# design 1

$ cat src/rtl/adder_vec_pkg.sv
// Shared types and constants for the adder test-vector generator.
package adder_vec_pkg;

  typedef enum logic [1:0] {
    IDLE,
    RUN,
    DONE
  } state_e;

  localparam logic [15:0] LFSR_POLY    = 16'hB400;
  localparam logic [15:0] DEFAULT_SEED = 16'hACE1;

  // Right-shifting Galois step: feedback taps are XORed in when bit 0 falls out.
  function automatic logic [15:0] lfsr_next(input logic [15:0] cur);
    lfsr_next = cur[0] ? ((cur >> 1) ^ LFSR_POLY) : (cur >> 1);
  endfunction

endpackage

$ cat src/rtl/lfsr16.sv
// 16-bit Galois LFSR with synchronous load and step enable.
module lfsr16
  import adder_vec_pkg::*;
#(
  parameter logic [15:0] RESET_VAL = DEFAULT_SEED
) (
  input  logic        clk,
  input  logic        rst,
  input  logic        load,
  input  logic [15:0] seed,
  input  logic        step,
  output logic [15:0] q
);

  logic [15:0] q_q, q_d;

  always_comb begin
    q_d = q_q;
    if (load) begin
      q_d = seed;
    end else if (step) begin
      q_d = lfsr_next(q_q);
    end
  end

  always_ff @(posedge clk or posedge rst) begin
    if (rst) begin
      q_q <= RESET_VAL;
    end else begin
      q_q <= q_d;
    end
  end

  assign q = q_q;

endmodule

$ cat src/rtl/adder_vec_gen.sv
// Adder stimulus generator: exhaustive {a,b,cin} sweep, or LFSR-driven vectors
// when ADDER_VEC_GEN_LFSR_EN is defined. Valid/ready handshake on the output.
module adder_vec_gen
  import adder_vec_pkg::*;
#(
  parameter int          WIDTH    = 4,
  parameter int          NUM_VECS = 256,
  parameter logic [15:0] SEED     = DEFAULT_SEED
) (
  input  logic                 clk,
  input  logic                 rst,
  input  logic                 start,
  input  logic                 in_ready,
  output logic                 out_valid,
  output logic [WIDTH-1:0]     out_a,
  output logic [WIDTH-1:0]     out_b,
  output logic                 out_cin,
  output logic [WIDTH-1:0]     out_sum,
  output logic                 out_cout,
  output logic                 done,
  output logic [2*WIDTH+1:0]   vec_count
);

  localparam int VW = 2 * WIDTH + 1;
  localparam int CW = 2 * WIDTH + 2;

  state_e          state_q, state_d;
  logic [CW-1:0]   vec_count_q, vec_count_d;
  logic [VW-1:0]   vec_q, vec_d;
  logic            valid_q, valid_d;
  logic            done_q, done_d;

  logic            xfer;
  logic            last;
  logic [CW-1:0]   cnt_inc;
  logic [VW-1:0]   start_vec;
  logic [VW-1:0]   next_vec;

`ifdef ADDER_VEC_GEN_LFSR_EN
  localparam logic [CW-1:0] LAST_IDX = CW'(NUM_VECS - 1);

  logic [15:0] lfsr_q;
  logic [15:0] lfsr_nxt;
  logic        lfsr_load;
  logic        unused_lfsr;

  assign lfsr_load   = start && (state_q != RUN);
  assign lfsr_nxt    = lfsr_next(lfsr_q);
  assign start_vec   = SEED[VW-1:0];
  assign next_vec    = lfsr_nxt[VW-1:0];
  assign unused_lfsr = ^lfsr_nxt[15:VW];

  lfsr16 #(.RESET_VAL(SEED)) u_lfsr (
    .clk  (clk),
    .rst  (rst),
    .load (lfsr_load),
    .seed (SEED),
    .step (xfer),
    .q    (lfsr_q)
  );
`else
  localparam logic [CW-1:0] LAST_IDX = CW'((1 << VW) - 1);

  logic unused_cfg;

  assign start_vec  = '0;
  assign next_vec   = cnt_inc[VW-1:0];
  assign unused_cfg = ^{SEED, 32'(NUM_VECS)};
`endif

  // vec_count doubles as the vector index: both clear on start and advance per transfer.
  assign xfer    = valid_q && in_ready;
  assign last    = (vec_count_q == LAST_IDX);
  assign cnt_inc = vec_count_q + 1'b1;

  always_ff @(posedge clk or posedge rst) begin
    if (rst) begin
      state_q <= IDLE;
    end else begin
      state_q <= state_d;
    end
  end

  always_comb begin
    state_d = state_q;
    case (state_q)
      IDLE, DONE: if (start) state_d = RUN;
      RUN:        if (xfer && last) state_d = DONE;
      default:    state_d = IDLE;
    endcase
  end

  always_comb begin
    vec_count_d = vec_count_q;
    vec_d       = vec_q;
    valid_d     = valid_q;
    done_d      = done_q;
    case (state_q)
      IDLE, DONE: begin
        if (start) begin
          vec_count_d = '0;
          vec_d       = start_vec;
          valid_d     = 1'b1;
          done_d      = 1'b0;
        end
      end
      RUN: begin
        if (xfer) begin
          vec_count_d = cnt_inc;
          if (last) begin
            valid_d = 1'b0;
            done_d  = 1'b1;
          end else begin
            vec_d = next_vec;
          end
        end
      end
      default: begin
        valid_d = 1'b0;
        done_d  = 1'b0;
      end
    endcase
  end

  always_ff @(posedge clk or posedge rst) begin
    if (rst) begin
      vec_count_q <= '0;
      vec_q       <= '0;
      valid_q     <= 1'b0;
      done_q      <= 1'b0;
    end else begin
      vec_count_q <= vec_count_d;
      vec_q       <= vec_d;
      valid_q     <= valid_d;
      done_q      <= done_d;
    end
  end

  assign out_valid = valid_q;
  assign done      = done_q;
  assign vec_count = vec_count_q;
  assign out_a     = vec_q[VW-1:WIDTH+1];
  assign out_b     = vec_q[WIDTH:1];
  assign out_cin   = vec_q[0];

  always_comb begin
    {out_cout, out_sum} = (WIDTH+1)'(out_a) + (WIDTH+1)'(out_b) + (WIDTH+1)'(out_cin);
  end

endmodule

$ cat config.mk
export PLATFORM = sky130hd
export DESIGN_NAME = adder_vec_gen
export DESIGN_NICKNAME = d
export VERILOG_FILES = /design/src/rtl/adder_vec_pkg.sv /design/src/rtl/lfsr16.sv /design/src/rtl/adder_vec_gen.sv
export SDC_FILE = /design/constraint.sdc
export NUM_CORES = 1
export LEC_CHECK = 0
export ABC_AREA = 1
export CORE_ASPECT_RATIO = 1.4
export CORE_UTILIZATION = 40
export CTS_BUF_LIST = sky130_fd_sc_hd__clkbuf_8
export CTS_CLUSTER_SIZE = 24
export DETAILED_ROUTE_END_ITERATION = 7
export PLACE_DENSITY = 0.66
export SLEW_MARGIN = 10
export SYNTH_ARGS = -nofsm -noshare
export SYNTH_HDL_FRONTEND = slang
export SYNTH_SLANG_ARGS = --single-unit
$ cat constraint.sdc
create_clock -name clk -period 2.24 [get_ports clk]
set_input_delay 0.448 -clock clk [delete_from_list [all_inputs] [get_ports clk]]
set_output_delay 0.448 -clock clk [all_outputs]
set_load 0.05 [all_outputs]
Figure 1. Supply network (design 1).
Scale: 6 px per µm. Pins as bars on the die edge.
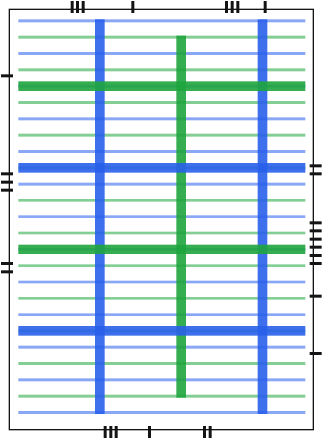
VSS: in blue. VDD: in green.
4 straps on met5. 3 straps on met4. 30 signal pins sit on the boundary.
VDD IR max: 0.000372 V
Die W: 50.4 µm
chip height: 69.8 µm
core footprint: 3120 µm²

Figure 2. Routed metal per tile (design 1).
Scale: 6 px per µm. The die is cut into 10 by 14 equal tiles; dark purple is low, yellow is high, scaled to the fullest tile. Values are wire area over tile area, all layers added.
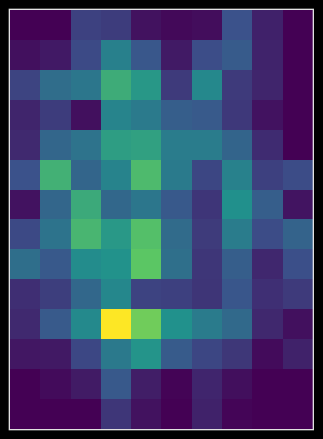
11% of the tiles are over half the peak. The densest ninth of the die: center. The emptiest ninth of the die: south-east.
via count: 1149
Avg WL per Cell: 11.9 µm

==> results_dict.tcl <==
# implementation run metrics
set metrics [dict create \
    grt_pass1_vias 1167 \
    fin_worst_hold_slack_ns 0.489 \
    common_cells "nand2_1, dfrtp_1, nor2_1" \
    slew_headroom_pct 65.2 \
    gp_congestion 0.789 \
    p_per_area_nw_per_um2 386 \
    vias_per_cell 4.77 \
    synth_async_sr_flop_share_pct 100 \
    met2_usage_pct 32.3 \
    grt_overflow_total 0 \
    syn_inst 168 \
    ant_nets 0 \
    hold_depth 2 \
    yosysWarnings 0 \
    synth-seq-cells 23 \
    dpl-instance-area_um2 1730 \
    maxCapViolCount 0 \
    cts_made_buffers 3 \
    yosys_area_um2 1310 \
    cts_tree "built" \
    skew_ns 0.00184 \
    met1_length_um 1230 \
    synth_area_um2 1310 \
    sequentialPowerShare_pct 60.1 \
    cts_buffer_depth 2 \
    fp_util_pct 42.1 \
    fillers 309 \
    rsz0062_at_grt "yes" \
    p_leak_nw 0.896 \
    root_buffer "clkbuf_8" \
    buffer_area_share_pct 20.3 \
    slowest_delay_ns 0.42 \
    setup_viol 0 \
    power-top-group "registers" \
    period_used_pct 99.5 \
    muxShareOfSynthArea_pct 0 \
    rows 24 \
    min_period_ns 2.23 \
    htreeDepth 1 \
    design_area_um2 1790 \
    crit_type "register to primary output" \
    outcome "completed" \
    cp-start-kind "register" \
    required_ns 1.79 \
    drt_iter0_drc 21 \
    firstDrtPassIters 4 \
    worst_path_most_repeated_cell "inv_2" \
    synthFlopType "dfrtp_1" \
    synth.area.top_cells "dfrtp_1, nand2_1, nand3_1" \
    top_usage_layer "met2" \
    worstPathCellList "fa_2, inv_2, fa_1, inv_2, buf_12" \
    synth.avg_cell_area_um2 7.82 \
    hp-start "done" \
    r2r-end "vec_q[2]" \
    switching_share_pct 21.0 \
    seq_share_pct 32.4 \
    fin_util_pct 57.3 \
    cts_setup_buffers 1 \
    edf_count 0 \
    power_frac_comb_pct 2.1 \
]

# design 2

## src/rtl/alu_issue_ctrl.sv

```systemverilog
// Execute-stage sequencer: issues regfile operands to a combinational ALU and writes back.
// Optional N/Z flag output enabled by defining ALU_ISSUE_FLAGS_EN.
module alu_issue_ctrl #(
    parameter int ALU_LAT = 1,
    parameter int NREGS   = 8,
    localparam int AW     = $clog2(NREGS)
) (
    input  logic          clk,
    input  logic          rst_n,
    input  logic          cmd_valid,
    output logic          cmd_ready,
    input  logic [1:0]    cmd_op,
    input  logic [AW-1:0] cmd_rd,
    input  logic [AW-1:0] cmd_rn,
    input  logic [AW-1:0] cmd_rm,
    input  logic          cmd_imm_sel,
    input  logic [7:0]    cmd_imm,
    output logic          rsp_valid,
    input  logic          rsp_ready,
    output logic [AW-1:0] rsp_rd,
    output logic [31:0]   rsp_data,
`ifdef ALU_ISSUE_FLAGS_EN
    output logic [1:0]    flags_nz,
`endif
    output logic [31:0]   alu_operand1,
    output logic [31:0]   alu_operand2,
    output logic [1:0]    alu_control,
    input  logic [31:0]   alu_result,
    input  logic          wr_en,
    input  logic [AW-1:0] wr_addr,
    input  logic [31:0]   wr_data,
    input  logic [AW-1:0] dbg_addr,
    output logic [31:0]   dbg_data
);

    typedef enum logic [1:0] {IDLE, EXEC, RESP} state_t;

    state_t        state_q, state_d;
    logic [3:0]    cnt_q, cnt_d;
    logic [AW-1:0] rd_q, rd_d;
    logic [31:0]   op1_q, op1_d;
    logic [31:0]   op2_q, op2_d;
    logic [1:0]    ctl_q, ctl_d;
    logic          ready_q, ready_d;
    logic          rsp_valid_q, rsp_valid_d;
    logic [31:0]   rsp_data_q, rsp_data_d;
    logic [AW-1:0] rsp_rd_q, rsp_rd_d;
    logic [31:0]   regs_q [NREGS];
    logic [31:0]   regs_d [NREGS];
    logic          wb;
`ifdef ALU_ISSUE_FLAGS_EN
    logic [1:0]    flags_q, flags_d;
`endif

    always_comb begin
        state_d     = state_q;
        cnt_d       = cnt_q;
        rd_d        = rd_q;
        op1_d       = op1_q;
        op2_d       = op2_q;
        ctl_d       = ctl_q;
        ready_d     = ready_q;
        rsp_valid_d = rsp_valid_q;
        rsp_data_d  = rsp_data_q;
        rsp_rd_d    = rsp_rd_q;
        wb          = 1'b0;
        case (state_q)
            IDLE: begin
                ready_d = 1'b1;
                if (cmd_valid && ready_q) begin
                    state_d = EXEC;
                    ready_d = 1'b0;
                    rd_d    = cmd_rd;
                    ctl_d   = cmd_op;
                    op1_d   = regs_q[cmd_rn];
                    op2_d   = cmd_imm_sel ? {24'b0, cmd_imm}
                                          : regs_q[cmd_rm];
                    cnt_d   = 4'(ALU_LAT - 1);
                end
            end
            EXEC: begin
                if (cnt_q == 4'd0) begin
                    wb          = 1'b1;
                    state_d     = RESP;
                    rsp_valid_d = 1'b1;
                    rsp_data_d  = alu_result;
                    rsp_rd_d    = rd_q;
                end else begin
                    cnt_d = cnt_q - 4'd1;
                end
            end
            RESP: begin
                if (rsp_ready) begin
                    state_d     = IDLE;
                    rsp_valid_d = 1'b0;
                    ready_d     = 1'b1;
                end
            end
            default: state_d = IDLE;
        endcase

        regs_d = regs_q;
        // Writeback is applied last so it wins over a same-edge preload.
        if (wr_en) regs_d[wr_addr] = wr_data;
        if (wb)    regs_d[rd_q]    = alu_result;

`ifdef ALU_ISSUE_FLAGS_EN
        flags_d = flags_q;
        if (wb) flags_d = {alu_result[31], alu_result == 32'd0};
`endif
    end

    always_ff @(posedge clk or negedge rst_n) begin
        if (!rst_n) begin
            state_q     <= IDLE;
            cnt_q       <= '0;
            rd_q        <= '0;
            op1_q       <= '0;
            op2_q       <= '0;
            ctl_q       <= '0;
            ready_q     <= 1'b0;
            rsp_valid_q <= 1'b0;
            rsp_data_q  <= '0;
            rsp_rd_q    <= '0;
            for (int i = 0; i < NREGS; i++) regs_q[i] <= '0;
`ifdef ALU_ISSUE_FLAGS_EN
            flags_q     <= 2'b00;
`endif
        end else begin
            state_q     <= state_d;
            cnt_q       <= cnt_d;
            rd_q        <= rd_d;
            op1_q       <= op1_d;
            op2_q       <= op2_d;
            ctl_q       <= ctl_d;
            ready_q     <= ready_d;
            rsp_valid_q <= rsp_valid_d;
            rsp_data_q  <= rsp_data_d;
            rsp_rd_q    <= rsp_rd_d;
            regs_q      <= regs_d;
`ifdef ALU_ISSUE_FLAGS_EN
            flags_q     <= flags_d;
`endif
        end
    end

    assign cmd_ready    = ready_q;
    assign rsp_valid    = rsp_valid_q;
    assign rsp_data     = rsp_data_q;
    assign rsp_rd       = rsp_rd_q;
    assign alu_operand1 = op1_q;
    assign alu_operand2 = op2_q;
    assign alu_control  = ctl_q;
    assign dbg_data     = regs_q[dbg_addr];
`ifdef ALU_ISSUE_FLAGS_EN
    assign flags_nz     = flags_q;
`endif

endmodule

```

## config.mk

```make
export PLATFORM = sky130hd
export DESIGN_NAME = alu_issue_ctrl
export DESIGN_NICKNAME = d
export VERILOG_FILES = /design/src/rtl/alu_issue_ctrl.sv
export SDC_FILE = /design/constraint.sdc
export NUM_CORES = 1
export LEC_CHECK = 0
export CAP_MARGIN = 20
export CORE_ASPECT_RATIO = 1.1
export CORE_MARGIN = 3
export CORE_UTILIZATION = 55
export CTS_CLUSTER_SIZE = 20
export DETAILED_ROUTE_END_ITERATION = 8
export GPL_ROUTABILITY_DRIVEN = 0
export PLACE_DENSITY = 0.79
export SETUP_SLACK_MARGIN = 0.1
export SYNTH_ARGS = -nofsm -noshare
export SYNTH_HDL_FRONTEND = slang
export SYNTH_SLANG_ARGS = --single-unit
export TNS_END_PERCENT = 5
```

## constraint.sdc

```tcl
create_clock -name clk -period 6.47 [get_ports clk]
set_clock_uncertainty 0.15 [all_clocks]
set_input_delay 1.294 -clock clk [delete_from_list [all_inputs] [get_ports clk]]
set_output_delay 1.294 -clock clk [all_outputs]
set_load 0.02 [all_outputs]
```

==> results_dict.tcl <==
# implementation run metrics
set metrics [dict create \
    cp-start-kind "input pin" \
    cts_repair_resize_count 0 \
    worst_path_most_repeated_cell "buf_4" \
    root_buffer "clkbuf_16" \
    wl_met2_um 31000 \
    grt_usage_pct 28.7 \
    synth_cell_types 36 \
    synthFlopType "dfrtp_1" \
    hold_depth 2 \
    ant_nets 0 \
    use_met3_pct 4.33 \
    slew_headroom_pct 27.1 \
    syn_to_final_growth_pct 17.3 \
    wire_per_inst_um 27.4 \
    min_period_ns 5.10 \
    whs_endpoint "alu_operand1[27]" \
    setup_ws_ns 1.37 \
    synthAoiAreaFrac_pct 1.81 \
    power-top-group "combinational cells" \
    route.met3.wl_um 4020 \
    r2r_slack_ns 3.26 \
    cts_sinks 368 \
    netlist.top_cell.by_area "dfrtp_1" \
    final_layout_size_suffix_gt1_share_pct 48.8 \
    synth_area_um2 22500 \
    met1_length_um 24600 \
    fa_ha_area_share_pct 0.111 \
    common_cells "mux2_2, dfrtp_1, mux4_2" \
    holdCritPathClass "register to register" \
    p_comb_w 0.00535 \
    route.detailed.drc 0 \
    outcome "completed" \
    path_clk_slew_ns 0.05 \
    firstDrtPassIters 5 \
    top_layer "met5" \
    drt_iter0_drc 1061 \
    ff_latch_area_um2 9210 \
    required_ns 5.03 \
    nClkBuffers 64 \
    slowest_stage "mux4_2" \
    cts_setup_buffers 0 \
    finalHoldViolations 0 \
    edf_count 0 \
    io_pins 230 \
    regMostFlops "regs_q" \
    yosys_area_um2 22500 \
    cts_buffer_depth 3 \
    topCombFamilyByArea "multiplexers" \
]
Figure 3. Supply network (design 2).
Scale: 2 px per µm. Pins as bars on the die edge.
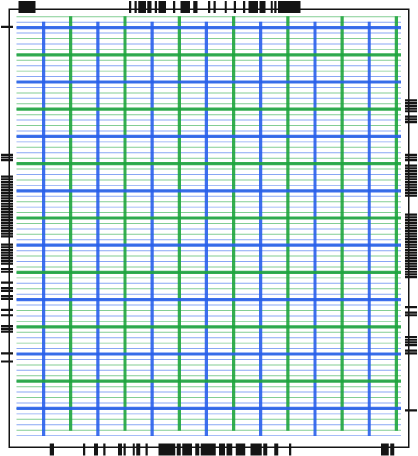
VSS: in blue. VDD: in green.
The core has 77 rows. 14 straps on met4. 78 met1 rails follow the rows.
core footprint: 40300 µm²
chip height: 218 µm
Die W: 199 µm
VDD IR max: 0.000287 V


# design 3

Figure 4. Cell sizes after repair (design 3).
Scale: 1.5 px per µm.
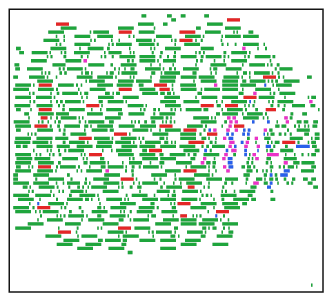
Figure 5. Routed metal per tile (design 3).
Scale: 2 px per µm. The die is cut into 21 by 19 equal tiles; dark purple is low, yellow is high, scaled to the fullest tile. Values are wire area over tile area, all layers added.
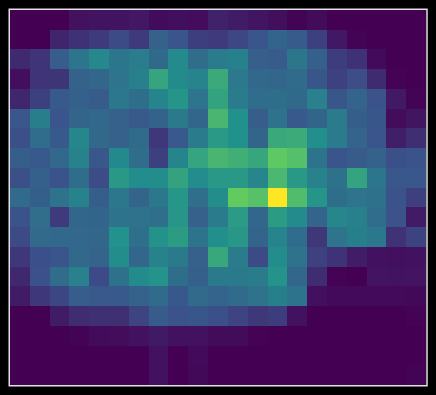
`src/rtl/stack_pkg.sv`:
```
// Shared types and constants for the return-address stack.
package stack_pkg;

    localparam int unsigned DATA_W    = 16;
    localparam int unsigned DEF_DEPTH = 16;

    typedef enum logic [1:0] {
        IDLE      = 2'd0,
        PUSH_PEND = 2'd1,
        POP_PEND  = 2'd2
    } state_e;

    // SP after reset is one past the deepest entry, which is the empty marker.
    function automatic int unsigned sp_reset_val(input int unsigned depth);
        return depth;
    endfunction

endpackage

```
`src/rtl/stack_ram.sv`:
```
// Stack storage: one synchronous write port, one combinational read port.
module stack_ram
    import stack_pkg::*;
#(
    parameter int unsigned DEPTH = DEF_DEPTH,
    parameter int unsigned AW    = $clog2(DEPTH)
) (
    input  logic              clk,
    input  logic              we,
    input  logic [AW-1:0]     waddr,
    input  logic [DATA_W-1:0] wdata,
    input  logic [AW-1:0]     raddr,
    output logic [DATA_W-1:0] rdata_c
);

    logic [DATA_W-1:0] mem_q [DEPTH];

    // Write port; contents are deliberately not reset.
    always_ff @(posedge clk) begin
        if (we) begin
            mem_q[waddr] <= wdata;
        end
    end

    assign rdata_c = mem_q[raddr];

endmodule

```
`src/rtl/stack_unit.sv`:
```
// Return-address stack with SP register and one-deep pending-op tracker.
// Full/empty guards and sticky flags are built only with STACK_GUARD_EN.
module stack_unit
    import stack_pkg::*;
#(
    parameter int unsigned DEPTH = DEF_DEPTH,
    parameter int unsigned SP_W  = $clog2(DEPTH) + 1
) (
    input  logic              clk,
    input  logic              rst,
    input  logic              sp_load_en,
    input  logic [DATA_W-1:0] sp_load_val,
    input  logic              dcr_sp,
    input  logic              spr,
    input  logic              spw,
    input  logic              inr_sp,
    input  logic [DATA_W-1:0] wdata,
    output logic [DATA_W-1:0] rdata,
    output logic [SP_W-1:0]   sp,
    output logic              overflow,
    output logic              underflow
);

    localparam int unsigned     AW     = SP_W - 1;
    localparam logic [SP_W-1:0] SP_RST = SP_W'(sp_reset_val(DEPTH));

    state_e            state_q, state_d;
    logic [SP_W-1:0]   sp_q, sp_d;
    logic [DATA_W-1:0] rdata_q, rdata_d;
    logic              ovf_q, ovf_d;
    logic              unf_q, unf_d;
    logic              blk_q, blk_d;

    logic [SP_W-1:0]   sp_res_c;
    logic              we_c;
    logic              full_c;
    logic              empty_c;
    logic [DATA_W-1:0] ram_rd_c;
    logic              unused_load_bits;

    assign unused_load_bits = ^sp_load_val[DATA_W-1:SP_W];

    // Decrement wraps from 0 to the top entry (reachable only without guards).
    function automatic logic [SP_W-1:0] sp_dec(input logic [SP_W-1:0] s);
        return (s == '0) ? SP_W'(DEPTH - 1) : s - SP_W'(1);
    endfunction

    // Increment past empty wraps within the low address bits.
    function automatic logic [SP_W-1:0] sp_inc(input logic [SP_W-1:0] s);
        return (s >= SP_RST) ? {1'b0, s[AW-1:0] + AW'(1)} : s + SP_W'(1);
    endfunction

    stack_ram #(
        .DEPTH (DEPTH),
        .AW    (AW)
    ) u_ram (
        .clk     (clk),
        .we      (we_c),
        .waddr   (sp_q[AW-1:0]),
        .wdata   (wdata),
        .raddr   (sp_res_c[AW-1:0]),
        .rdata_c (ram_rd_c)
    );

    // Stage-2 resolution of the pending op; yields the SP seen by stage 1.
    always_comb begin
        we_c     = 1'b0;
        sp_res_c = sp_q;
        unique case (state_q)
            PUSH_PEND: begin
                if (!blk_q) begin
                    if (spw) begin
                        we_c = 1'b1;
                    end else begin
                        sp_res_c = sp_inc(sp_q);
                    end
                end
            end
            POP_PEND: begin
                if (!blk_q && inr_sp) begin
                    sp_res_c = sp_inc(sp_q);
                end
            end
            default: ;
        endcase
    end

`ifdef STACK_GUARD_EN
    assign full_c  = (sp_res_c == '0);
    assign empty_c = (sp_res_c == SP_RST);
`else
    assign full_c  = 1'b0;
    assign empty_c = 1'b0;
`endif

    // Stage-1 op on the resolved SP, then SP load override.
    always_comb begin
        state_d = IDLE;
        sp_d    = sp_res_c;
        rdata_d = rdata_q;
        ovf_d   = ovf_q;
        unf_d   = unf_q;
        blk_d   = 1'b0;

        if (dcr_sp) begin
            state_d = PUSH_PEND;
            if (full_c) begin
                ovf_d = 1'b1;
                blk_d = 1'b1;
            end else begin
                sp_d = sp_dec(sp_res_c);
            end
        end else if (spr) begin
            state_d = POP_PEND;
            if (empty_c) begin
                unf_d   = 1'b1;
                blk_d   = 1'b1;
                rdata_d = '0;
            end else begin
                // A commit this cycle writes exactly the entry being read.
                rdata_d = we_c ? wdata : ram_rd_c;
            end
        end

        if (sp_load_en) begin
            sp_d    = sp_load_val[SP_W-1:0];
            state_d = IDLE;
            blk_d   = 1'b0;
        end
    end

    // State registers.
    always_ff @(posedge clk or posedge rst) begin
        if (rst) begin
            state_q <= IDLE;
            sp_q    <= SP_RST;
            rdata_q <= '0;
            ovf_q   <= 1'b0;
            unf_q   <= 1'b0;
            blk_q   <= 1'b0;
        end else begin
            state_q <= state_d;
            sp_q    <= sp_d;
            rdata_q <= rdata_d;
            ovf_q   <= ovf_d;
            unf_q   <= unf_d;
            blk_q   <= blk_d;
        end
    end

    assign rdata     = rdata_q;
    assign sp        = sp_q;
    assign overflow  = ovf_q;
    assign underflow = unf_q;

endmodule
```
`config.mk`:
```
export PLATFORM = sky130hd
export DESIGN_NAME = stack_unit
export DESIGN_NICKNAME = d
export VERILOG_FILES = /design/src/rtl/stack_pkg.sv /design/src/rtl/stack_ram.sv /design/src/rtl/stack_unit.sv
export SDC_FILE = /design/constraint.sdc
export NUM_CORES = 1
export LEC_CHECK = 0
export CELL_PAD_IN_SITES_DETAIL_PLACEMENT = 1
export CELL_PAD_IN_SITES_GLOBAL_PLACEMENT = 1
export CORE_ASPECT_RATIO = 0.9
export CORE_UTILIZATION = 30
export DETAILED_ROUTE_END_ITERATION = 10
export PLACE_DENSITY = 0.59
export SYNTH_ARGS = -nofsm -noshare
export SYNTH_HDL_FRONTEND = slang
export SYNTH_SLANG_ARGS = --single-unit
```
`constraint.sdc`:
```
create_clock -name clk -period 4.6 [get_ports clk]
set_input_delay 0.92 -clock clk [delete_from_list [all_inputs] [get_ports clk]]
set_output_delay 0.92 -clock clk [all_outputs]
set_load 0.05 [all_outputs]
```
==> results_dict.tcl <==
# implementation run metrics
set metrics [dict create \
    outcome "completed" \
    crit_type "register to primary output" \
    seq_share_pct 60.8 \
    comb_share_pct 22.0 \
    slew_headroom_pct 42.5 \
    fa_ha_area_share_pct 0.763 \
    buffer_area_share_pct 5.69 \
    grt_max_degree 43 \
    final_common_cell "edfxtp_1" \
    ant_nets 0 \
    yosys_area_um2 11500 \
    diodes 0 \
    p_leak_nw 4.64 \
    holdCritPathClass "register to register" \
    path_delay_family "buffers and inverters" \
    htreeDepth 1 \
    sequentialPowerShare_pct 46.8 \
    lay_top_cells "edfxtp_1, nand2_1, nand3_1, clkdlybuf4s50_1, nor2_1" \
    root_buffer "clkbuf_16" \
    place_inst 1413 \
    r2r-start "state_q[0]" \
    drt_iter0_drc 608 \
    cts_tree "built" \
    synthFlopType "edfxtp_1" \
    finalHoldViolations 0 \
    synth.avg_cell_area_um2 12.7 \
    ys_seq_share_pct 72.0 \
    nWellTaps 483 \
    io_buffers 48 \
    crit_fanout 13 \
    wl_met2_um 15400 \
    crit_arrival_ns 2.22 \
    grt_pass1_vias 7861 \
    yosys_cells 901 \
    worstSetupEndpointType "primary output" \
    synthAoiAreaFrac_pct 4.92 \
    hpwl_um 19300 \
    r2r-end "rdata[8]" \
    worstSetupEndpoint "sp[2]" \
    skew_ns 0.0125 \
    common_cells "edfxtp_1, nand2_1, nand3_1" \
    fp.dieW_um 208 \
    gp_congestion 0.726 \
    postCtsHoldBufs 0 \
    hold_depth 2 \
    period_used_pct 68.3 \
    maxCapViolCount 0 \
    whs_endpoint "rdata[11]" \
    yosysTopAreaCellShare_pct 67.0 \
]
About Figure 4:
drive 1 or less: in green, cells 877, most used edfxtp_1. drive 2: in blue, cells 32, most used nor2_2. drive 3 to 4: in magenta, cells 36, most used buf_4. drive 6 and up: in red, cells 38, most used clkbuf_16.
Non-clock buffers: 82
setup ws final: 1.46 ns

About Figure 5:
The emptiest ninth of the die: south-east. 9.3% of the tiles are over half the peak. The densest ninth of the die: center.
final WL: 34700 µm
via count: 7629
Avg WL per Cell: 23.7 µm


# design 4

Figure 6. Cell sizes after repair (design 4).
Scale: 4 px per µm.
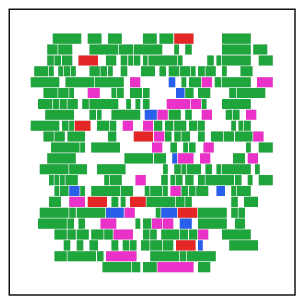
Figure 7. Supply network (design 4).
Scale: 6 px per µm. Pins as bars on the die edge.
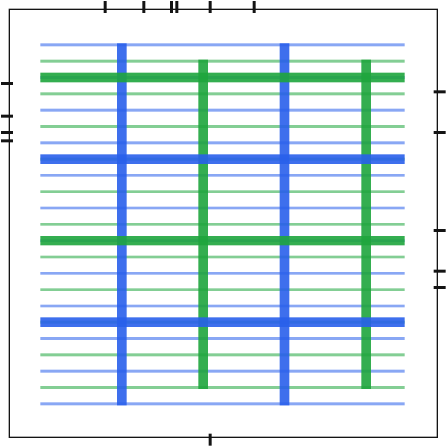
**config.mk**
```make
export PLATFORM = sky130hd
export DESIGN_NAME = spi_disp_tx
export DESIGN_NICKNAME = d
export VERILOG_FILES = /design/src/rtl/spi_disp_pkg.sv /design/src/rtl/spi_phase_timer.sv /design/src/rtl/spi_disp_tx.sv
export SDC_FILE = /design/constraint.sdc
export NUM_CORES = 1
export LEC_CHECK = 0
export ABC_CLOCK_PERIOD_IN_PS = 2050
export CORE_MARGIN = 5
export CORE_UTILIZATION = 51
export CTS_CLUSTER_DIAMETER = 80
export DETAILED_ROUTE_END_ITERATION = 10
export MAX_ROUTING_LAYER = met4
export PLACE_DENSITY_LB_ADDON = 0.08
export SLEW_MARGIN = 10
export SYNTH_ARGS = -nofsm -noshare
export SYNTH_HDL_FRONTEND = slang
export SYNTH_SLANG_ARGS = --single-unit
```
**constraint.sdc**
```tcl
create_clock -name clk -period 2.05 [get_ports clk]
set_input_delay 0.615 -clock clk [delete_from_list [all_inputs] [get_ports clk]]
set_output_delay 0.615 -clock clk [all_outputs]
set_load 0.03 [all_outputs]
```
**src/rtl/spi_disp_pkg.sv**
```systemverilog
// spi_disp_pkg: state encoding and SPI constants for the display transmitter
package spi_disp_pkg;
    typedef enum logic [2:0] {
        IDLE  = 3'd0,
        SETUP = 3'd1,
        LOW   = 3'd2,
        HIGH  = 3'd3,
        HOLD  = 3'd4,
        GAP   = 3'd5,
        DONE  = 3'd6
    } state_t;
    localparam logic SCLK_IDLE = 1'b1;
    localparam int BYTE_BITS = 8;
endpackage

```
**src/rtl/spi_phase_timer.sv**
```systemverilog
// spi_phase_timer: loadable down-counter whose strobe is high once it reaches zero
module spi_phase_timer #(
    parameter int W = 1
) (
    input  logic         clk,
    input  logic         rst_n,
    input  logic         load,
    input  logic [W-1:0] load_val,
    output logic         tc
);
    logic [W-1:0] cnt;
    always_ff @(posedge clk) begin
        if (!rst_n) cnt <= '0;
        else if (load) cnt <= load_val;
        else if (cnt != '0) cnt <= cnt - 1'b1;
    end
    assign tc = cnt == '0;
endmodule

```
**src/rtl/spi_disp_tx.sv**
```systemverilog
// spi_disp_tx: mode-3 byte transmitter with a post-frame gap before requesting the next byte
module spi_disp_tx
    import spi_disp_pkg::*;
#(
    parameter int CLK_DIV    = 50,
    parameter int GAP_CYCLES = 5000
) (
    input  logic       clk,
    input  logic       rst_n,
    input  logic [7:0] data,
    input  logic       dataRdy,
    output logic       transEna,
    output logic       sclk,
    output logic       mosi,
    output logic       cs_n,
    output logic       busy
);
    localparam int DW = $clog2(CLK_DIV + 1);
    localparam int GW = GAP_CYCLES > 0 ? $clog2(GAP_CYCLES + 1) : 1;
    state_t state, state_n;
    logic [BYTE_BITS-1:0] sh, sh_n;
    logic [2:0] bit_cnt, bit_cnt_n;
    logic mosi_n, ph_tc, gap_tc, ph_load, gap_load, timed_n;
    always_comb begin
        state_n   = state;
        sh_n      = sh;
        bit_cnt_n = bit_cnt;
        case (state)
            IDLE: if (dataRdy) begin
                state_n   = SETUP;
                sh_n      = data;
                bit_cnt_n = 3'(BYTE_BITS - 1);
            end
            SETUP: if (ph_tc) state_n = LOW;
            LOW:   if (ph_tc) state_n = HIGH;
            HIGH: if (ph_tc) begin
                state_n = bit_cnt == '0 ? HOLD : LOW;
                if (bit_cnt != '0) begin
                    bit_cnt_n = bit_cnt - 1'b1;
                    sh_n      = {sh[BYTE_BITS-2:0], 1'b0};
                end
            end
            HOLD: if (ph_tc) state_n = GAP_CYCLES > 0 ? GAP : DONE;
            GAP:  if (gap_tc) state_n = DONE;
            default: state_n = IDLE;
        endcase
    end
    // Each timed state reloads its counter on entry, so no counter ever wraps.
    assign timed_n  = state_n inside {SETUP, LOW, HIGH, HOLD};
    assign ph_load  = timed_n && state_n != state;
    assign gap_load = state_n == GAP && state != GAP;
    assign mosi_n   = (state == IDLE && state_n == SETUP) ? data[BYTE_BITS-1] :
                      (state_n == LOW && state != LOW)    ? sh_n[BYTE_BITS-1] : mosi;
    always_ff @(posedge clk) begin
        if (!rst_n) begin
            state    <= IDLE;
            sh       <= '0;
            bit_cnt  <= '0;
            sclk     <= SCLK_IDLE;
            cs_n     <= 1'b1;
            mosi     <= 1'b0;
            transEna <= 1'b0;
            busy     <= 1'b0;
        end else begin
            state    <= state_n;
            sh       <= sh_n;
            bit_cnt  <= bit_cnt_n;
            sclk     <= state_n == LOW ? ~SCLK_IDLE : SCLK_IDLE;
            cs_n     <= ~timed_n;
            mosi     <= mosi_n;
            transEna <= state_n == DONE;
            busy     <= state_n != IDLE;
        end
    end
    spi_phase_timer #(.W(DW)) u_phase (
        .clk      (clk),
        .rst_n    (rst_n),
        .load     (ph_load),
        .load_val (DW'(CLK_DIV - 1)),
        .tc       (ph_tc)
    );
    spi_phase_timer #(.W(GW)) u_gap (
        .clk      (clk),
        .rst_n    (rst_n),
        .load     (gap_load),
        .load_val (GW'(GAP_CYCLES > 0 ? GAP_CYCLES - 1 : 0)),
        .tc       (gap_tc)
    );
endmodule

```
==> results_dict.tcl <==
# implementation run metrics
set metrics [dict create \
    fp_util_pct 52.4 \
    switching_share_pct 39.0 \
    yosysTopAreaCellShare_pct 40.0 \
    grt_pass1_vias 1733 \
    worstPathCellList "inv_2, ha_4, or4b_4, nor4_4, buf_6, nor3_1, xnor2_1, a21oi_1" \
    fmax_mhz 513 \
    firstDrtPassIters 5 \
    r2r-start "u_gap.cnt[1]" \
    seq_share_pct 32.3 \
    buffer_area_share_pct 13.7 \
    wl_met2_um 2150 \
    nClkBuffers 7 \
    wire_per_inst_um 14.3 \
    nWellTaps 48 \
    netlist.top_cell.by_area "dfxtp_1" \
    largest_register_ffs 13 \
    crit_fanout 7 \
    cts_sinks 38 \
    vias_per_cell 5.75 \
    power-top-group "combinational cells" \
    antenna_found_initial 0 \
    whs_endpoint "sh[7]" \
    cts_tree "built" \
    grt_first_pass_wirelength_um 7580 \
    r2r_slack_ns 0.10 \
    final_common_cell "dfxtp_1" \
    final_layout_size_suffix_gt1_share_pct 18.1 \
    setup_ws_ns 0.101 \
    slowest_stage "or4b_4" \
    final_max_slew_viol_count 0 \
    clk_share_pct 3.87 \
    warnings 28 \
    synth.avg_cell_area_um2 8.42 \
    yosys_area_um2 1900 \
    power_frac_comb_pct 52.0 \
    cp-start-kind "register" \
    cts_made_buffers 5 \
    fin_worst_hold_slack_ns 0.463 \
    critical_path_buf_inv_count 2 \
    drt_iter0_drc 113 \
    total_power_w 0.00344 \
    htreeDepth 2 \
    ff_latch_area_um2 761 \
    period_used_pct 95.1 \
    slew_headroom_pct 68.5 \
    outcome "completed" \
    r2r-end "u_gap.cnt[7]" \
]
## Picture notes: Figure 6
drive 2: in blue, cells 10. drive 6 and up: in red, cells 8, most used clkbuf_8. drive 1 or less: in green, cells 212, most used dfxtp_1. drive 3 to 4: in magenta, cells 29, most used buf_4.
post-route cell area: 2360 µm²
Syn-to-layout area delta: 23.9%
Non-clock buffers: 37

## Picture notes: Figure 7
VDD: in green. VSS: in blue.
23 met1 rails follow the rows. 4 straps on met5. 4 straps on met4. The core has 22 rows. 16 signal pins sit on the boundary.
chip height: 71.1 µm
VDD IR max: 0.000835 V
core footprint: 3630 µm²
Die W: 71.1 µm


# design 5

--- config.mk ---
export PLATFORM = sky130hd
export DESIGN_NAME = eth_frame_loop_rx
export DESIGN_NICKNAME = d
export VERILOG_FILES = /design/src/rtl/eth_frame_loop_pkg.sv /design/src/rtl/eth_csum_fold.sv /design/src/rtl/eth_frame_loop_rx.sv
export SDC_FILE = /design/constraint.sdc
export NUM_CORES = 1
export LEC_CHECK = 0
export CORE_ASPECT_RATIO = 0.5
export CORE_MARGIN = 5
export CORE_UTILIZATION = 30
export CTS_CLUSTER_SIZE = 20
export DETAILED_ROUTE_END_ITERATION = 12
export GPL_ROUTABILITY_DRIVEN = 0
export HOLD_SLACK_MARGIN = 0.08
export PLACE_DENSITY = 0.47
export SLEW_MARGIN = 20
export SYNTH_ARGS = -nofsm -noshare
export SYNTH_HDL_FRONTEND = slang
export SYNTH_SLANG_ARGS = --single-unit
--- constraint.sdc ---
create_clock -name clk -period 5 [get_ports clk]
set_input_delay 1.5 -clock clk [delete_from_list [all_inputs] [get_ports clk]]
set_output_delay 1.5 -clock clk [all_outputs]
set_load 0.01 [all_outputs]
--- src/rtl/eth_frame_loop_pkg.sv ---
// Shared types and constants for the frame loop receive path.
// Optional TTL decrement is enabled in the top with LOOP_TTL_DEC_EN.
package eth_frame_loop_pkg;

    localparam logic [15:0] ETH_TYPE_IPV4   = 16'h0800;
    localparam logic [15:0] ETH_TYPE_VLAN   = 16'h8100;
    localparam logic [15:0] IP_OFF_UNTAGGED = 16'd14;
    localparam logic [15:0] IP_OFF_TAGGED   = 16'd18;
    localparam logic [15:0] IP_CSUM_OFF     = 16'd10;
    localparam logic [15:0] IP_TTL_OFF      = 16'd8;

    typedef struct packed {
        logic [15:0] csum;
        logic [14:0] pos;
        logic        fix;
    } csum_desc_t;

    typedef enum logic {ST_FRAME, ST_FOLD} state_t;

    // 16-bit word index of the IPv4 checksum field inside the frame
    function automatic logic [14:0] csum_pos(input logic [15:0] ip_off);
        return 15'((ip_off + IP_CSUM_OFF) >> 1);
    endfunction

endpackage

--- src/rtl/eth_csum_fold.sv ---
// One's-complement fold of a 21-bit checksum accumulator down to 16 bits.
module eth_csum_fold (
    input  logic [20:0] acc,
    output logic [15:0] sum
);
    logic [16:0] step1;

    // Second fold can no longer carry out, so 16 bits suffice.
    always_comb begin
        step1 = {1'b0, acc[15:0]} + {12'd0, acc[20:16]};
        sum   = step1[15:0] + {15'd0, step1[16]};
    end
endmodule

--- src/rtl/eth_frame_loop_rx.sv ---
// Frame loop ingress: byte passthrough with on-the-fly IPv4 header checksum recompute.
// Define LOOP_TTL_DEC_EN to forward (and sum) the IPv4 TTL decremented by one.
module eth_frame_loop_rx
    import eth_frame_loop_pkg::*;
#(
    parameter logic [15:0] ETHERTYPE_IPV4 = ETH_TYPE_IPV4,
    parameter logic [15:0] ETHERTYPE_VLAN = ETH_TYPE_VLAN
) (
    input  logic        clk,
    input  logic        rst_n,
    input  logic [7:0]  s_axis_tdata,
    input  logic        s_axis_tuser,
    input  logic        s_axis_tlast,
    input  logic        s_axis_tvalid,
    output logic        s_axis_tready,
    output logic [7:0]  m_axis_frame_tdata,
    output logic        m_axis_frame_tuser,
    output logic        m_axis_frame_tlast,
    output logic        m_axis_frame_tvalid,
    input  logic        m_axis_frame_tready,
    output logic [31:0] m_axis_csum_tdata,
    output logic        m_axis_csum_tvalid,
    input  logic        m_axis_csum_tready
);
    state_t      state, state_nx;
    logic [15:0] cnt;
    logic [20:0] acc;
    logic [15:0] etype;
    logic        vlan, ip_ok, hdr_done, err;
    logic [3:0]  ihl;
    csum_desc_t  desc, desc_nx;
    logic        desc_full;

    logic        beat;
    logic [15:0] ip_off, hdr_idx, hdr_len, add_word;
    logic        in_hdr, fix;
    logic [7:0]  byte_fwd;
    logic [15:0] fold_sum, csum;

    assign s_axis_tready = rst_n & m_axis_frame_tready & (state == ST_FRAME)
                         & ~(s_axis_tlast & desc_full & ~m_axis_csum_tready);
    assign beat = s_axis_tvalid & s_axis_tready;

    assign m_axis_frame_tdata  = byte_fwd;
    assign m_axis_frame_tuser  = s_axis_tuser;
    assign m_axis_frame_tlast  = s_axis_tlast;
    assign m_axis_frame_tvalid = beat;
    assign m_axis_csum_tdata   = desc;
    assign m_axis_csum_tvalid  = desc_full;

    // Header position tracking; the first header byte is summed before IHL is known.
    always_comb begin
        ip_off   = vlan ? IP_OFF_TAGGED : IP_OFF_UNTAGGED;
        hdr_idx  = cnt - ip_off;
        hdr_len  = {10'd0, ihl, 2'b00};
        in_hdr   = (cnt == ip_off) | (ip_ok & (cnt > ip_off) & (hdr_idx < hdr_len));
        byte_fwd = s_axis_tdata;
`ifdef LOOP_TTL_DEC_EN
        if (ip_ok && (cnt == ip_off + IP_TTL_OFF) && (s_axis_tdata != 8'h00))
            byte_fwd = s_axis_tdata - 8'd1;
`endif
        if ((hdr_idx == IP_CSUM_OFF) || (hdr_idx == IP_CSUM_OFF + 16'd1))
            add_word = 16'h0000;
        else if (hdr_idx[0])
            add_word = {8'h00, byte_fwd};
        else
            add_word = {byte_fwd, 8'h00};
    end

    always_ff @(posedge clk) begin
        if (!rst_n) begin
            cnt      <= '0;
            acc      <= '0;
            etype    <= '0;
            vlan     <= 1'b0;
            ip_ok    <= 1'b0;
            ihl      <= '0;
            hdr_done <= 1'b0;
            err      <= 1'b0;
        end else if (state == ST_FOLD) begin
            acc      <= '0;
            etype    <= '0;
            vlan     <= 1'b0;
            ip_ok    <= 1'b0;
            ihl      <= '0;
            hdr_done <= 1'b0;
            err      <= 1'b0;
        end else if (beat) begin
            if (s_axis_tlast)
                cnt <= '0;
            else if (cnt != 16'hFFFF)
                cnt <= cnt + 16'd1;
            if (s_axis_tuser)
                err <= 1'b1;
            if (cnt == 16'd12)
                etype[15:8] <= s_axis_tdata;
            if (cnt == 16'd13) begin
                etype[7:0] <= s_axis_tdata;
                vlan       <= ({etype[15:8], s_axis_tdata} == ETHERTYPE_VLAN);
            end
            if (vlan && cnt == 16'd16)
                etype[15:8] <= s_axis_tdata;
            if (vlan && cnt == 16'd17)
                etype[7:0] <= s_axis_tdata;
            if (cnt == ip_off) begin
                ip_ok <= (etype == ETHERTYPE_IPV4) && (s_axis_tdata[7:4] == 4'd4)
                         && (s_axis_tdata[3:0] >= 4'd5);
                ihl   <= s_axis_tdata[3:0];
            end
            if (in_hdr)
                acc <= acc + {5'd0, add_word};
            if (ip_ok && in_hdr && (hdr_idx == hdr_len - 16'd1))
                hdr_done <= 1'b1;
        end
    end

    eth_csum_fold u_fold (
        .acc (acc),
        .sum (fold_sum)
    );

    always_comb begin
        csum    = ~fold_sum;
        fix     = ip_ok & hdr_done & ~err;
        desc_nx = '0;
        if (fix) begin
            desc_nx.csum = {csum[7:0], csum[15:8]};
            desc_nx.pos  = csum_pos(ip_off);
            desc_nx.fix  = 1'b1;
        end
    end

    always_ff @(posedge clk) begin
        if (!rst_n)
            state <= ST_FRAME;
        else
            state <= state_nx;
    end

    always_comb begin
        state_nx = state;
        case (state)
            ST_FRAME: if (beat && s_axis_tlast) state_nx = ST_FOLD;
            ST_FOLD:  state_nx = ST_FRAME;
            default:  state_nx = ST_FRAME;
        endcase
    end

    // The slot is always empty in FOLD: the last beat only enters when it is free or draining.
    always_ff @(posedge clk) begin
        if (!rst_n) begin
            desc      <= '0;
            desc_full <= 1'b0;
        end else if (state == ST_FOLD) begin
            desc      <= desc_nx;
            desc_full <= 1'b1;
        end else if (desc_full && m_axis_csum_tready) begin
            desc_full <= 1'b0;
        end
    end
endmodule

==> results_dict.tcl <==
# implementation run metrics
set metrics [dict create \
    outcome "completed" \
    n_all_inverters 22 \
    synth.avg_cell_area_um2 8.31 \
    firstDrtPassIters 4 \
    slowest_delay_ns 0.42 \
    met2_usage_pct 22.3 \
    net-switching-power_w 0.000339 \
    ys_seq_share_pct 28.7 \
    cts_tree "built" \
    crit_arrival_ns 4.88 \
    ff_latch_area_um2 1620 \
    synth-seq-cells 81 \
    route.detailed.drc 0 \
    total_power_w 0.00149 \
    tightestPinTransition_ns 0.859 \
    dieArea_um2 21800 \
    period_used_pct 92.2 \
    largest_register_ffs 21 \
    r2r_slack_ns 0.39 \
    switching_share_pct 22.7 \
]
Figure 8. Supply network (design 5).
Scale: 3 px per µm. Pins as bars on the die edge.
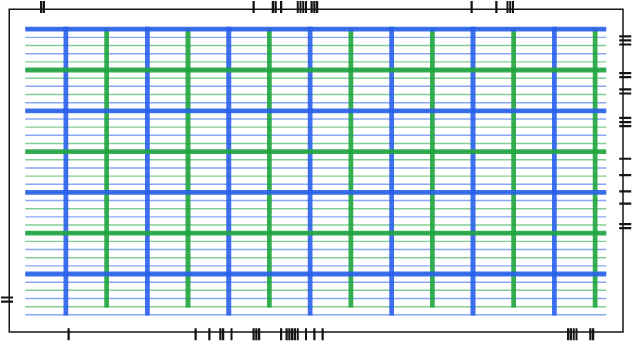
VDD: in green. VSS: in blue.
60 signal pins sit on the boundary. 14 straps on met4. The core has 35 rows. 36 met1 rails follow the rows.
chip height: 107 µm
Die W: 204 µm
core footprint: 18400 µm²
VDD IR max: 0.000144 V


# design 6

Figure 9. Cell outlines without signal wires (design 6).
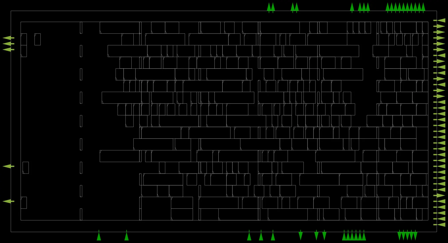
`config.mk`:
```
export PLATFORM = sky130hd
export DESIGN_NAME = mutex_lock_agent
export DESIGN_NICKNAME = d
export VERILOG_FILES = /design/src/rtl/mutex_agent_pkg.sv /design/src/rtl/mutex_backoff_timer.sv /design/src/rtl/mutex_lock_agent.sv
export SDC_FILE = /design/constraint.sdc
export NUM_CORES = 1
export LEC_CHECK = 0
export CORE_ASPECT_RATIO = 0.5
export CORE_MARGIN = 2
export CORE_UTILIZATION = 45
export DETAILED_ROUTE_END_ITERATION = 8
export GPL_ROUTABILITY_DRIVEN = 0
export HOLD_SLACK_MARGIN = 0.03
export PLACE_DENSITY = 0.81
export SYNTH_ARGS = -nofsm -noshare
export SYNTH_HDL_FRONTEND = slang
export SYNTH_SLANG_ARGS = --single-unit
export TNS_END_PERCENT = 20
```
`constraint.sdc`:
```
create_clock -name clk -period 2.9 [get_ports clk]
set_input_delay 0.725 -clock clk [delete_from_list [all_inputs] [get_ports clk]]
set_output_delay 0.725 -clock clk [all_outputs]
set_load 0.02 [all_outputs]
```
`src/rtl/mutex_agent_pkg.sv`:
```
// Shared types for the mutex lock agent: command ops, response status codes,
// FSM state encoding and Avalon mutex register addresses.
package mutex_agent_pkg;

  typedef enum logic {
    OP_ACQUIRE = 1'b0,
    OP_RELEASE = 1'b1
  } op_e;

  typedef enum logic [1:0] {
    ST_OK        = 2'b00,
    ST_TIMEOUT   = 2'b01,
    ST_NOT_OWNER = 2'b10
  } status_e;

  typedef enum logic [2:0] {
    S_IDLE,
    S_ACQ_WR,
    S_ACQ_RD,
    S_BACKOFF,
    S_REL_RD,
    S_REL_WR,
    S_RESP
  } state_e;

  localparam logic ADDR_MUTEX = 1'b0;
  localparam logic ADDR_RESET = 1'b1;

endpackage

```
`src/rtl/mutex_backoff_timer.sv`:
```
// Exponential backoff: holds the current delay (doubling, saturating) and a
// down-counter that flags the last cycle of the wait.
module mutex_backoff_timer #(
  parameter int BACKOFF_W    = 8,
  parameter int BACKOFF_INIT = 4
) (
  input  logic clk,
  input  logic reset_n,
  input  logic i_init,
  input  logic i_load,
  input  logic i_double,
  output logic o_expired
);

  localparam logic [BACKOFF_W-1:0] INIT_VAL = BACKOFF_W'(BACKOFF_INIT);
  localparam logic [BACKOFF_W-1:0] MAX_VAL  = '1;

  logic [BACKOFF_W-1:0] r_backoff;
  logic [BACKOFF_W-1:0] r_count;
  logic [BACKOFF_W-1:0] w_doubled;

  // Doubling overflows exactly when the top bit is set, so that is the saturation point.
  assign w_doubled = r_backoff[BACKOFF_W-1] ? MAX_VAL : {r_backoff[BACKOFF_W-2:0], 1'b0};

  // NOTE: sequential state uses non-blocking assignments so every flop samples pre-edge values.
  always_ff @(posedge clk or negedge reset_n) begin
    if (!reset_n) begin
      r_backoff <= INIT_VAL;
      r_count   <= '0;
    end else begin
      if (i_init)
        r_backoff <= INIT_VAL;
      else if (i_double)
        r_backoff <= w_doubled;

      if (i_load)
        r_count <= r_backoff;
      else if (r_count != '0)
        r_count <= r_count - 1'b1;
    end
  end

  assign o_expired = (r_count == BACKOFF_W'(1));

endmodule

```
`src/rtl/mutex_lock_agent.sv`:
```
// Lock-acquire engine in front of an Avalon-MM hardware mutex: runs the
// write/readback/compare protocol with backoff and reports one status per command.
module mutex_lock_agent
  import mutex_agent_pkg::*;
#(
  parameter logic [15:0] OWNER_ID     = 16'h0001,
  parameter logic [15:0] LOCK_VALUE   = 16'h0001,
  parameter int          MAX_RETRIES  = 255,
  parameter int          BACKOFF_W    = 8,
  parameter int          BACKOFF_INIT = 4
) (
  input  logic        clk,
  input  logic        reset_n,
  input  logic        cmd_valid,
  output logic        cmd_ready,
  input  logic        cmd_op,
  output logic        rsp_valid,
  output logic [1:0]  rsp_status,
  output logic        held,
  output logic        avm_address,
  output logic        avm_chipselect,
  output logic        avm_read,
  output logic        avm_write,
  output logic [31:0] avm_writedata,
  input  logic [31:0] avm_readdata,
  input  logic        avm_waitrequest
);

  localparam int          RC_W     = (MAX_RETRIES > 0) ? $clog2(MAX_RETRIES + 1) : 1;
  localparam logic [31:0] ACQ_WORD = {OWNER_ID, LOCK_VALUE};
  localparam logic [31:0] REL_WORD = {OWNER_ID, 16'h0000};

  state_e          r_state, w_next;
  status_e         r_status, w_status_next;
  logic            r_held, w_held_next;
  logic [RC_W-1:0] r_retry_cnt;
  logic            w_retry_clr, w_retry_inc;
  logic            w_timer_init, w_timer_load, w_timer_double, w_timer_expired;
  logic            w_acq_match, w_rel_owner, w_retry_exhausted;

  assign w_acq_match       = (avm_readdata == ACQ_WORD);
  assign w_rel_owner       = (avm_readdata[31:16] == OWNER_ID) && (avm_readdata[15:0] != 16'h0000);
  assign w_retry_exhausted = (MAX_RETRIES != 0) && (r_retry_cnt == RC_W'(MAX_RETRIES));

  mutex_backoff_timer #(
    .BACKOFF_W   (BACKOFF_W),
    .BACKOFF_INIT(BACKOFF_INIT)
  ) u_backoff (
    .clk      (clk),
    .reset_n  (reset_n),
    .i_init   (w_timer_init),
    .i_load   (w_timer_load),
    .i_double (w_timer_double),
    .o_expired(w_timer_expired)
  );

  always_ff @(posedge clk or negedge reset_n) begin
    if (!reset_n) begin
      r_state     <= S_IDLE;
      r_status    <= ST_OK;
      r_held      <= 1'b0;
      r_retry_cnt <= '0;
    end else begin
      r_state  <= w_next;
      r_status <= w_status_next;
      r_held   <= w_held_next;
      if (w_retry_clr)
        r_retry_cnt <= '0;
      else if (w_retry_inc)
        r_retry_cnt <= r_retry_cnt + 1'b1;
    end
  end

  // NOTE: every signal gets a default before the case so no path can infer a latch.
  always_comb begin
    w_next         = r_state;
    w_status_next  = r_status;
    w_held_next    = r_held;
    w_retry_clr    = 1'b0;
    w_retry_inc    = 1'b0;
    w_timer_init   = 1'b0;
    w_timer_load   = 1'b0;
    w_timer_double = 1'b0;
    case (r_state)
      S_IDLE: begin
        if (cmd_valid) begin
          if (op_e'(cmd_op) == OP_RELEASE) begin
            w_next = S_REL_RD;
          end else begin
            w_next       = S_ACQ_WR;
            w_retry_clr  = 1'b1;
            w_timer_init = 1'b1;
          end
        end
      end
      S_ACQ_WR: if (!avm_waitrequest) w_next = S_ACQ_RD;
      S_ACQ_RD: begin
        if (!avm_waitrequest) begin
          if (w_acq_match) begin
            w_next        = S_RESP;
            w_status_next = ST_OK;
            w_held_next   = 1'b1;
          end else if (w_retry_exhausted) begin
            // Readback shows another owner, so any earlier hold is gone too.
            w_next        = S_RESP;
            w_status_next = ST_TIMEOUT;
            w_held_next   = 1'b0;
          end else begin
            w_next       = S_BACKOFF;
            w_retry_inc  = 1'b1;
            w_timer_load = 1'b1;
          end
        end
      end
      S_BACKOFF: begin
        if (w_timer_expired) begin
          w_next         = S_ACQ_WR;
          w_timer_double = 1'b1;
        end
      end
      S_REL_RD: begin
        if (!avm_waitrequest) begin
          if (w_rel_owner) begin
            w_next = S_REL_WR;
          end else begin
            w_next        = S_RESP;
            w_status_next = ST_NOT_OWNER;
            w_held_next   = 1'b0;
          end
        end
      end
      S_REL_WR: begin
        if (!avm_waitrequest) begin
          w_next        = S_RESP;
          w_status_next = ST_OK;
          w_held_next   = 1'b0;
        end
      end
      S_RESP:  w_next = S_IDLE;
      default: w_next = S_IDLE;
    endcase
  end

  // Bus strobes decode straight from the registered state, so they stay stable under waitrequest.
  always_comb begin
    avm_read      = (r_state == S_ACQ_RD) || (r_state == S_REL_RD);
    avm_write     = (r_state == S_ACQ_WR) || (r_state == S_REL_WR);
    avm_writedata = '0;
    if (r_state == S_ACQ_WR)
      avm_writedata = ACQ_WORD;
    else if (r_state == S_REL_WR)
      avm_writedata = REL_WORD;
  end

  assign avm_chipselect = avm_read | avm_write;
  assign avm_address    = ADDR_MUTEX;
  assign cmd_ready      = reset_n && (r_state == S_IDLE);
  assign rsp_valid      = (r_state == S_RESP);
  assign rsp_status     = r_status;
  assign held           = r_held;

endmodule
```
==> results_dict.tcl <==
# implementation run metrics
set metrics [dict create \
    setup_ws_ns 0.190 \
    muxShareOfSynthArea_pct 5.54 \
    p_comb_w 0.00102 \
    routed_wl_um 4530 \
    n_all_inverters 4 \
    slew_headroom_pct 65.9 \
    htreeDepth 2 \
    fp.dieH_um 51.5 \
    power_frac_comb_pct 46.8 \
    path_delay_family "buffers and inverters" \
    drt_iter0_drc 127 \
    syn_inst 231 \
    crit_type "input pin to primary output" \
    r2r_slack_ns 0.86 \
    postCtsHoldBufs 0 \
    fp.dieW_um 99.1 \
    top_cell "buf_4" \
    buffer_area_share_pct 19.0 \
    use_met3_pct 5.78 \
    top_regs "r_retry_cnt (8), u_backoff.r_backoff (8), u_backoff.r_count (8)" \
    outcome "completed" \
    tns_ns 0 \
    wire_per_inst_um 13.6 \
    final_max_slew_viol_count 0 \
    grt_max_degree 31 \
    max-vdd-ir-drop_v 0.000401 \
    finalHoldViolations 0 \
    topCombFamilyByArea "simple AND/OR/NAND/NOR gates" \
    rows 17 \
    power-top-group "combinational cells" \
    comb_area_um2 1100 \
]
## Picture notes: Figure 9
core footprint: 4380 µm²
Non-Filler Instances: 333
Final Util: 57.3%
flop count: 30


# design 7

[src/rtl/instr_encode_loader.sv]
`default_nettype none
// ============================================================================
// Module   : instr_encode_loader
// Brief    : Packs field-level instruction requests into 32-bit ARM-subset
//            words and writes them sequentially into instruction memory.
// Revision : 1.0 - initial release
// ============================================================================
module instr_encode_loader #(
  parameter int                 ADDR_W    = 32,
  parameter logic [ADDR_W-1:0]  BASE_ADDR = '0,
  parameter int                 DEPTH     = 64
) (
  input  logic              clk,
  input  logic              reset,
  input  logic              start_i,
  input  logic              req_valid_i,
  output logic              req_ready_o,
  input  logic [3:0]        req_cond_i,
  input  logic [1:0]        req_op_i,
  input  logic [5:0]        req_funct_i,
  input  logic [3:0]        req_rn_i,
  input  logic [3:0]        req_rd_i,
  input  logic [11:0]       req_src2_i,
  input  logic [23:0]       req_imm24_i,
  input  logic              req_last_i,
  output logic              imem_we_o,
  output logic [ADDR_W-1:0] imem_addr_o,
  output logic [31:0]       imem_wdata_o,
  output logic              busy_o,
  output logic              done_o,
  output logic              err_o,
  output logic [7:0]        words_written_o
);

  localparam logic [7:0]        C_DEPTH = 8'(DEPTH);
  localparam logic [ADDR_W-1:0] C_STEP  = ADDR_W'(4);

  typedef enum logic [2:0] {
    S_IDLE  = 3'd0,
    S_LOAD  = 3'd1,
    S_WRITE = 3'd2,
    S_DONE  = 3'd3,
    S_ERR   = 3'd4
  } state_t;

  state_t              state_q, state_d;
  logic [ADDR_W-1:0]   addr_q, addr_d;
  logic [31:0]         wdata_q, wdata_d;
  logic [7:0]          count_q, count_d;
  logic                last_q, last_d;

  logic [31:0]         w_enc;
  logic                w_illegal;
  logic                w_dp_bad;

  // Branch words force the L bit to zero; funct is ignored for BR.
  always_comb begin
    if (req_op_i == 2'b10) begin
      w_enc = {req_cond_i, 2'b10, 2'b10, req_imm24_i};
    end else begin
      w_enc = {req_cond_i, req_op_i, req_funct_i, req_rn_i, req_rd_i, req_src2_i};
    end
  end

  // DP encodings the decode stage cannot execute: reserved opcodes and
  // compare-class ops without the S bit.
  always_comb begin
    w_dp_bad = 1'b0;
    case (req_funct_i[4:1])
      4'b0101, 4'b0110, 4'b0111, 4'b1111: w_dp_bad = 1'b1;
      default:                            w_dp_bad = 1'b0;
    endcase
    if ((req_funct_i[4:3] == 2'b10) && !req_funct_i[0]) begin
      w_dp_bad = 1'b1;
    end
  end

  assign w_illegal = (req_op_i == 2'b11)
                   || ((req_op_i == 2'b00) && w_dp_bad)
                   || (count_q == C_DEPTH);

  always_comb begin
    state_d = state_q;
    addr_d  = addr_q;
    wdata_d = wdata_q;
    count_d = count_q;
    last_d  = last_q;
    case (state_q)
      S_IDLE, S_DONE, S_ERR: begin
        if (start_i) begin
          state_d = S_LOAD;
          addr_d  = BASE_ADDR;
          count_d = 8'd0;
        end
      end
      S_LOAD: begin
        if (req_valid_i) begin
          if (w_illegal) begin
            state_d = S_ERR;
          end else begin
            state_d = S_WRITE;
            wdata_d = w_enc;
            last_d  = req_last_i;
          end
        end
      end
      S_WRITE: begin
        addr_d  = addr_q + C_STEP;
        count_d = count_q + 8'd1;
        state_d = last_q ? S_DONE : S_LOAD;
      end
      default: state_d = S_IDLE;
    endcase
  end

  always_ff @(posedge clk) begin
    if (reset) begin
      state_q <= S_IDLE;
      addr_q  <= BASE_ADDR;
      wdata_q <= 32'd0;
      count_q <= 8'd0;
      last_q  <= 1'b0;
    end else begin
      state_q <= state_d;
      addr_q  <= addr_d;
      wdata_q <= wdata_d;
      count_q <= count_d;
      last_q  <= last_d;
    end
  end

  assign req_ready_o     = (state_q == S_LOAD);
  assign imem_we_o       = (state_q == S_WRITE);
  assign busy_o          = (state_q == S_LOAD) || (state_q == S_WRITE);
  assign done_o          = (state_q == S_DONE);
  assign err_o           = (state_q == S_ERR);
  assign imem_addr_o     = addr_q;
  assign imem_wdata_o    = wdata_q;
  assign words_written_o = count_q;

endmodule
`default_nettype wire

[config.mk]
export PLATFORM = sky130hd
export DESIGN_NAME = instr_encode_loader
export DESIGN_NICKNAME = d
export VERILOG_FILES = /design/src/rtl/instr_encode_loader.sv
export SDC_FILE = /design/constraint.sdc
export NUM_CORES = 1
export LEC_CHECK = 0
export ABC_CLOCK_PERIOD_IN_PS = 3490
export CAP_MARGIN = 40
export CORE_MARGIN = 2
export CORE_UTILIZATION = 25
export CTS_CLUSTER_SIZE = 25
export DETAILED_ROUTE_END_ITERATION = 8
export PLACE_DENSITY_LB_ADDON = 0.3
export SLEW_MARGIN = 20
export SYNTH_ARGS = -nofsm -noshare
export SYNTH_HDL_FRONTEND = slang
export SYNTH_SLANG_ARGS = --single-unit
[constraint.sdc]
create_clock -name clk -period 3.49 [get_ports clk]
set_input_delay 0.698 -clock clk [delete_from_list [all_inputs] [get_ports clk]]
set_output_delay 0.698 -clock clk [all_outputs]
set_load 0.02 [all_outputs]
==> results_dict.tcl <==
# implementation run metrics
set metrics [dict create \
    outcome "completed" \
    muxShareOfSynthArea_pct 7.40 \
    fin_util_pct 37.7 \
    cts_buffer_depth 2 \
    seq_share_pct 27.2 \
    root_buffer "clkbuf_16" \
    r2r-end "imem_wdata_o[27]" \
    yosys_area_um2 3680 \
    use_met1_pct 16.7 \
    htreeDepth 3 \
    syn_inst 429 \
    required_ns 2.79 \
    skew_ns 0.00439 \
    synthAoiAreaFrac_pct 21.4 \
    n_all_inverters 10 \
    cp.depth 3 \
    min_period_ns 2.80 \
]
Figure 10. Supply network (design 7).
Scale: 4 px per µm. Pins as bars on the die edge.
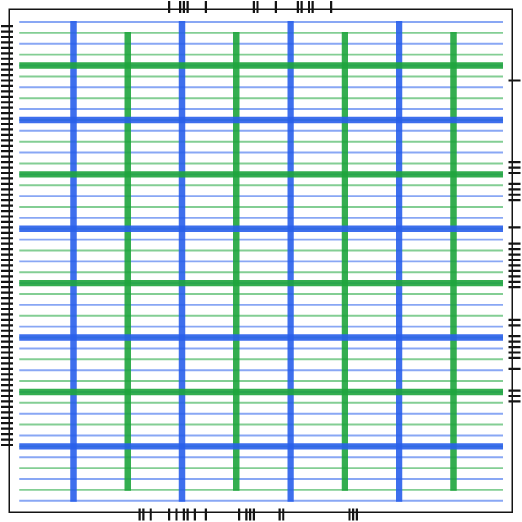
VSS: in blue. VDD: in green.
138 signal pins sit on the boundary. The core has 44 rows. 8 straps on met5.
chip height: 125 µm
Die W: 125 µm
VDD IR max: 0.000213 V
core footprint: 14500 µm²


# design 8

==> config.mk <==
export PLATFORM = sky130hd
export DESIGN_NAME = uart_tx
export DESIGN_NICKNAME = d
export VERILOG_FILES = /design/src/rtl/uart_tx.sv
export SDC_FILE = /design/constraint.sdc
export NUM_CORES = 1
export LEC_CHECK = 0
export CORE_UTILIZATION = 45
export DETAILED_ROUTE_END_ITERATION = 8
export GPL_TIMING_DRIVEN = 0
export MAX_ROUTING_LAYER = met4
export SETUP_SLACK_MARGIN = 0.5
export SYNTH_ARGS = -nofsm -noshare
export SYNTH_HDL_FRONTEND = slang
export SYNTH_SLANG_ARGS = --single-unit
==> constraint.sdc <==
create_clock -name clk -period 3 [get_ports clk]
set_input_delay 0.6 -clock clk [delete_from_list [all_inputs] [get_ports clk]]
set_output_delay 0.6 -clock clk [all_outputs]
set_load 0.02 [all_outputs]
==> src/rtl/uart_tx.sv <==
// UART serial transmitter: valid/ready input FIFO feeding an LSB-first frame serialiser
// (start, data, optional parity, stop bits) clocked bit-by-bit on a shared baud_tick.
module uart_tx #(
  parameter int unsigned DATA_BITS  = 8,
  parameter int unsigned FIFO_DEPTH = 4,
  parameter int unsigned PARITY_EN  = 0,
  parameter int unsigned PARITY_ODD = 0,
  parameter int unsigned STOP_BITS  = 1
) (
  input  logic                 clk,
  input  logic                 rst,
  input  logic                 baud_tick,
  input  logic [DATA_BITS-1:0] tx_data,
  input  logic                 tx_valid,
  output logic                 tx_ready,
  output logic                 tx,
  output logic                 tx_busy,
  output logic                 tx_done
);

  localparam int unsigned PTR_W = $clog2(FIFO_DEPTH);
  localparam int unsigned CNT_W = $clog2(FIFO_DEPTH + 1);
  localparam int unsigned IDX_W = $clog2(DATA_BITS);

  typedef enum logic [2:0] {
    IDLE,
    START,
    DATA,
    PARITY,
    STOP
  } state_e;

  logic [DATA_BITS-1:0] mem_q [FIFO_DEPTH];
  logic [PTR_W-1:0]     wr_ptr_q, rd_ptr_q;
  logic [CNT_W-1:0]     count_q;
  logic                 push, pop, fifo_empty;

  state_e               state_q, state_d;
  logic [DATA_BITS-1:0] shift_q, shift_d;
  logic [IDX_W-1:0]     bit_idx_q, bit_idx_d;
  logic                 stop_cnt_q, stop_cnt_d;
  logic                 tx_q, tx_d;
  logic                 done_q, done_d;
  logic                 par;

  assign tx_ready   = (count_q != CNT_W'(FIFO_DEPTH));
  assign fifo_empty = (count_q == '0);
  assign push       = tx_valid && tx_ready;
  assign par        = (^shift_q) ^ 1'(PARITY_ODD);

  assign tx      = tx_q;
  assign tx_done = done_q;
  assign tx_busy = (state_q != IDLE);

  // FIFO storage is not reset; only the pointers and count define validity.
  always_ff @(posedge clk) begin
    if (push) mem_q[wr_ptr_q] <= tx_data;
  end

  always_ff @(posedge clk or posedge rst) begin
    if (rst) begin
      wr_ptr_q <= '0;
      rd_ptr_q <= '0;
      count_q  <= '0;
    end else begin
      if (push) wr_ptr_q <= wr_ptr_q + PTR_W'(1);
      if (pop)  rd_ptr_q <= rd_ptr_q + PTR_W'(1);
      case ({push, pop})
        2'b10:   count_q <= count_q + CNT_W'(1);
        2'b01:   count_q <= count_q - CNT_W'(1);
        default: count_q <= count_q;
      endcase
    end
  end

  always_ff @(posedge clk or posedge rst) begin
    if (rst) begin
      state_q    <= IDLE;
      shift_q    <= '0;
      bit_idx_q  <= '0;
      stop_cnt_q <= 1'b0;
      tx_q       <= 1'b1;
      done_q     <= 1'b0;
    end else begin
      state_q    <= state_d;
      shift_q    <= shift_d;
      bit_idx_q  <= bit_idx_d;
      stop_cnt_q <= stop_cnt_d;
      tx_q       <= tx_d;
      done_q     <= done_d;
    end
  end

  // Each state names the bit currently on the line; transitions happen only on baud_tick.
  always_comb begin
    state_d    = state_q;
    shift_d    = shift_q;
    bit_idx_d  = bit_idx_q;
    stop_cnt_d = stop_cnt_q;
    tx_d       = tx_q;
    done_d     = 1'b0;
    pop        = 1'b0;
    if (baud_tick) begin
      case (state_q)
        IDLE: begin
          if (!fifo_empty) begin
            pop     = 1'b1;
            shift_d = mem_q[rd_ptr_q];
            tx_d    = 1'b0;
            state_d = START;
          end
        end
        START: begin
          tx_d      = shift_q[0];
          bit_idx_d = '0;
          state_d   = DATA;
        end
        DATA: begin
          if (bit_idx_q == IDX_W'(DATA_BITS - 1)) begin
            if (PARITY_EN != 0) begin
              tx_d    = par;
              state_d = PARITY;
            end else begin
              tx_d       = 1'b1;
              stop_cnt_d = 1'b0;
              state_d    = STOP;
            end
          end else begin
            tx_d      = shift_q[bit_idx_q + IDX_W'(1)];
            bit_idx_d = bit_idx_q + IDX_W'(1);
          end
        end
        PARITY: begin
          tx_d       = 1'b1;
          stop_cnt_d = 1'b0;
          state_d    = STOP;
        end
        STOP: begin
          if (stop_cnt_q == 1'(STOP_BITS - 1)) begin
            done_d = 1'b1;
            // Chain straight into the next frame when one is queued.
            if (!fifo_empty) begin
              pop     = 1'b1;
              shift_d = mem_q[rd_ptr_q];
              tx_d    = 1'b0;
              state_d = START;
            end else begin
              tx_d    = 1'b1;
              state_d = IDLE;
            end
          end else begin
            stop_cnt_d = stop_cnt_q + 1'b1;
          end
        end
        default: state_d = IDLE;
      endcase
    end
  end

endmodule

Figure 11. Routed metal per tile (design 8).
Scale: 4 px per µm. The die is cut into 15 by 15 equal tiles; dark purple is low, yellow is high, scaled to the fullest tile. Values are wire area over tile area, all layers added.
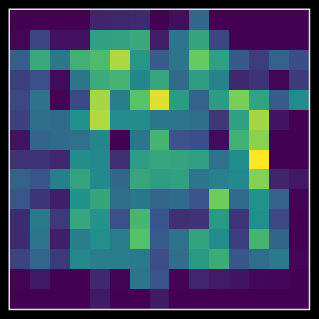
21% of the tiles are nearly empty. The fullest tile reaches 0.34. The mean over all tiles is 0.10.
final WL: 3760 µm
Avg WL per Cell: 15.3 µm
GRT Total Usage: 16.3%
via count: 1283

==> results_dict.tcl <==
# implementation run metrics
set metrics [dict create \
    outcome "completed" \
    final_layout_size_suffix_gt1_share_pct 17.6 \
    cts_buffer_depth 2 \
    dieArea_um2 5580 \
    antenna_found_initial 0 \
    synth.area.top_cells "edfxtp_1, dfrtp_1, mux4_2" \
    p_comb_w 0.000928 \
    common_cells "edfxtp_1, dfrtp_1, nand2_1" \
    htreeDepth 2 \
    synth-seq-cells 55 \
    netlist.top_cell.by_area "edfxtp_1" \
    lay_top_cells "edfxtp_1, dfrtp_1, clkdlybuf4s50_1, nand2_1" \
    slowest_delay_ns 0.64 \
    fp.dieW_um 74.7 \
    n_all_inverters 10 \
    simple_gate_share_pct 7.84 \
    tightestPinTransition_ns 0.903 \
    topCombFamilyByArea "multiplexers" \
]

# design 9

[src/rtl/ifu_fetch.sv]
// ifu_fetch: instruction fetch unit for the RV32E multi-cycle NPC core.
// Holds the architectural PC and issues one instruction-memory read per
// instruction. It hands the fetched word and its PC to decode, then waits
// for commit to return the next PC. At most one instruction is in flight.
//
// Ports:
//   clk, rst              clock; synchronous active-low reset
//   req_valid/ready/addr  instruction-memory read request (addr = pc)
//   rsp_valid/ready/data  instruction-memory response
//   rsp_err               bus error on the response
//   out_valid/ready       instruction handoff to decode
//   out_inst/pc/fault     fetched word, its PC, fetch fault flag
//   npc_valid, npc        next PC from commit
//   fetch_cnt             instructions handed to decode (wrapping)
module ifu_fetch #(
  parameter logic [31:0] RESET_PC = 32'h8000_0000
) (
  input  logic        clk,
  input  logic        rst,
  output logic        req_valid,
  input  logic        req_ready,
  output logic [31:0] req_addr,
  input  logic        rsp_valid,
  output logic        rsp_ready,
  input  logic [31:0] rsp_data,
  input  logic        rsp_err,
  output logic        out_valid,
  input  logic        out_ready,
  output logic [31:0] out_inst,
  output logic [31:0] out_pc,
  output logic        out_fault,
  input  logic        npc_valid,
  input  logic [31:0] npc,
  output logic [31:0] fetch_cnt
);

  typedef enum logic [1:0] {
    REQ,
    WAIT_RSP,
    HOLD,
    WAIT_NPC
  } state_t;

  state_t      state;
  state_t      state_nxt;
  logic [31:0] pc;
  logic [31:0] inst_q;
  logic        fault_q;
  logic [31:0] cnt_q;
  logic        misaligned;

  assign misaligned = (pc[1:0] != 2'b00);

  // Handshake outputs decode state only; they are additionally held low
  // while rst is asserted so nothing is offered during reset.
  always_comb begin
    state_nxt = state;
    req_valid = 1'b0;
    rsp_ready = 1'b0;
    out_valid = 1'b0;
    case (state)
      REQ: begin
        req_valid = rst & ~misaligned;
        if (misaligned)     state_nxt = HOLD;
        else if (req_ready) state_nxt = WAIT_RSP;
      end
      WAIT_RSP: begin
        rsp_ready = rst;
        if (rsp_valid) state_nxt = HOLD;
      end
      HOLD: begin
        out_valid = rst;
        if (out_ready) state_nxt = WAIT_NPC;
      end
      WAIT_NPC: begin
        if (npc_valid) state_nxt = REQ;
      end
      default: state_nxt = REQ;
    endcase
  end

  always_ff @(posedge clk) begin
    if (!rst) begin
      state   <= REQ;
      pc      <= RESET_PC;
      inst_q  <= '0;
      fault_q <= 1'b0;
      cnt_q   <= '0;
    end else begin
      state <= state_nxt;
      if (state == REQ && misaligned) begin
        inst_q  <= '0;
        fault_q <= 1'b1;
      end
      if (state == WAIT_RSP && rsp_valid) begin
        inst_q  <= rsp_err ? '0 : rsp_data;
        fault_q <= rsp_err;
      end
      if (state == HOLD && out_ready) cnt_q <= cnt_q + 32'd1;
      if (state == WAIT_NPC && npc_valid) pc <= npc;
    end
  end

  assign req_addr  = pc;
  assign out_pc    = pc;
  assign out_inst  = inst_q;
  assign out_fault = fault_q;
  assign fetch_cnt = cnt_q;

endmodule

[config.mk]
export PLATFORM = sky130hd
export DESIGN_NAME = ifu_fetch
export DESIGN_NICKNAME = d
export VERILOG_FILES = /design/src/rtl/ifu_fetch.sv
export SDC_FILE = /design/constraint.sdc
export NUM_CORES = 1
export LEC_CHECK = 0
export CAP_MARGIN = 20
export CORE_UTILIZATION = 28
export CTS_BUF_LIST = sky130_fd_sc_hd__clkbuf_16
export CTS_CLUSTER_SIZE = 25
export DETAILED_ROUTE_END_ITERATION = 7
export GPL_ROUTABILITY_DRIVEN = 0
export MAX_ROUTING_LAYER = met4
export PLACE_DENSITY = 0.68
export SLEW_MARGIN = 40
export SYNTH_ARGS = -nofsm -noshare
export SYNTH_HDL_FRONTEND = slang
export SYNTH_SLANG_ARGS = --single-unit
[constraint.sdc]
create_clock -name clk -period 2.4 [get_ports clk]
set_input_delay 0.48 -clock clk [delete_from_list [all_inputs] [get_ports clk]]
set_output_delay 0.48 -clock clk [all_outputs]
set_load 0.05 [all_outputs]
Figure 12. Cell sizes after repair (design 9).
Scale: 2 px per µm.
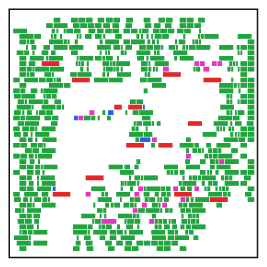
drive 6 and up: in red, cells 13, most used clkbuf_16. drive 3 to 4: in magenta, cells 22, most used buf_4. drive 2: in blue, cells 5. drive 1 or less: in green, cells 621, most used clkdlybuf4s50_1.
setup ws final: 0.135 ns
Syn-to-layout area delta: 56.7%

==> results_dict.tcl <==
# implementation run metrics
set metrics [dict create \
    postCtsHoldBufs 0 \
    fp.dieH_um 123 \
    outcome "completed" \
    yosys_cells 486 \
    buffer_area_share_pct 33.9 \
    firstDrtPassIters 6 \
    p_per_area_nw_per_um2 648 \
    vias 3989 \
    r2r-end "fetch_cnt[30]" \
    antenna_found_initial 0 \
    syn_inst 486 \
    simple_gate_share_pct 22.5 \
    clk_share_pct 4.18 \
    lay_top_cells "clkdlybuf4s50_1, dfxtp_1, nand2_1, a21oi_1, nor2_1" \
    ys_seq_share_pct 48.0 \
    finalHoldViolations 0 \
    ff_latch_area_um2 1980 \
    yosysTopAreaCellShare_pct 48.0 \
    stdcell_count 841 \
    nMultiInputCombCells 318 \
    synth_cell_types 31 \
    setup_viol 0 \
    period_used_pct 94.4 \
    synth.avg_cell_area_um2 8.49 \
    tightestPinTransition_ns 0.548 \
    skew_ns 0.00550 \
    design_area_um2 6460 \
    root_buffer "clkbuf_16" \
    wire_per_inst_um 13.7 \
]
Figure 13. Cell outlines without signal wires (design 9).
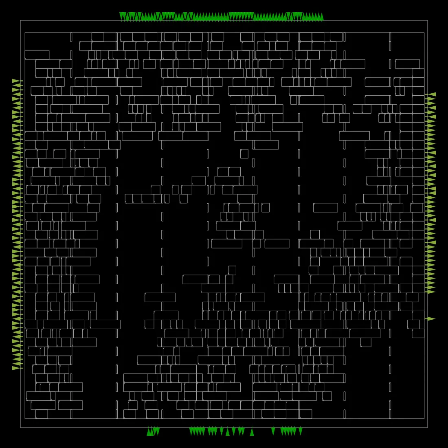
flop count: 99
core footprint: 14100 µm²


# design 10

[config.mk]
export PLATFORM = sky130hd
export DESIGN_NAME = mem_access_unit
export DESIGN_NICKNAME = d
export VERILOG_FILES = /design/src/rtl/mem_access_pkg.sv /design/src/rtl/mem_lane_align.sv /design/src/rtl/mem_access_unit.sv
export SDC_FILE = /design/constraint.sdc
export NUM_CORES = 1
export LEC_CHECK = 0
export CORE_UTILIZATION = 43
export CTS_CLUSTER_SIZE = 10
export DETAILED_ROUTE_END_ITERATION = 16
export PLACE_DENSITY = 0.84
export SETUP_SLACK_MARGIN = 0.05
export SLEW_MARGIN = 15
export SYNTH_ARGS = -nofsm -noshare
export SYNTH_HDL_FRONTEND = slang
export SYNTH_SLANG_ARGS = --single-unit
[constraint.sdc]
create_clock -name clk -period 2.4 [get_ports clk]
set_clock_uncertainty 0.05 [all_clocks]
set_input_delay 0.48 -clock clk [delete_from_list [all_inputs] [get_ports clk]]
set_output_delay 0.48 -clock clk [all_outputs]
set_load 0.03 [all_outputs]
[src/rtl/mem_access_pkg.sv]
// Shared definitions for the memory access unit: request size encodings
// and the sequencing FSM states.
package mem_access_pkg;

    localparam logic [1:0] SZ_BYTE = 2'b00;
    localparam logic [1:0] SZ_HALF = 2'b01;
    localparam logic [1:0] SZ_WORD = 2'b10;

    typedef enum logic [1:0] {
        IDLE = 2'b00,
        RD   = 2'b01,
        WR   = 2'b10,
        RESP = 2'b11
    } state_t;

    // The reserved size code behaves exactly like a word access.
    function automatic logic [1:0] norm_size(input logic [1:0] size);
        return (size == 2'b11) ? SZ_WORD : size;
    endfunction

endpackage

[src/rtl/mem_lane_align.sv]
// Big-endian byte lane handling for a word-only memory: merges sub-word
// store data into a read word and extracts/extends sub-word load data.
// Byte offset 0 is bits [31:24]; half offset 0 (addr[1]=0) is bits [31:16].
module mem_lane_align
    import mem_access_pkg::*;
(
    input  logic [31:0] word,
    input  logic [1:0]  offset,
    input  logic [1:0]  size,
    input  logic        is_signed,
    input  logic [31:0] wdata,
    output logic [31:0] merged,
    output logic [31:0] extracted
);

    logic [4:0]  byte_lsb;
    logic [4:0]  half_lsb;
    logic [7:0]  byte_lane;
    logic [15:0] half_lane;

    // Inverting the offset gives the lane position counted from the LSB end.
    assign byte_lsb  = {~offset, 3'b000};
    assign half_lsb  = {~offset[1], 4'b0000};
    assign byte_lane = word[byte_lsb +: 8];
    assign half_lane = word[half_lsb +: 16];

    // Replace only the selected lane for stores; right-justify and extend for loads.
    always_comb begin
        merged    = word;
        extracted = word;
        case (size)
            SZ_BYTE: begin
                merged[byte_lsb +: 8] = wdata[7:0];
                extracted = {{24{is_signed & byte_lane[7]}}, byte_lane};
            end
            SZ_HALF: begin
                merged[half_lsb +: 16] = wdata[15:0];
                extracted = {{16{is_signed & half_lane[15]}}, half_lane};
            end
            default: begin
                merged    = wdata;
                extracted = word;
            end
        endcase
    end

endmodule

[src/rtl/mem_access_unit.sv]
// CPU-side initiator for a word-addressed data memory. Accepts byte/half/word
// loads and stores over a valid/ready handshake, issues one-cycle-spaced
// read/write strobes and performs read-modify-write for sub-word stores.
// Optional feature: define MEM_ACCESS_CHECK_EN to fault misaligned accesses
// and word indices at or beyond MEM_WORDS (no strobe, resp_err=1).
module mem_access_unit
    import mem_access_pkg::*;
#(
    parameter int MEM_WORDS = 512,
    parameter int RD_WAIT   = 1
) (
    input  logic        clk,
    input  logic        rst_n,
    input  logic        req_valid,
    output logic        req_ready,
    input  logic        req_we,
    input  logic [1:0]  req_size,
    input  logic        req_signed,
    input  logic [31:0] req_addr,
    input  logic [31:0] req_wdata,
    output logic        resp_valid,
    output logic [31:0] resp_rdata,
    output logic        resp_err,
    output logic [31:0] mem_address,
    output logic [31:0] mem_dataIn,
    output logic        mem_readmode,
    output logic        mem_writemode,
    input  logic [31:0] mem_dataOut
);

    localparam int CNT_W = (RD_WAIT > 1) ? $clog2(RD_WAIT) : 1;

`ifdef MEM_ACCESS_CHECK_EN
    localparam bit CHECK_EN = 1'b1;
`else
    localparam bit CHECK_EN = 1'b0;
`endif

    state_t            state;
    logic              we_q;
    logic              signed_q;
    logic [1:0]        size_q;
    logic [1:0]        offset_q;
    logic [31:0]       wdata_q;
    logic [CNT_W-1:0]  rd_cnt;
    logic [1:0]        size_in;
    logic              misaligned;
    logic              out_of_range;
    logic              fault;
    logic [31:0]       merged;
    logic [31:0]       extracted;

    assign size_in = norm_size(req_size);

    // Fault detection on the incoming request; only honoured when checking is built in.
    always_comb begin
        misaligned = 1'b0;
        case (size_in)
            SZ_HALF: misaligned = req_addr[0];
            SZ_WORD: misaligned = |req_addr[1:0];
            default: misaligned = 1'b0;
        endcase
        out_of_range = ({2'b00, req_addr[31:2]} >= 32'(MEM_WORDS));
        fault        = CHECK_EN & (misaligned | out_of_range);
    end

    mem_lane_align u_align (
        .word      (mem_dataOut),
        .offset    (offset_q),
        .size      (size_q),
        .is_signed (signed_q),
        .wdata     (wdata_q),
        .merged    (merged),
        .extracted (extracted)
    );

    // Access sequencer: every output is registered so strobes are glitch-free.
    always_ff @(posedge clk or negedge rst_n) begin
        if (!rst_n) begin
            state         <= IDLE;
            req_ready     <= 1'b1;
            resp_valid    <= 1'b0;
            resp_rdata    <= '0;
            resp_err      <= 1'b0;
            mem_address   <= '0;
            mem_dataIn    <= '0;
            mem_readmode  <= 1'b0;
            mem_writemode <= 1'b0;
            we_q          <= 1'b0;
            signed_q      <= 1'b0;
            size_q        <= SZ_BYTE;
            offset_q      <= '0;
            wdata_q       <= '0;
            rd_cnt        <= '0;
        end else begin
            case (state)
                IDLE: begin
                    if (req_valid) begin
                        req_ready   <= 1'b0;
                        we_q        <= req_we;
                        signed_q    <= req_signed;
                        size_q      <= size_in;
                        offset_q    <= req_addr[1:0];
                        wdata_q     <= req_wdata;
                        mem_address <= {2'b00, req_addr[31:2]};
                        if (fault) begin
                            resp_valid <= 1'b1;
                            resp_err   <= 1'b1;
                            resp_rdata <= '0;
                            state      <= RESP;
                        end else if (req_we && size_in == SZ_WORD) begin
                            mem_dataIn    <= req_wdata;
                            mem_writemode <= 1'b1;
                            state         <= WR;
                        end else begin
                            mem_readmode <= 1'b1;
                            rd_cnt       <= CNT_W'(RD_WAIT - 1);
                            state        <= RD;
                        end
                    end
                end
                RD: begin
                    if (rd_cnt == '0) begin
                        mem_readmode <= 1'b0;
                        if (we_q) begin
                            mem_dataIn    <= merged;
                            mem_writemode <= 1'b1;
                            state         <= WR;
                        end else begin
                            resp_rdata <= extracted;
                            resp_valid <= 1'b1;
                            state      <= RESP;
                        end
                    end else begin
                        rd_cnt <= rd_cnt - 1'b1;
                    end
                end
                WR: begin
                    mem_writemode <= 1'b0;
                    resp_rdata    <= '0;
                    resp_valid    <= 1'b1;
                    state         <= RESP;
                end
                RESP: begin
                    resp_valid <= 1'b0;
                    resp_err   <= 1'b0;
                    resp_rdata <= '0;
                    req_ready  <= 1'b1;
                    state      <= IDLE;
                end
                default: begin
                    state <= IDLE;
                end
            endcase
        end
    end

endmodule

==> results_dict.tcl <==
# implementation run metrics
set metrics [dict create \
    required_ns 2.68 \
    synth-seq-cells 138 \
    synthAoiAreaFrac_pct 18.5 \
    period_used_pct 94.9 \
    r2r_slack_ns 0.12 \
    synth_cell_types 54 \
    top_regs "mem_dataIn (32), resp_rdata (32), wdata_q (32)" \
    seq_share_pct 34.6 \
    clk_latency_ns 0.42 \
    dominant-cell-class "registers" \
    use_met3_pct 8.04 \
    worstPathCellList "ha_1, or3_4, nor4b_4, a221oi_1, o31ai_2" \
    path_delay_family "simple AND/OR/NAND/NOR gates" \
    synth.area.top_cells "dfrtp_1, mux2_2, nand2_1" \
    htreeDepth 4 \
    io_pins 204 \
    worstSetupEndpointType "register" \
    cp.depth 5 \
    outcome "completed" \
    top_usage_layer "met2" \
]
Figure 14. Cell sizes after repair (design 10).
Scale: 2 px per µm.
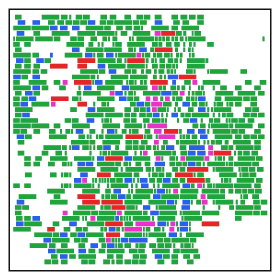
drive 2: in blue, cells 97, most used mux2_2. drive 1 or less: in green, cells 714, most used clkdlybuf4s50_1. drive 6 and up: in red, cells 27, most used clkbuf_16. drive 3 to 4: in magenta, cells 36, most used buf_4.
Syn-to-layout area delta: 41.8%
Non-clock buffers: 229

Figure 15. Routed metal per tile (design 10).
Scale: 3 px per µm. The die is cut into 26 by 26 equal tiles; dark purple is low, yellow is high, scaled to the fullest tile. Values are wire area over tile area, all layers added.
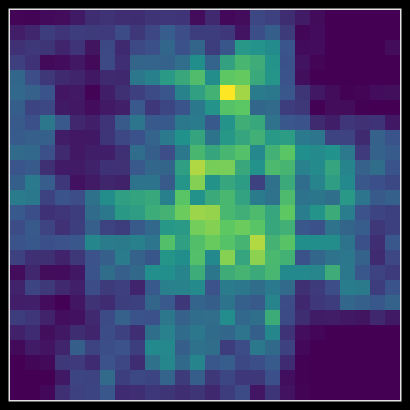
11% of the tiles are nearly empty. The emptiest ninth of the die: north-east. The mean over all tiles is 0.22.
final WL: 22100 µm
via count: 6352
Avg WL per Cell: 20.2 µm
GRT Total Usage: 27.2%


# design 11

File: src/rtl/serial_subtractor_if.sv
// -----------------------------------------------------------------------------
// serial_subtractor_if
// Purpose : Groups the operand/result handshake and data signals of the
//           bit-serial subtractor into one bundle.
// Handshake: a transfer happens only on a rising clk edge where valid && ready.
//            The producer holds valid and its data stable until that edge.
//            The consumer may change ready at any time. in_valid has no effect
//            outside IDLE, and out_ready has no effect outside DONE.
// Signals : in_valid/in_ready/a/b/bin    operand channel
//           out_valid/out_ready/diff/bout result channel
//           busy                          high while bits are being processed
//           ovf                           signed overflow (only with SUB_OVF_EN)
// Modports: master -- environment side (drives operands, consumes results)
//           slave  -- subtractor side
// Config  : `define SUB_OVF_EN adds the ovf signal.
// -----------------------------------------------------------------------------
interface serial_subtractor_if #(
   parameter int WIDTH = 8
);
   logic             in_valid;
   logic             in_ready;
   logic [WIDTH-1:0] a;
   logic [WIDTH-1:0] b;
   logic             bin;
   logic             out_valid;
   logic             out_ready;
   logic [WIDTH-1:0] diff;
   logic             bout;
   logic             busy;
`ifdef SUB_OVF_EN
   logic             ovf;
`endif

   modport master (
      output in_valid, a, b, bin, out_ready,
      input  in_ready, out_valid, diff, bout, busy
`ifdef SUB_OVF_EN
      , input ovf
`endif
   );

   modport slave (
      input  in_valid, a, b, bin, out_ready,
      output in_ready, out_valid, diff, bout, busy
`ifdef SUB_OVF_EN
      , output ovf
`endif
   );
endinterface

File: src/rtl/serial_subtractor.sv
// -----------------------------------------------------------------------------
// serial_subtractor
// Purpose : Bit-serial WIDTH-bit subtractor. It computes diff = a - b - bin one
//           bit per cycle, LSB first, using a full-subtractor cell and a borrow
//           flip-flop.
// Ports   : clk        rising-edge clock
//           rst_n      asynchronous active-low reset
//           bus        serial_subtractor_if.slave (operand/result handshakes,
//                      busy, and ovf when enabled)
//           dbg_state  current FSM state (0 IDLE, 1 RUN, 2 DONE)
// Timing  : the operands are accepted in IDLE. RUN then takes exactly WIDTH
//           edges. DONE holds out_valid, diff and bout until out_ready.
// Config  : `define SUB_OVF_EN enables ovf. The sign bits of a and b are
//           captured at accept, and ovf is computed from them in DONE.
// -----------------------------------------------------------------------------
module serial_subtractor #(
   parameter int WIDTH = 8
) (
   input  logic                clk,
   input  logic                rst_n,
   serial_subtractor_if.slave  bus,
   output logic [1:0]          dbg_state
);
   localparam int CW = $clog2(WIDTH + 1);

   typedef enum logic [1:0] {
      IDLE = 2'd0,
      RUN  = 2'd1,
      DONE = 2'd2
   } state_t;

   state_t           state;
   state_t           state_nxt;
   logic [WIDTH-1:0] a_sr;
   logic [WIDTH-1:0] b_sr;
   logic [WIDTH-1:0] diff_r;
   logic             brw;
   logic [CW-1:0]    cnt;
   logic             d_bit;
   logic             brw_nxt;
   logic             last_bit;
`ifdef SUB_OVF_EN
   logic             a_sgn;
   logic             b_sgn;
`endif

   // Full-subtractor cell operating on the current LSBs.
   assign d_bit    = a_sr[0] ^ b_sr[0] ^ brw;
   assign brw_nxt  = (~a_sr[0] & b_sr[0]) | (~(a_sr[0] ^ b_sr[0]) & brw);
   assign last_bit = (cnt == CW'(WIDTH - 1));

   // State register.
   always_ff @(posedge clk or negedge rst_n) begin
      if (!rst_n) begin
         state <= IDLE;
      end else begin
         state <= state_nxt;
      end
   end

   // Next-state logic and handshake outputs.
   always_comb begin
      state_nxt     = state;
      bus.in_ready  = 1'b0;
      bus.busy      = 1'b0;
      bus.out_valid = 1'b0;
      unique case (state)
         IDLE: begin
            bus.in_ready = 1'b1;
            if (bus.in_valid) state_nxt = RUN;
         end
         RUN: begin
            bus.busy = 1'b1;
            if (last_bit) state_nxt = DONE;
         end
         DONE: begin
            bus.out_valid = 1'b1;
            if (bus.out_ready) state_nxt = IDLE;
         end
         default: state_nxt = IDLE;
      endcase
   end

   // Datapath: shift registers, borrow FF and bit counter.
   always_ff @(posedge clk or negedge rst_n) begin
      if (!rst_n) begin
         a_sr   <= '0;
         b_sr   <= '0;
         diff_r <= '0;
         brw    <= 1'b0;
         cnt    <= '0;
`ifdef SUB_OVF_EN
         a_sgn  <= 1'b0;
         b_sgn  <= 1'b0;
`endif
      end else begin
         unique case (state)
            IDLE: begin
               if (bus.in_valid) begin
                  a_sr   <= bus.a;
                  b_sr   <= bus.b;
                  brw    <= bus.bin;
                  cnt    <= '0;
                  diff_r <= '0;
`ifdef SUB_OVF_EN
                  a_sgn  <= bus.a[WIDTH-1];
                  b_sgn  <= bus.b[WIDTH-1];
`endif
               end
            end
            RUN: begin
               // The result fills from the MSB side. After WIDTH shifts, the
               // first (LSB) difference bit has reached bit 0.
               a_sr   <= a_sr >> 1;
               b_sr   <= b_sr >> 1;
               diff_r <= {d_bit, diff_r[WIDTH-1:1]};
               brw    <= brw_nxt;
               cnt    <= cnt + CW'(1);
            end
            default: begin
               // DONE holds the result stable while the output stalls.
            end
         endcase
      end
   end

   // The final borrow lives in the borrow FF, which is frozen outside RUN.
   assign bus.diff = diff_r;
   assign bus.bout = brw;
   assign dbg_state = state;

`ifdef SUB_OVF_EN
   assign bus.ovf = (state == DONE) && (a_sgn != b_sgn) && (diff_r[WIDTH-1] != a_sgn);
`endif
endmodule
File: src/flat_wrapper.sv
// flat-port wrapper written by rule: the top's interface ports become plain ports
module serial_subtractor_flat 
#(
   parameter int WIDTH = 8
)
  (clk, rst_n, dbg_state, bus_in_valid, bus_a, bus_b, bus_bin, bus_out_ready, bus_in_ready, bus_out_valid, bus_diff, bus_bout, bus_busy);
  serial_subtractor_if #(.WIDTH(WIDTH)) bus_i ();
  input  logic clk;
  input  logic rst_n;
  output logic [1:0] dbg_state;
  input wire logic [$bits(bus_i.in_valid)-1:0] bus_in_valid;
  input wire logic [$bits(bus_i.a)-1:0] bus_a;
  input wire logic [$bits(bus_i.b)-1:0] bus_b;
  input wire logic [$bits(bus_i.bin)-1:0] bus_bin;
  input wire logic [$bits(bus_i.out_ready)-1:0] bus_out_ready;
  output wire logic [$bits(bus_i.in_ready)-1:0] bus_in_ready;
  output wire logic [$bits(bus_i.out_valid)-1:0] bus_out_valid;
  output wire logic [$bits(bus_i.diff)-1:0] bus_diff;
  output wire logic [$bits(bus_i.bout)-1:0] bus_bout;
  output wire logic [$bits(bus_i.busy)-1:0] bus_busy;
  assign bus_i.in_valid = bus_in_valid;
  assign bus_i.a = bus_a;
  assign bus_i.b = bus_b;
  assign bus_i.bin = bus_bin;
  assign bus_i.out_ready = bus_out_ready;
  assign bus_in_ready = bus_i.in_ready;
  assign bus_out_valid = bus_i.out_valid;
  assign bus_diff = bus_i.diff;
  assign bus_bout = bus_i.bout;
  assign bus_busy = bus_i.busy;
  serial_subtractor #(.WIDTH(WIDTH)) u_core (.clk(clk), .rst_n(rst_n), .bus(bus_i), .dbg_state(dbg_state));
endmodule
File: config.mk
export PLATFORM = sky130hd
export DESIGN_NAME = serial_subtractor_flat
export DESIGN_NICKNAME = d
export VERILOG_FILES = /design/src/rtl/serial_subtractor_if.sv /design/src/rtl/serial_subtractor.sv /design/src/flat_wrapper.sv
export SDC_FILE = /design/constraint.sdc
export NUM_CORES = 1
export LEC_CHECK = 0
export ABC_AREA = 1
export CELL_PAD_IN_SITES_DETAIL_PLACEMENT = 1
export CELL_PAD_IN_SITES_GLOBAL_PLACEMENT = 1
export CORE_MARGIN = 2
export CORE_UTILIZATION = 30
export CTS_CLUSTER_SIZE = 28
export DETAILED_ROUTE_END_ITERATION = 7
export PLACE_DENSITY_LB_ADDON = 0.1
export SLEW_MARGIN = 30
export SYNTH_ARGS = -nofsm -noshare
export SYNTH_HDL_FRONTEND = slang
export SYNTH_SLANG_ARGS = --single-unit
File: constraint.sdc
create_clock -name clk -period 1.85 [get_ports clk]
set_input_delay 0.2775 -clock clk [delete_from_list [all_inputs] [get_ports clk]]
set_output_delay 0.2775 -clock clk [all_outputs]
set_load 0.05 [all_outputs]
==> results_dict.tcl <==
# implementation run metrics
set metrics [dict create \
    xor_share_pct 0 \
    max-vdd-ir-drop_v 0.000615 \
    fin_util_pct 41.6 \
    top_cell "nand3_1" \
    finalHoldViolations 0 \
    power_frac_comb_pct 51.6 \
    clk_latency_ns 0.28 \
    worstSetupEndpointType "primary output" \
    p_leak_nw 0.930 \
    skew_ns 0.00340 \
    route.met3.wl_um 148 \
    io_buffers 34 \
    period_used_pct 95.2 \
    seq_share_pct 40.0 \
    rsz0062_at_grt "no" \
    yosysWarnings 0 \
    final_nets 232 \
    holdCritPathClass "input pin to async pin" \
    antenna_found_initial 0 \
    tns_ns 0 \
    synthFlopType "dfrtp_1" \
    p_seq_w 0.00111 \
    cts_sinks 31 \
    dieArea_um2 5340 \
    synth.avg_cell_area_um2 8.51 \
    outcome "completed" \
    yosys_area_um2 1430 \
    cts_made_buffers 5 \
    netlist.top_cell.by_area "dfrtp_1" \
    p_int_w 0.00182 \
    final_common_cell "nand3_1" \
    n_all_inverters 17 \
    firstDrtPassIters 3 \
    power-top-group "combinational cells" \
    syn_to_final_growth_pct 35.6 \
    fp.dieW_um 73.0 \
    fp.dieH_um 73.0 \
    worstSetupEndpoint "bus_bout" \
    yosys_cells 168 \
    slowest_stage "clkdlybuf4s50_1" \
    crit_path_start "u_core.bus.bout" \
    final_layout_size_suffix_gt1_share_pct 12.4 \
    top_layer "met4" \
    r2r-end "u_core.a_sr[5]" \
    yosysTopAreaCellShare_pct 54.2 \
    slowest_delay_ns 0.82 \
    muxShareOfSynthArea_pct 0 \
    nClkBuffers 7 \
    fin_worst_hold_slack_ns 0.403 \
    synthAoiAreaFrac_pct 3.67 \
    syn_nets 191 \
    wire_per_inst_um 13.6 \
    pwr-share-clk_pct 15.0 \
    ys_seq_share_pct 54.2 \
    buffer_area_share_pct 21.3 \
    crit_arrival_ns 1.48 \
    fa_ha_area_share_pct 2.27 \
    nMultiInputCombCells 112 \
    required_ns 1.57 \
    crit_type "register to primary output" \
    htreeDepth 2 \
    grt_max_degree 32 \
    p_comb_w 0.00172 \
    critical_path_buf_inv_count 1 \
]
Figure 16. Routed metal per tile (design 11).
Scale: 4 px per µm. The die is cut into 15 by 15 equal tiles; dark purple is low, yellow is high, scaled to the fullest tile. Values are wire area over tile area, all layers added.
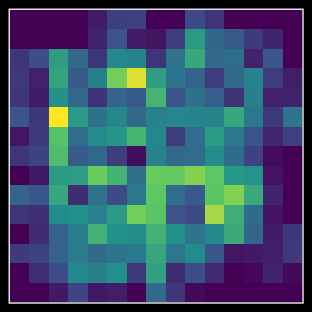
The mean over all tiles is 0.11. 20% of the tiles are over half the peak. The densest ninth of the die: center.
GRT Total Usage: 14.9%
final WL: 3580 µm
via count: 1260


# design 12

Figure 17. Sequential cells colored by netlist name (design 12).
Scale: 8 px per µm.
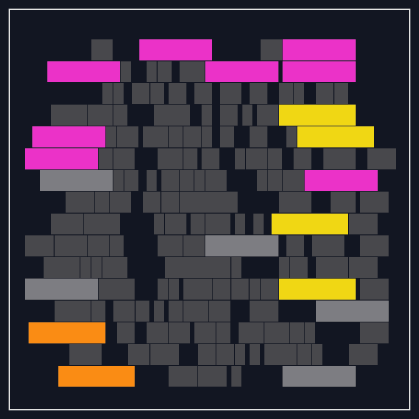
--- src/rtl/pci_bus_arbiter.sv ---
// pci_bus_arbiter: round-robin PCI bus arbiter with bus-idle tracking,
// preemption of long owners and revocation of grants that never start a cycle.
module pci_bus_arbiter #(
    parameter int NUM_MASTERS   = 4,
    parameter int OWNER_W       = 2,
    parameter int GRANT_TIMEOUT = 16
) (
    input  logic                   Clk,
    input  logic                   Rst,
    input  logic [NUM_MASTERS-1:0] Req,
    input  logic                   Frame,
    input  logic                   IRDY,
    output logic [NUM_MASTERS-1:0] Gnt,
    output logic [OWNER_W-1:0]     Owner,
    output logic                   Timeout
);
    typedef enum logic [1:0] {IDLE, GRANT, BUSY, SWITCH} state_t;

    state_t                 state, state_nx;
    logic [NUM_MASTERS-1:0] gnt_nx;
    logic [OWNER_W-1:0]     owner_nx, last, last_nx, winner, idx;
    logic [7:0]             timer, timer_nx;
    logic                   timeout_nx, found, others_req, bus_idle;

    assign bus_idle   = Frame & IRDY;
    assign others_req = |(~Req & ~(NUM_MASTERS'(1) << Owner));

    // Scan downward so the nearest requester after last overwrites farther ones.
    always_comb begin
        winner = '0;
        found  = 1'b0;
        idx    = '0;
        for (int i = NUM_MASTERS; i >= 1; i--) begin
            idx = OWNER_W'((int'(last) + i) % NUM_MASTERS);
            if (!Req[idx]) begin
                winner = idx;
                found  = 1'b1;
            end
        end
    end

    always_comb begin
        state_nx   = state;
        gnt_nx     = Gnt;
        owner_nx   = Owner;
        last_nx    = last;
        timer_nx   = timer;
        timeout_nx = 1'b0;
        case (state)
            IDLE: begin
                gnt_nx = '1;
                if (found) begin
                    gnt_nx   = ~(NUM_MASTERS'(1) << winner);
                    owner_nx = winner;
                    timer_nx = '0;
                    state_nx = GRANT;
                end
            end
            GRANT: begin
                if (!Frame) begin
                    state_nx = BUSY;
                end else if (Req[Owner]) begin
                    gnt_nx   = '1;
                    state_nx = SWITCH;
                end else if (timer == 8'(GRANT_TIMEOUT - 1)) begin
                    gnt_nx     = '1;
                    timeout_nx = 1'b1;
                    state_nx   = SWITCH;
                end else begin
                    timer_nx = (timer == 8'hff) ? timer : timer + 8'd1;
                end
            end
            BUSY: begin
                if (bus_idle) begin
                    gnt_nx   = '1;
                    state_nx = SWITCH;
                end else if (others_req || Req[Owner]) begin
                    gnt_nx = '1;
                end
            end
            SWITCH: begin
                gnt_nx   = '1;
                last_nx  = Owner;
                state_nx = IDLE;
            end
            default: state_nx = IDLE;
        endcase
    end

    always_ff @(posedge Clk or negedge Rst) begin
        if (!Rst) begin
            state   <= IDLE;
            Gnt     <= '1;
            Owner   <= '0;
            Timeout <= 1'b0;
            timer   <= '0;
            last    <= OWNER_W'(NUM_MASTERS - 1);
        end else begin
            state   <= state_nx;
            Gnt     <= gnt_nx;
            Owner   <= owner_nx;
            Timeout <= timeout_nx;
            timer   <= timer_nx;
            last    <= last_nx;
        end
    end
endmodule

--- config.mk ---
export PLATFORM = sky130hd
export DESIGN_NAME = pci_bus_arbiter
export DESIGN_NICKNAME = d
export VERILOG_FILES = /design/src/rtl/pci_bus_arbiter.sv
export SDC_FILE = /design/constraint.sdc
export NUM_CORES = 1
export LEC_CHECK = 0
export CAP_MARGIN = 15
export CORE_MARGIN = 1.5
export CORE_UTILIZATION = 59
export CTS_CLUSTER_SIZE = 14
export DETAILED_ROUTE_END_ITERATION = 10
export GPL_TIMING_DRIVEN = 1
export PLACE_DENSITY_LB_ADDON = 0.12
export SYNTH_ARGS = -nofsm -noshare
export SYNTH_HDL_FRONTEND = slang
export SYNTH_SLANG_ARGS = --single-unit
--- constraint.sdc ---
create_clock -name Clk -period 4.06 [get_ports Clk]
set_input_delay 0.812 -clock Clk [delete_from_list [all_inputs] [get_ports Clk]]
set_output_delay 0.812 -clock Clk [all_outputs]
set_load 0.05 [all_outputs]
==> results_dict.tcl <==
# implementation run metrics
set metrics [dict create \
    fp.dieH_um 49.9 \
    r2r_cells 6 \
    synth.area.top_cells "dfrtp_1, dfstp_2, mux2_2" \
    yosysWarnings 0 \
    topCombFamilyByArea "simple AND/OR/NAND/NOR gates" \
    diodes 0 \
    top_cell "nand2_1" \
    tns_ns 0 \
    worstPathCellList "clkdlybuf4s50_1, mux4_2, a211oi_4, nand2_2, or4_1, nand3_1" \
    total_power_w 0.000893 \
    place_inst 177 \
    muxShareOfSynthArea_pct 7.82 \
    largest_register_ffs 8 \
    netlist.top_cell.by_area "dfrtp_1" \
    design_area_um2 1470 \
    period_used_pct 64.9 \
    worstSetupEndpoint "timer[5]" \
    cts_repair_resize_count 0 \
    cts_buffer_depth 2 \
    cp.depth 6 \
    setup_ws_ns 1.43 \
    routed_wl_um 2690 \
    warnings 30 \
    rsz0062_at_grt "no" \
    r2r-start "state[1]" \
    final_nets 169 \
    hold_depth 1 \
    slowest_delay_ns 0.60 \
    synth_cell_types 41 \
    grt_max_degree 20 \
    p_seq_w 0.000317 \
    fp.dieW_um 49.9 \
    gp_congestion 0.831 \
    crit_arrival_ns 2.87 \
    synth.avg_cell_area_um2 9.19 \
    syn_inst 141 \
    cts_made_buffers 3 \
    r2r-end "timer[5]" \
    cp-start-kind "input pin" \
    slowest_stage "mux4_2" \
    p_per_area_nw_per_um2 607 \
    slew_headroom_pct 42.0 \
    synth_area_um2 1300 \
    top_layer "met4" \
    holdCritPathClass "register to register" \
    net-switching-power_w 0.000417 \
    rows 16 \
    wl_met2_um 1250 \
    synthAoiAreaFrac_pct 17.3 \
    grt_pass1_vias 1061 \
    htreeDepth 1 \
    outcome "completed" \
    yosys_cells 141 \
    syn_nets 155 \
    max-vdd-ir-drop_v 0.000490 \
    pwr-share-clk_pct 10.5 \
    core_area_um2 2020 \
]
About Figure 17:
`timer`: in magenta, flops 8. `Gnt`: in yellow, flops 4. `last`: in orange, flops 2.
Another 5 sequential cells are not colored.
register area: 483 µm²
Final Util: 72.8%


# design 13

Figure 18. Sequential cells colored by netlist name (design 13).
Scale: 3 px per µm.
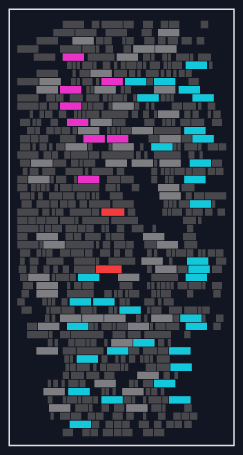
Figure 19. Supply network (design 13).
Scale: 4 px per µm. Pins as bars on the die edge.
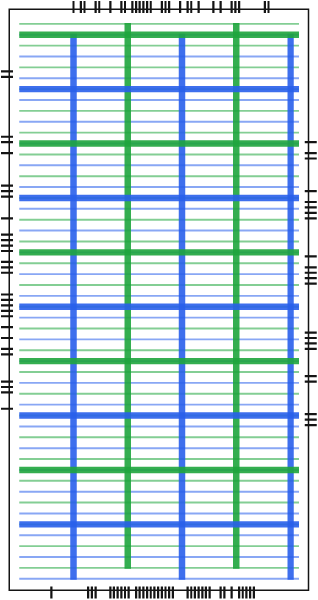
==> src/rtl/fetch_stage.sv <==
`default_nettype none
// ============================================================================
// Module      : fetch_stage
// Description : Instruction-fetch stage. Holds the PC, drives the instruction
//               memory request, parks an unconsumed instruction in a one-entry
//               hold buffer while decode is stalled, and owns the IF/ID
//               pipeline register. Optional performance counters are built
//               when the FETCH_PERF_EN macro is defined.
// Revision    : 1.0 - initial release
// ============================================================================
module fetch_stage #(
    parameter int                   PC_W      = 8,
    parameter int                   INSTR_W   = 32,
    parameter logic [PC_W-1:0]      RESET_PC  = '0,
    parameter logic [INSTR_W-1:0]   NOP_INSTR = '0
) (
    input  logic                clk,
    input  logic                rst,
    input  logic                pc_write,
    input  logic                IFID_write,
    input  logic                branch_taken,
    input  logic [PC_W-1:0]     branch_target,
    output logic                imem_req,
    output logic [PC_W-1:0]     imem_addr,
    input  logic [INSTR_W-1:0]  imem_rdata,
    input  logic                imem_ready,
    output logic [PC_W-1:0]     pc,
    output logic [PC_W-1:0]     IFID_pc,
    output logic [INSTR_W-1:0]  IFID_instr,
    output logic                IFID_valid,
    output logic [4:0]          ID_rs,
    output logic [4:0]          ID_rt,
    output logic                fetch_wait
`ifdef FETCH_PERF_EN
    ,
    output logic [15:0]         perf_stall_cnt,
    output logic [15:0]         perf_wait_cnt
`endif
);

    localparam logic [PC_W-1:0] c_pc_one = {{(PC_W-1){1'b0}}, 1'b1};

    typedef enum logic [1:0] {
        S_BOOT  = 2'd0,
        S_FETCH = 2'd1,
        S_HELD  = 2'd2
    } state_t;

    state_t                 r_state;
    logic [PC_W-1:0]        r_pc;
    logic [PC_W-1:0]        r_hold_pc;
    logic [INSTR_W-1:0]     r_hold_instr;
    logic [PC_W-1:0]        r_ifid_pc;
    logic [INSTR_W-1:0]     r_ifid_instr;
    logic                   r_ifid_valid;

    logic                   w_avail;
    logic [INSTR_W-1:0]     w_avail_instr;
    logic [PC_W-1:0]        w_avail_pc;
    logic                   w_consume;

    // Select the instruction source: live memory data in FETCH, the buffer in HELD
    always_comb begin
        w_avail       = 1'b0;
        w_avail_instr = r_hold_instr;
        w_avail_pc    = r_hold_pc;
        case (r_state)
            S_FETCH: begin
                w_avail       = imem_ready;
                w_avail_instr = imem_rdata;
                w_avail_pc    = r_pc;
            end
            S_HELD: begin
                w_avail = 1'b1;
            end
            default: begin
                w_avail = 1'b0;
            end
        endcase
    end

    // An instruction leaves the fetch stage only when decode accepts it and no redirect kills it
    assign w_consume = w_avail & IFID_write & ~branch_taken;

    // PC, fetch state and hold buffer; a redirect always wins and drops any parked instruction
    always_ff @(posedge clk) begin
        if (rst) begin
            r_pc         <= RESET_PC;
            r_state      <= S_BOOT;
            r_hold_pc    <= '0;
            r_hold_instr <= NOP_INSTR;
        end else begin
            if (branch_taken) begin
                r_pc <= branch_target;
            end else if (w_consume & pc_write) begin
                r_pc <= r_pc + c_pc_one;
            end

            case (r_state)
                S_BOOT: begin
                    r_state <= S_FETCH;
                end
                S_FETCH: begin
                    if (w_avail & ~IFID_write & ~branch_taken) begin
                        r_hold_instr <= imem_rdata;
                        r_hold_pc    <= r_pc;
                        r_state      <= S_HELD;
                    end
                end
                S_HELD: begin
                    if (branch_taken | IFID_write) begin
                        r_state <= S_FETCH;
                    end
                end
                default: begin
                    r_state <= S_BOOT;
                end
            endcase
        end
    end

    // IF/ID register: flush beats stall, stall beats load, otherwise a bubble
    always_ff @(posedge clk) begin
        if (rst) begin
            r_ifid_pc    <= '0;
            r_ifid_instr <= NOP_INSTR;
            r_ifid_valid <= 1'b0;
        end else if (branch_taken) begin
            r_ifid_instr <= NOP_INSTR;
            r_ifid_valid <= 1'b0;
        end else if (!IFID_write) begin
            r_ifid_valid <= r_ifid_valid;
        end else if (w_avail) begin
            r_ifid_pc    <= w_avail_pc;
            r_ifid_instr <= w_avail_instr;
            r_ifid_valid <= 1'b1;
        end else begin
            r_ifid_instr <= NOP_INSTR;
            r_ifid_valid <= 1'b0;
        end
    end

    assign pc         = r_pc;
    assign imem_addr  = r_pc;
    assign imem_req   = (r_state == S_FETCH);
    assign fetch_wait = imem_req & ~imem_ready;
    assign IFID_pc    = r_ifid_pc;
    assign IFID_instr = r_ifid_instr;
    assign IFID_valid = r_ifid_valid;
    assign ID_rs      = r_ifid_instr[25:21];
    assign ID_rt      = r_ifid_instr[20:16];

`ifdef FETCH_PERF_EN
    logic [15:0] r_perf_stall_cnt;
    logic [15:0] r_perf_wait_cnt;

    // Saturating counters for decode stall cycles and memory wait cycles
    always_ff @(posedge clk) begin
        if (rst) begin
            r_perf_stall_cnt <= 16'h0000;
            r_perf_wait_cnt  <= 16'h0000;
        end else begin
            if (!IFID_write && (r_perf_stall_cnt != 16'hFFFF)) begin
                r_perf_stall_cnt <= r_perf_stall_cnt + 16'h0001;
            end
            if (fetch_wait && (r_perf_wait_cnt != 16'hFFFF)) begin
                r_perf_wait_cnt <= r_perf_wait_cnt + 16'h0001;
            end
        end
    end

    assign perf_stall_cnt = r_perf_stall_cnt;
    assign perf_wait_cnt  = r_perf_wait_cnt;
`endif

endmodule
`default_nettype wire

==> config.mk <==
export PLATFORM = sky130hd
export DESIGN_NAME = fetch_stage
export DESIGN_NICKNAME = d
export VERILOG_FILES = /design/src/rtl/fetch_stage.sv
export SDC_FILE = /design/constraint.sdc
export NUM_CORES = 1
export LEC_CHECK = 0
export CORE_ASPECT_RATIO = 2
export CORE_MARGIN = 2
export CORE_UTILIZATION = 44
export CTS_CLUSTER_SIZE = 30
export DETAILED_ROUTE_END_ITERATION = 8
export PLACE_DENSITY = 0.76
export SLEW_MARGIN = 20
export SYNTH_ARGS = -nofsm -noshare
export SYNTH_HDL_FRONTEND = slang
export SYNTH_SLANG_ARGS = --single-unit
==> constraint.sdc <==
create_clock -name clk -period 1.9 [get_ports clk]
set_clock_uncertainty 0.2 [all_clocks]
set_input_delay 0.38 -clock clk [delete_from_list [all_inputs] [get_ports clk]]
set_output_delay 0.38 -clock clk [all_outputs]
set_load 0.05 [all_outputs]
==> results_dict.tcl <==
# implementation run metrics
set metrics [dict create \
    vias_per_cell 5.05 \
    cts_buffer_depth 2 \
    top_cell "dfxtp_1" \
    firstDrtPassIters 4 \
    synth_async_sr_flop_share_pct 0 \
    fin_util_pct 64.7 \
    crit_arrival_ns 1.37 \
    maxCapViolCount 0 \
    setup_viol 3 \
    io_buffers 114 \
    hpwl_um 7750 \
    fp.dieW_um 74.5 \
    dieArea_um2 10800 \
    violations "setup timing" \
    cts_made_buffers 9 \
    stdcell_count 739 \
    core_area_um2 9700 \
    use_met1_pct 22.1 \
    pre_cts_ws_ns -0.394 \
    r2r-end "IFID_pc[3]" \
    wire_per_inst_um 15.4 \
    fmax_mhz 514 \
    syn_inst 489 \
    route.met3.wl_um 348 \
    slowest_stage "clkdlybuf4s50_1" \
    lay_top_cells "dfxtp_1, nand2_1, buf_4, a21oi_1, clkdlybuf4s50_1" \
    seq_cells 91 \
    path_delay_family "buffers and inverters" \
    design_area_um2 6280 \
    outcome "finished with violations" \
    place_inst 718 \
    synthFlopType "dfxtp_1" \
    synth.avg_cell_area_um2 8.93 \
    postCtsHoldBufs 0 \
    vias 3732 \
    comb_area_um2 2200 \
    buffers 155 \
    fillers 821 \
    route.detailed.drc 0 \
    simple_gate_share_pct 16.5 \
    grt_first_pass_wirelength_um 17600 \
    nWellTaps 132 \
    r2r_cells 9 \
    whs_endpoint "r_hold_instr[27]" \
    setup_ws_ns -0.0464 \
    sequentialPowerShare_pct 34.6 \
    nMultiInputCombCells 306 \
    edf_count 0 \
    final_max_slew_viol_count 0 \
    cp.depth 4 \
    crit_type "input pin to primary output" \
    total_power_w 0.00590 \
    use_met3_pct 3.33 \
    routed_wl_um 11400 \
    top_layer "met4" \
    yosysWarnings 0 \
    cts_sinks 91 \
]
## Picture notes: Figure 18
`r_hold_pc`: in magenta, flops 8. `r_state`: in red, flops 2. `IFID_instr`: in cyan, flops 32.
Another 49 sequential cells are not colored.
sequential group power: 0.00204 W
register area: 1830 µm²

## Picture notes: Figure 19
VSS: in blue. VDD: in green.
52 met1 rails follow the rows. The core has 51 rows. 115 signal pins sit on the boundary. 5 straps on met4.
chip height: 145 µm
VDD IR max: 0.000591 V


# design 14

<file path="config.mk">
export PLATFORM = sky130hd
export DESIGN_NAME = mem_access_stage
export DESIGN_NICKNAME = d
export VERILOG_FILES = /design/src/rtl/mem_access_stage.sv
export SDC_FILE = /design/constraint.sdc
export NUM_CORES = 1
export LEC_CHECK = 0
export CORE_MARGIN = 5
export CORE_UTILIZATION = 25
export DETAILED_ROUTE_END_ITERATION = 12
export PLACE_DENSITY = 0.7
export SETUP_SLACK_MARGIN = 0.1
export SYNTH_ARGS = -nofsm -noshare
export SYNTH_HDL_FRONTEND = slang
export SYNTH_SLANG_ARGS = --single-unit
export TNS_END_PERCENT = 10
</file>
<file path="constraint.sdc">
create_clock -name CLK -period 5.3 [get_ports CLK]
set_input_delay 1.06 -clock CLK [delete_from_list [all_inputs] [get_ports CLK]]
set_output_delay 1.06 -clock CLK [all_outputs]
set_load 0.01 [all_outputs]
</file>
<file path="src/rtl/mem_access_stage.sv">
// -----------------------------------------------------------------------------
// mem_access_stage
//   MEM pipeline stage. Drives a handshaked data-memory port from the EX/MEM
//   register, resolves the branch/jump PC select, stalls upstream while an
//   access is outstanding (bounded by a timeout), and registers MEM/WB.
//
// Optional feature macro: MEM_ALIGN_CHECK_EN
//   When defined, a memop whose address is not word aligned issues no request,
//   does not stall, commits a bubble and pulses misalign_err for one cycle.
//
// Ports:
//   CLK, RST                 clock, async active-low reset
//   valid_in ... regdst_in   EX/MEM register contents
//   dmem_*                   data-memory request/ack port
//   stall                    freeze PC, IF/ID, ID/EX, EX/MEM
//   PCSrc, branch_target_out next-PC select and target
//   MEMRegRd, MEM_RegWrite   forwarding taps
//   wb_valid ... regdst_out  MEM/WB register
//   bus_error                one-cycle pulse after a timeout abort
//   misalign_err             (MEM_ALIGN_CHECK_EN only) misaligned access pulse
// -----------------------------------------------------------------------------
module mem_access_stage #(
    parameter int TIMEOUT_CYCLES = 16,
    parameter int CNT_W          = 8
) (
    input  logic        CLK,
    input  logic        RST,
    input  logic        valid_in,
    input  logic        branch_in,
    input  logic        jump_in,
    input  logic        MemRead_in,
    input  logic        MemWrite_in,
    input  logic        RegWrite_in,
    input  logic        MemtoReg_in,
    input  logic        aluzero_in,
    input  logic [31:0] branch_target_in,
    input  logic [31:0] alu_in,
    input  logic [31:0] readdata2_in,
    input  logic [4:0]  regdst_in,
    output logic        dmem_req,
    output logic        dmem_we,
    output logic [31:0] dmem_addr,
    output logic [31:0] dmem_wdata,
    input  logic [31:0] dmem_rdata,
    input  logic        dmem_ack,
    output logic        stall,
    output logic        PCSrc,
    output logic [31:0] branch_target_out,
    output logic [4:0]  MEMRegRd,
    output logic        MEM_RegWrite,
    output logic        wb_valid,
    output logic        RegWrite_out,
    output logic        MemtoReg_out,
    output logic [31:0] memdata_out,
    output logic [31:0] alu_out,
    output logic [4:0]  regdst_out,
`ifdef MEM_ALIGN_CHECK_EN
    output logic        misalign_err,
`endif
    output logic        bus_error
);

    typedef enum logic {IDLE = 1'b0, WAIT = 1'b1} state_t;

    localparam logic [CNT_W-1:0] TMO = CNT_W'(TIMEOUT_CYCLES);

    state_t           state_q, state_d;
    logic [CNT_W-1:0] cnt_q, cnt_d;
    logic             abort;
    logic             misalign;
    logic             memop;
    logic             is_read;

    logic             wb_valid_q, regwrite_q, memtoreg_q, bus_error_q;
    logic [31:0]      memdata_q, alu_q;
    logic [4:0]       regdst_q;

`ifdef MEM_ALIGN_CHECK_EN
    logic             misalign_q;
    assign misalign = valid_in & (MemRead_in | MemWrite_in) & (|alu_in[1:0]);
`else
    assign misalign = 1'b0;
`endif

    // A misaligned access is not a memop: no request, no stall.
    assign memop   = valid_in & (MemRead_in | MemWrite_in) & ~misalign;
    // Read+write together is treated as a write, so it returns no load data.
    assign is_read = valid_in & MemRead_in & ~MemWrite_in;

    // ---------------- FSM: state register ----------------
    always_ff @(posedge CLK or negedge RST) begin
        if (!RST) begin
            state_q <= IDLE;
            cnt_q   <= '0;
        end else begin
            state_q <= state_d;
            cnt_q   <= cnt_d;
        end
    end

    // ---------------- FSM: next state ----------------
    always_comb begin
        state_d = state_q;
        cnt_d   = cnt_q;
        case (state_q)
            IDLE: begin
                if (memop && !dmem_ack) begin
                    state_d = WAIT;
                    cnt_d   = CNT_W'(1);
                end
            end
            WAIT: begin
                // Leaving WAIT if the instruction vanished is defensive only;
                // upstream holds EX/MEM while stalled.
                if (dmem_ack || abort || !memop) begin
                    state_d = IDLE;
                    cnt_d   = '0;
                end else begin
                    cnt_d = cnt_q + CNT_W'(1);
                end
            end
            default: begin
                state_d = IDLE;
                cnt_d   = '0;
            end
        endcase
    end

    // ---------------- FSM: outputs ----------------
    // Request, stall and abort are all forced low while reset is asserted.
    always_comb begin
        dmem_req = 1'b0;
        stall    = 1'b0;
        abort    = 1'b0;
        if (RST) begin
            case (state_q)
                IDLE: begin
                    dmem_req = memop;
                    stall    = memop & ~dmem_ack;
                end
                WAIT: begin
                    dmem_req = 1'b1;
                    abort    = ~dmem_ack & (cnt_q >= TMO);
                    stall    = memop & ~dmem_ack & ~abort;
                end
                default: ;
            endcase
        end
    end

    // ---------------- memory port / PC select ----------------
    assign dmem_we           = MemWrite_in;
    assign dmem_addr         = alu_in;
    assign dmem_wdata        = readdata2_in;
    assign PCSrc             = RST & ~stall & valid_in & ((branch_in & aluzero_in) | jump_in);
    assign branch_target_out = branch_target_in;
    assign MEMRegRd          = regdst_in;
    assign MEM_RegWrite      = RegWrite_in & valid_in;

    // ---------------- MEM/WB register ----------------
    // Stall, abort and misalign each load a bubble; data fields hold.
    always_ff @(posedge CLK or negedge RST) begin
        if (!RST) begin
            wb_valid_q  <= 1'b0;
            regwrite_q  <= 1'b0;
            memtoreg_q  <= 1'b0;
            memdata_q   <= '0;
            alu_q       <= '0;
            regdst_q    <= '0;
            bus_error_q <= 1'b0;
        end else begin
            bus_error_q <= abort;
            if (stall || abort || misalign) begin
                wb_valid_q <= 1'b0;
                regwrite_q <= 1'b0;
            end else begin
                wb_valid_q <= valid_in;
                regwrite_q <= RegWrite_in & valid_in;
                memtoreg_q <= MemtoReg_in;
                alu_q      <= alu_in;
                regdst_q   <= regdst_in;
                memdata_q  <= is_read ? dmem_rdata : 32'h0;
            end
        end
    end

`ifdef MEM_ALIGN_CHECK_EN
    always_ff @(posedge CLK or negedge RST) begin
        if (!RST) misalign_q <= 1'b0;
        else      misalign_q <= misalign;
    end
    assign misalign_err = misalign_q;
`endif

    assign wb_valid     = wb_valid_q;
    assign RegWrite_out = regwrite_q;
    assign MemtoReg_out = memtoreg_q;
    assign memdata_out  = memdata_q;
    assign alu_out      = alu_q;
    assign regdst_out   = regdst_q;
    assign bus_error    = bus_error_q;

endmodule

</file>
Figure 20. Cell outlines without signal wires (design 14).
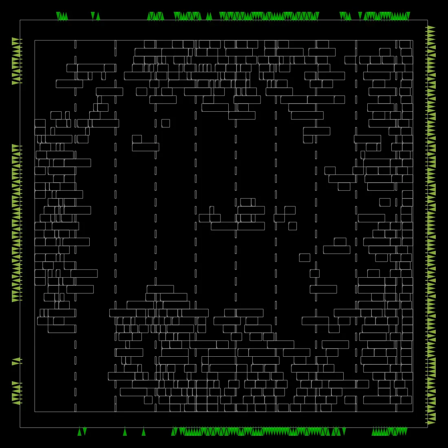
filler instances: 1621
TAP cells: 220
Site Rows: 47
Non-Filler Instances: 706

Figure 21. Cell sizes after repair (design 14).
Scale: 2 px per µm.
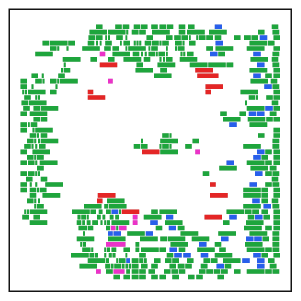
drive 1 or less: in green, cells 420, most used clkdlybuf4s50_1. drive 6 and up: in red, cells 14, most used clkbuf_16. drive 2: in blue, cells 42, most used mux2_2. drive 3 to 4: in magenta, cells 10, most used buf_4.
post-route cell area: 5970 µm²
Non-clock buffers: 198
setup ws final: 1.28 ns
Syn-to-layout area delta: 40.6%

==> results_dict.tcl <==
# implementation run metrics
set metrics [dict create \
    p_leak_nw 2.59 \
    crit_arrival_ns 2.96 \
    worstSetupEndpointType "primary output" \
    dieArea_um2 19700 \
    nClkBuffers 9 \
    yosys_area_um2 4240 \
    nMultiInputCombCells 155 \
    netlist.top_cell.by_area "dfrtp_1" \
    ff_latch_area_um2 2050 \
    cts_tree "built" \
    dominant-cell-class "registers" \
    xor_share_pct 0.206 \
    outcome "completed" \
    met2_usage_pct 18.2 \
    maxCapViolCount 0 \
]


## Gallery

Sequential cells colored by netlist name.
Plate I
Scale: 6 px per µm.
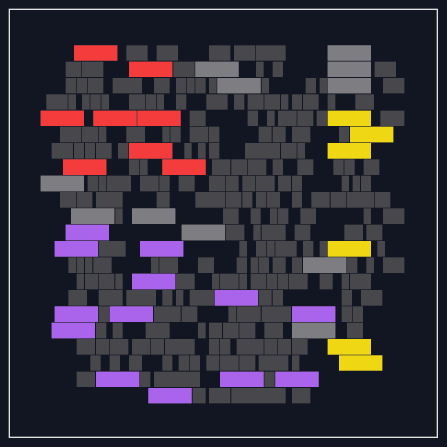
Plate II
Scale: 4 px per µm.
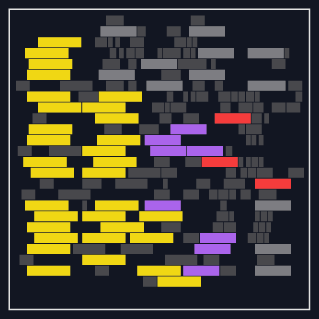
Plate III
Scale: 4 px per µm.
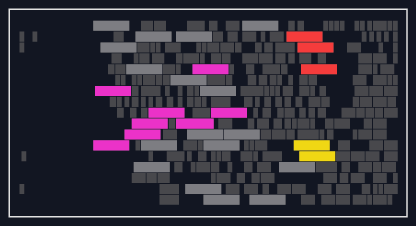
Plate IV
Scale: 4 px per µm.
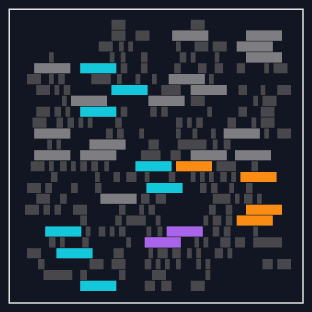
Plate V
Scale: 6 px per µm.
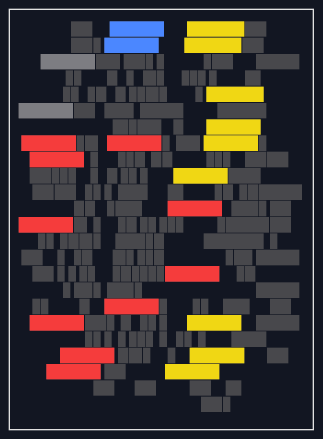
For design 8, see Plate II.
For design 11, see Plate IV.
For design 1, see Plate V.
For design 4, see Plate I.
For design 6, see Plate III.
Of these, most sequential cells: Plate II

Key to Plate I:
`sh`: in red, flops 8. `u_gap.cnt`: in purple, flops 13. `u_phase.cnt`: in yellow, flops 6.
Another 11 sequential cells are not colored.


==> screenshots <==
Supply network.
(a)
Scale: 10 px per µm. Pins as bars on the die edge.
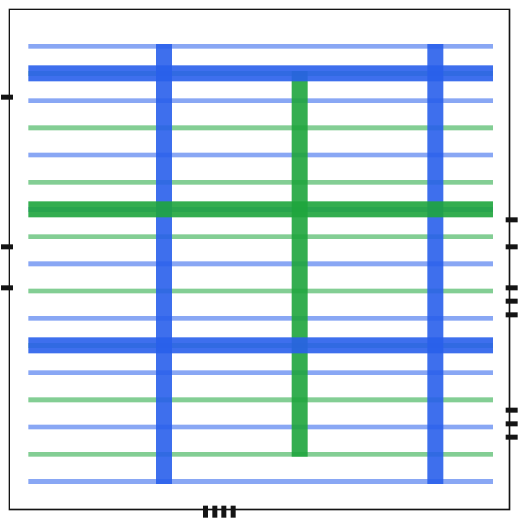
(b)
Scale: 6 px per µm. Pins as bars on the die edge.
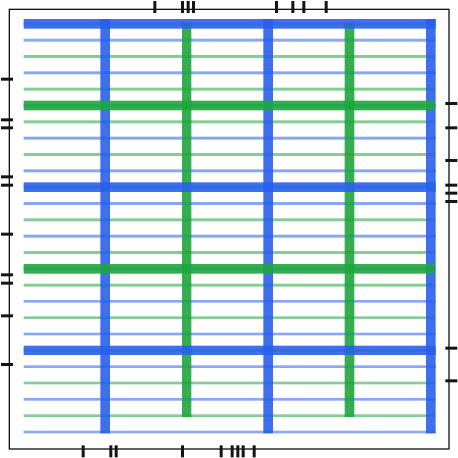
(c)
Scale: 6 px per µm. Pins as bars on the die edge.
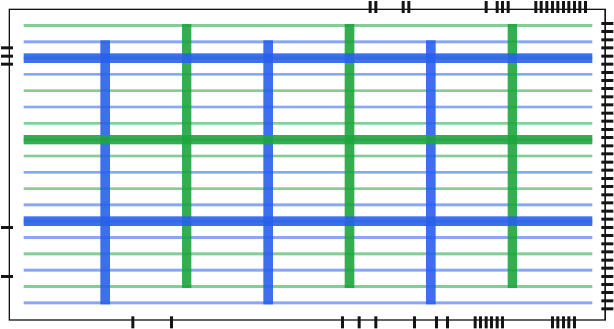
(d)
Scale: 4 px per µm. Pins as bars on the die edge.
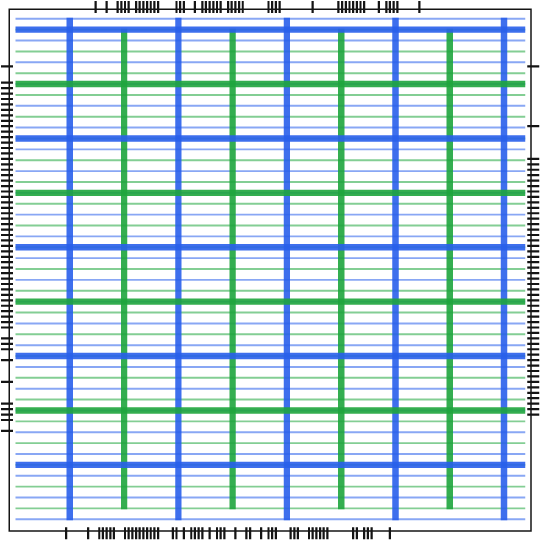
(e)
Scale: 6 px per µm. Pins as bars on the die edge.
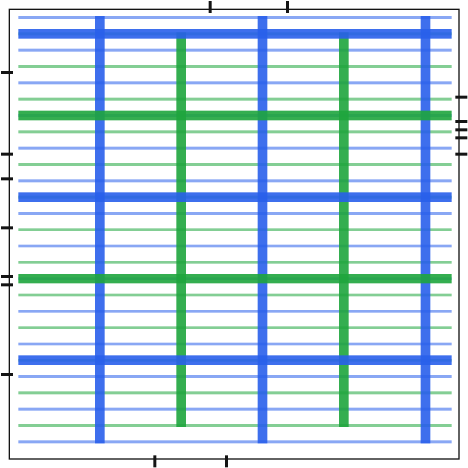
(f)
Scale: 4 px per µm. Pins as bars on the die edge.
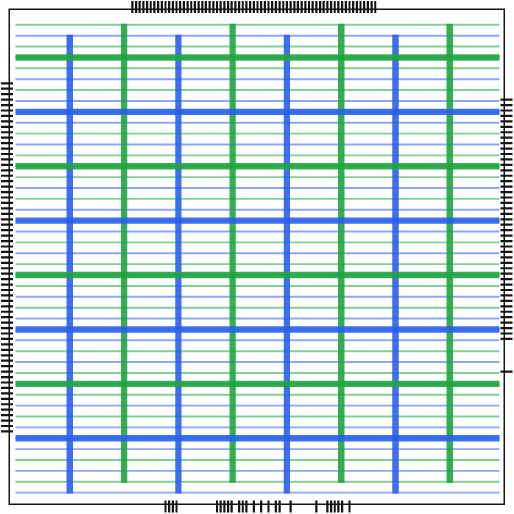
The one with the smallest die is (a).
(c) is design 6.
(b) is design 11.
(e) is design 8.
(d) is design 10.
(f) is design 9.
(a) is design 12.

Power figures rest on the tool's default switching activity, not on a simulated workload.
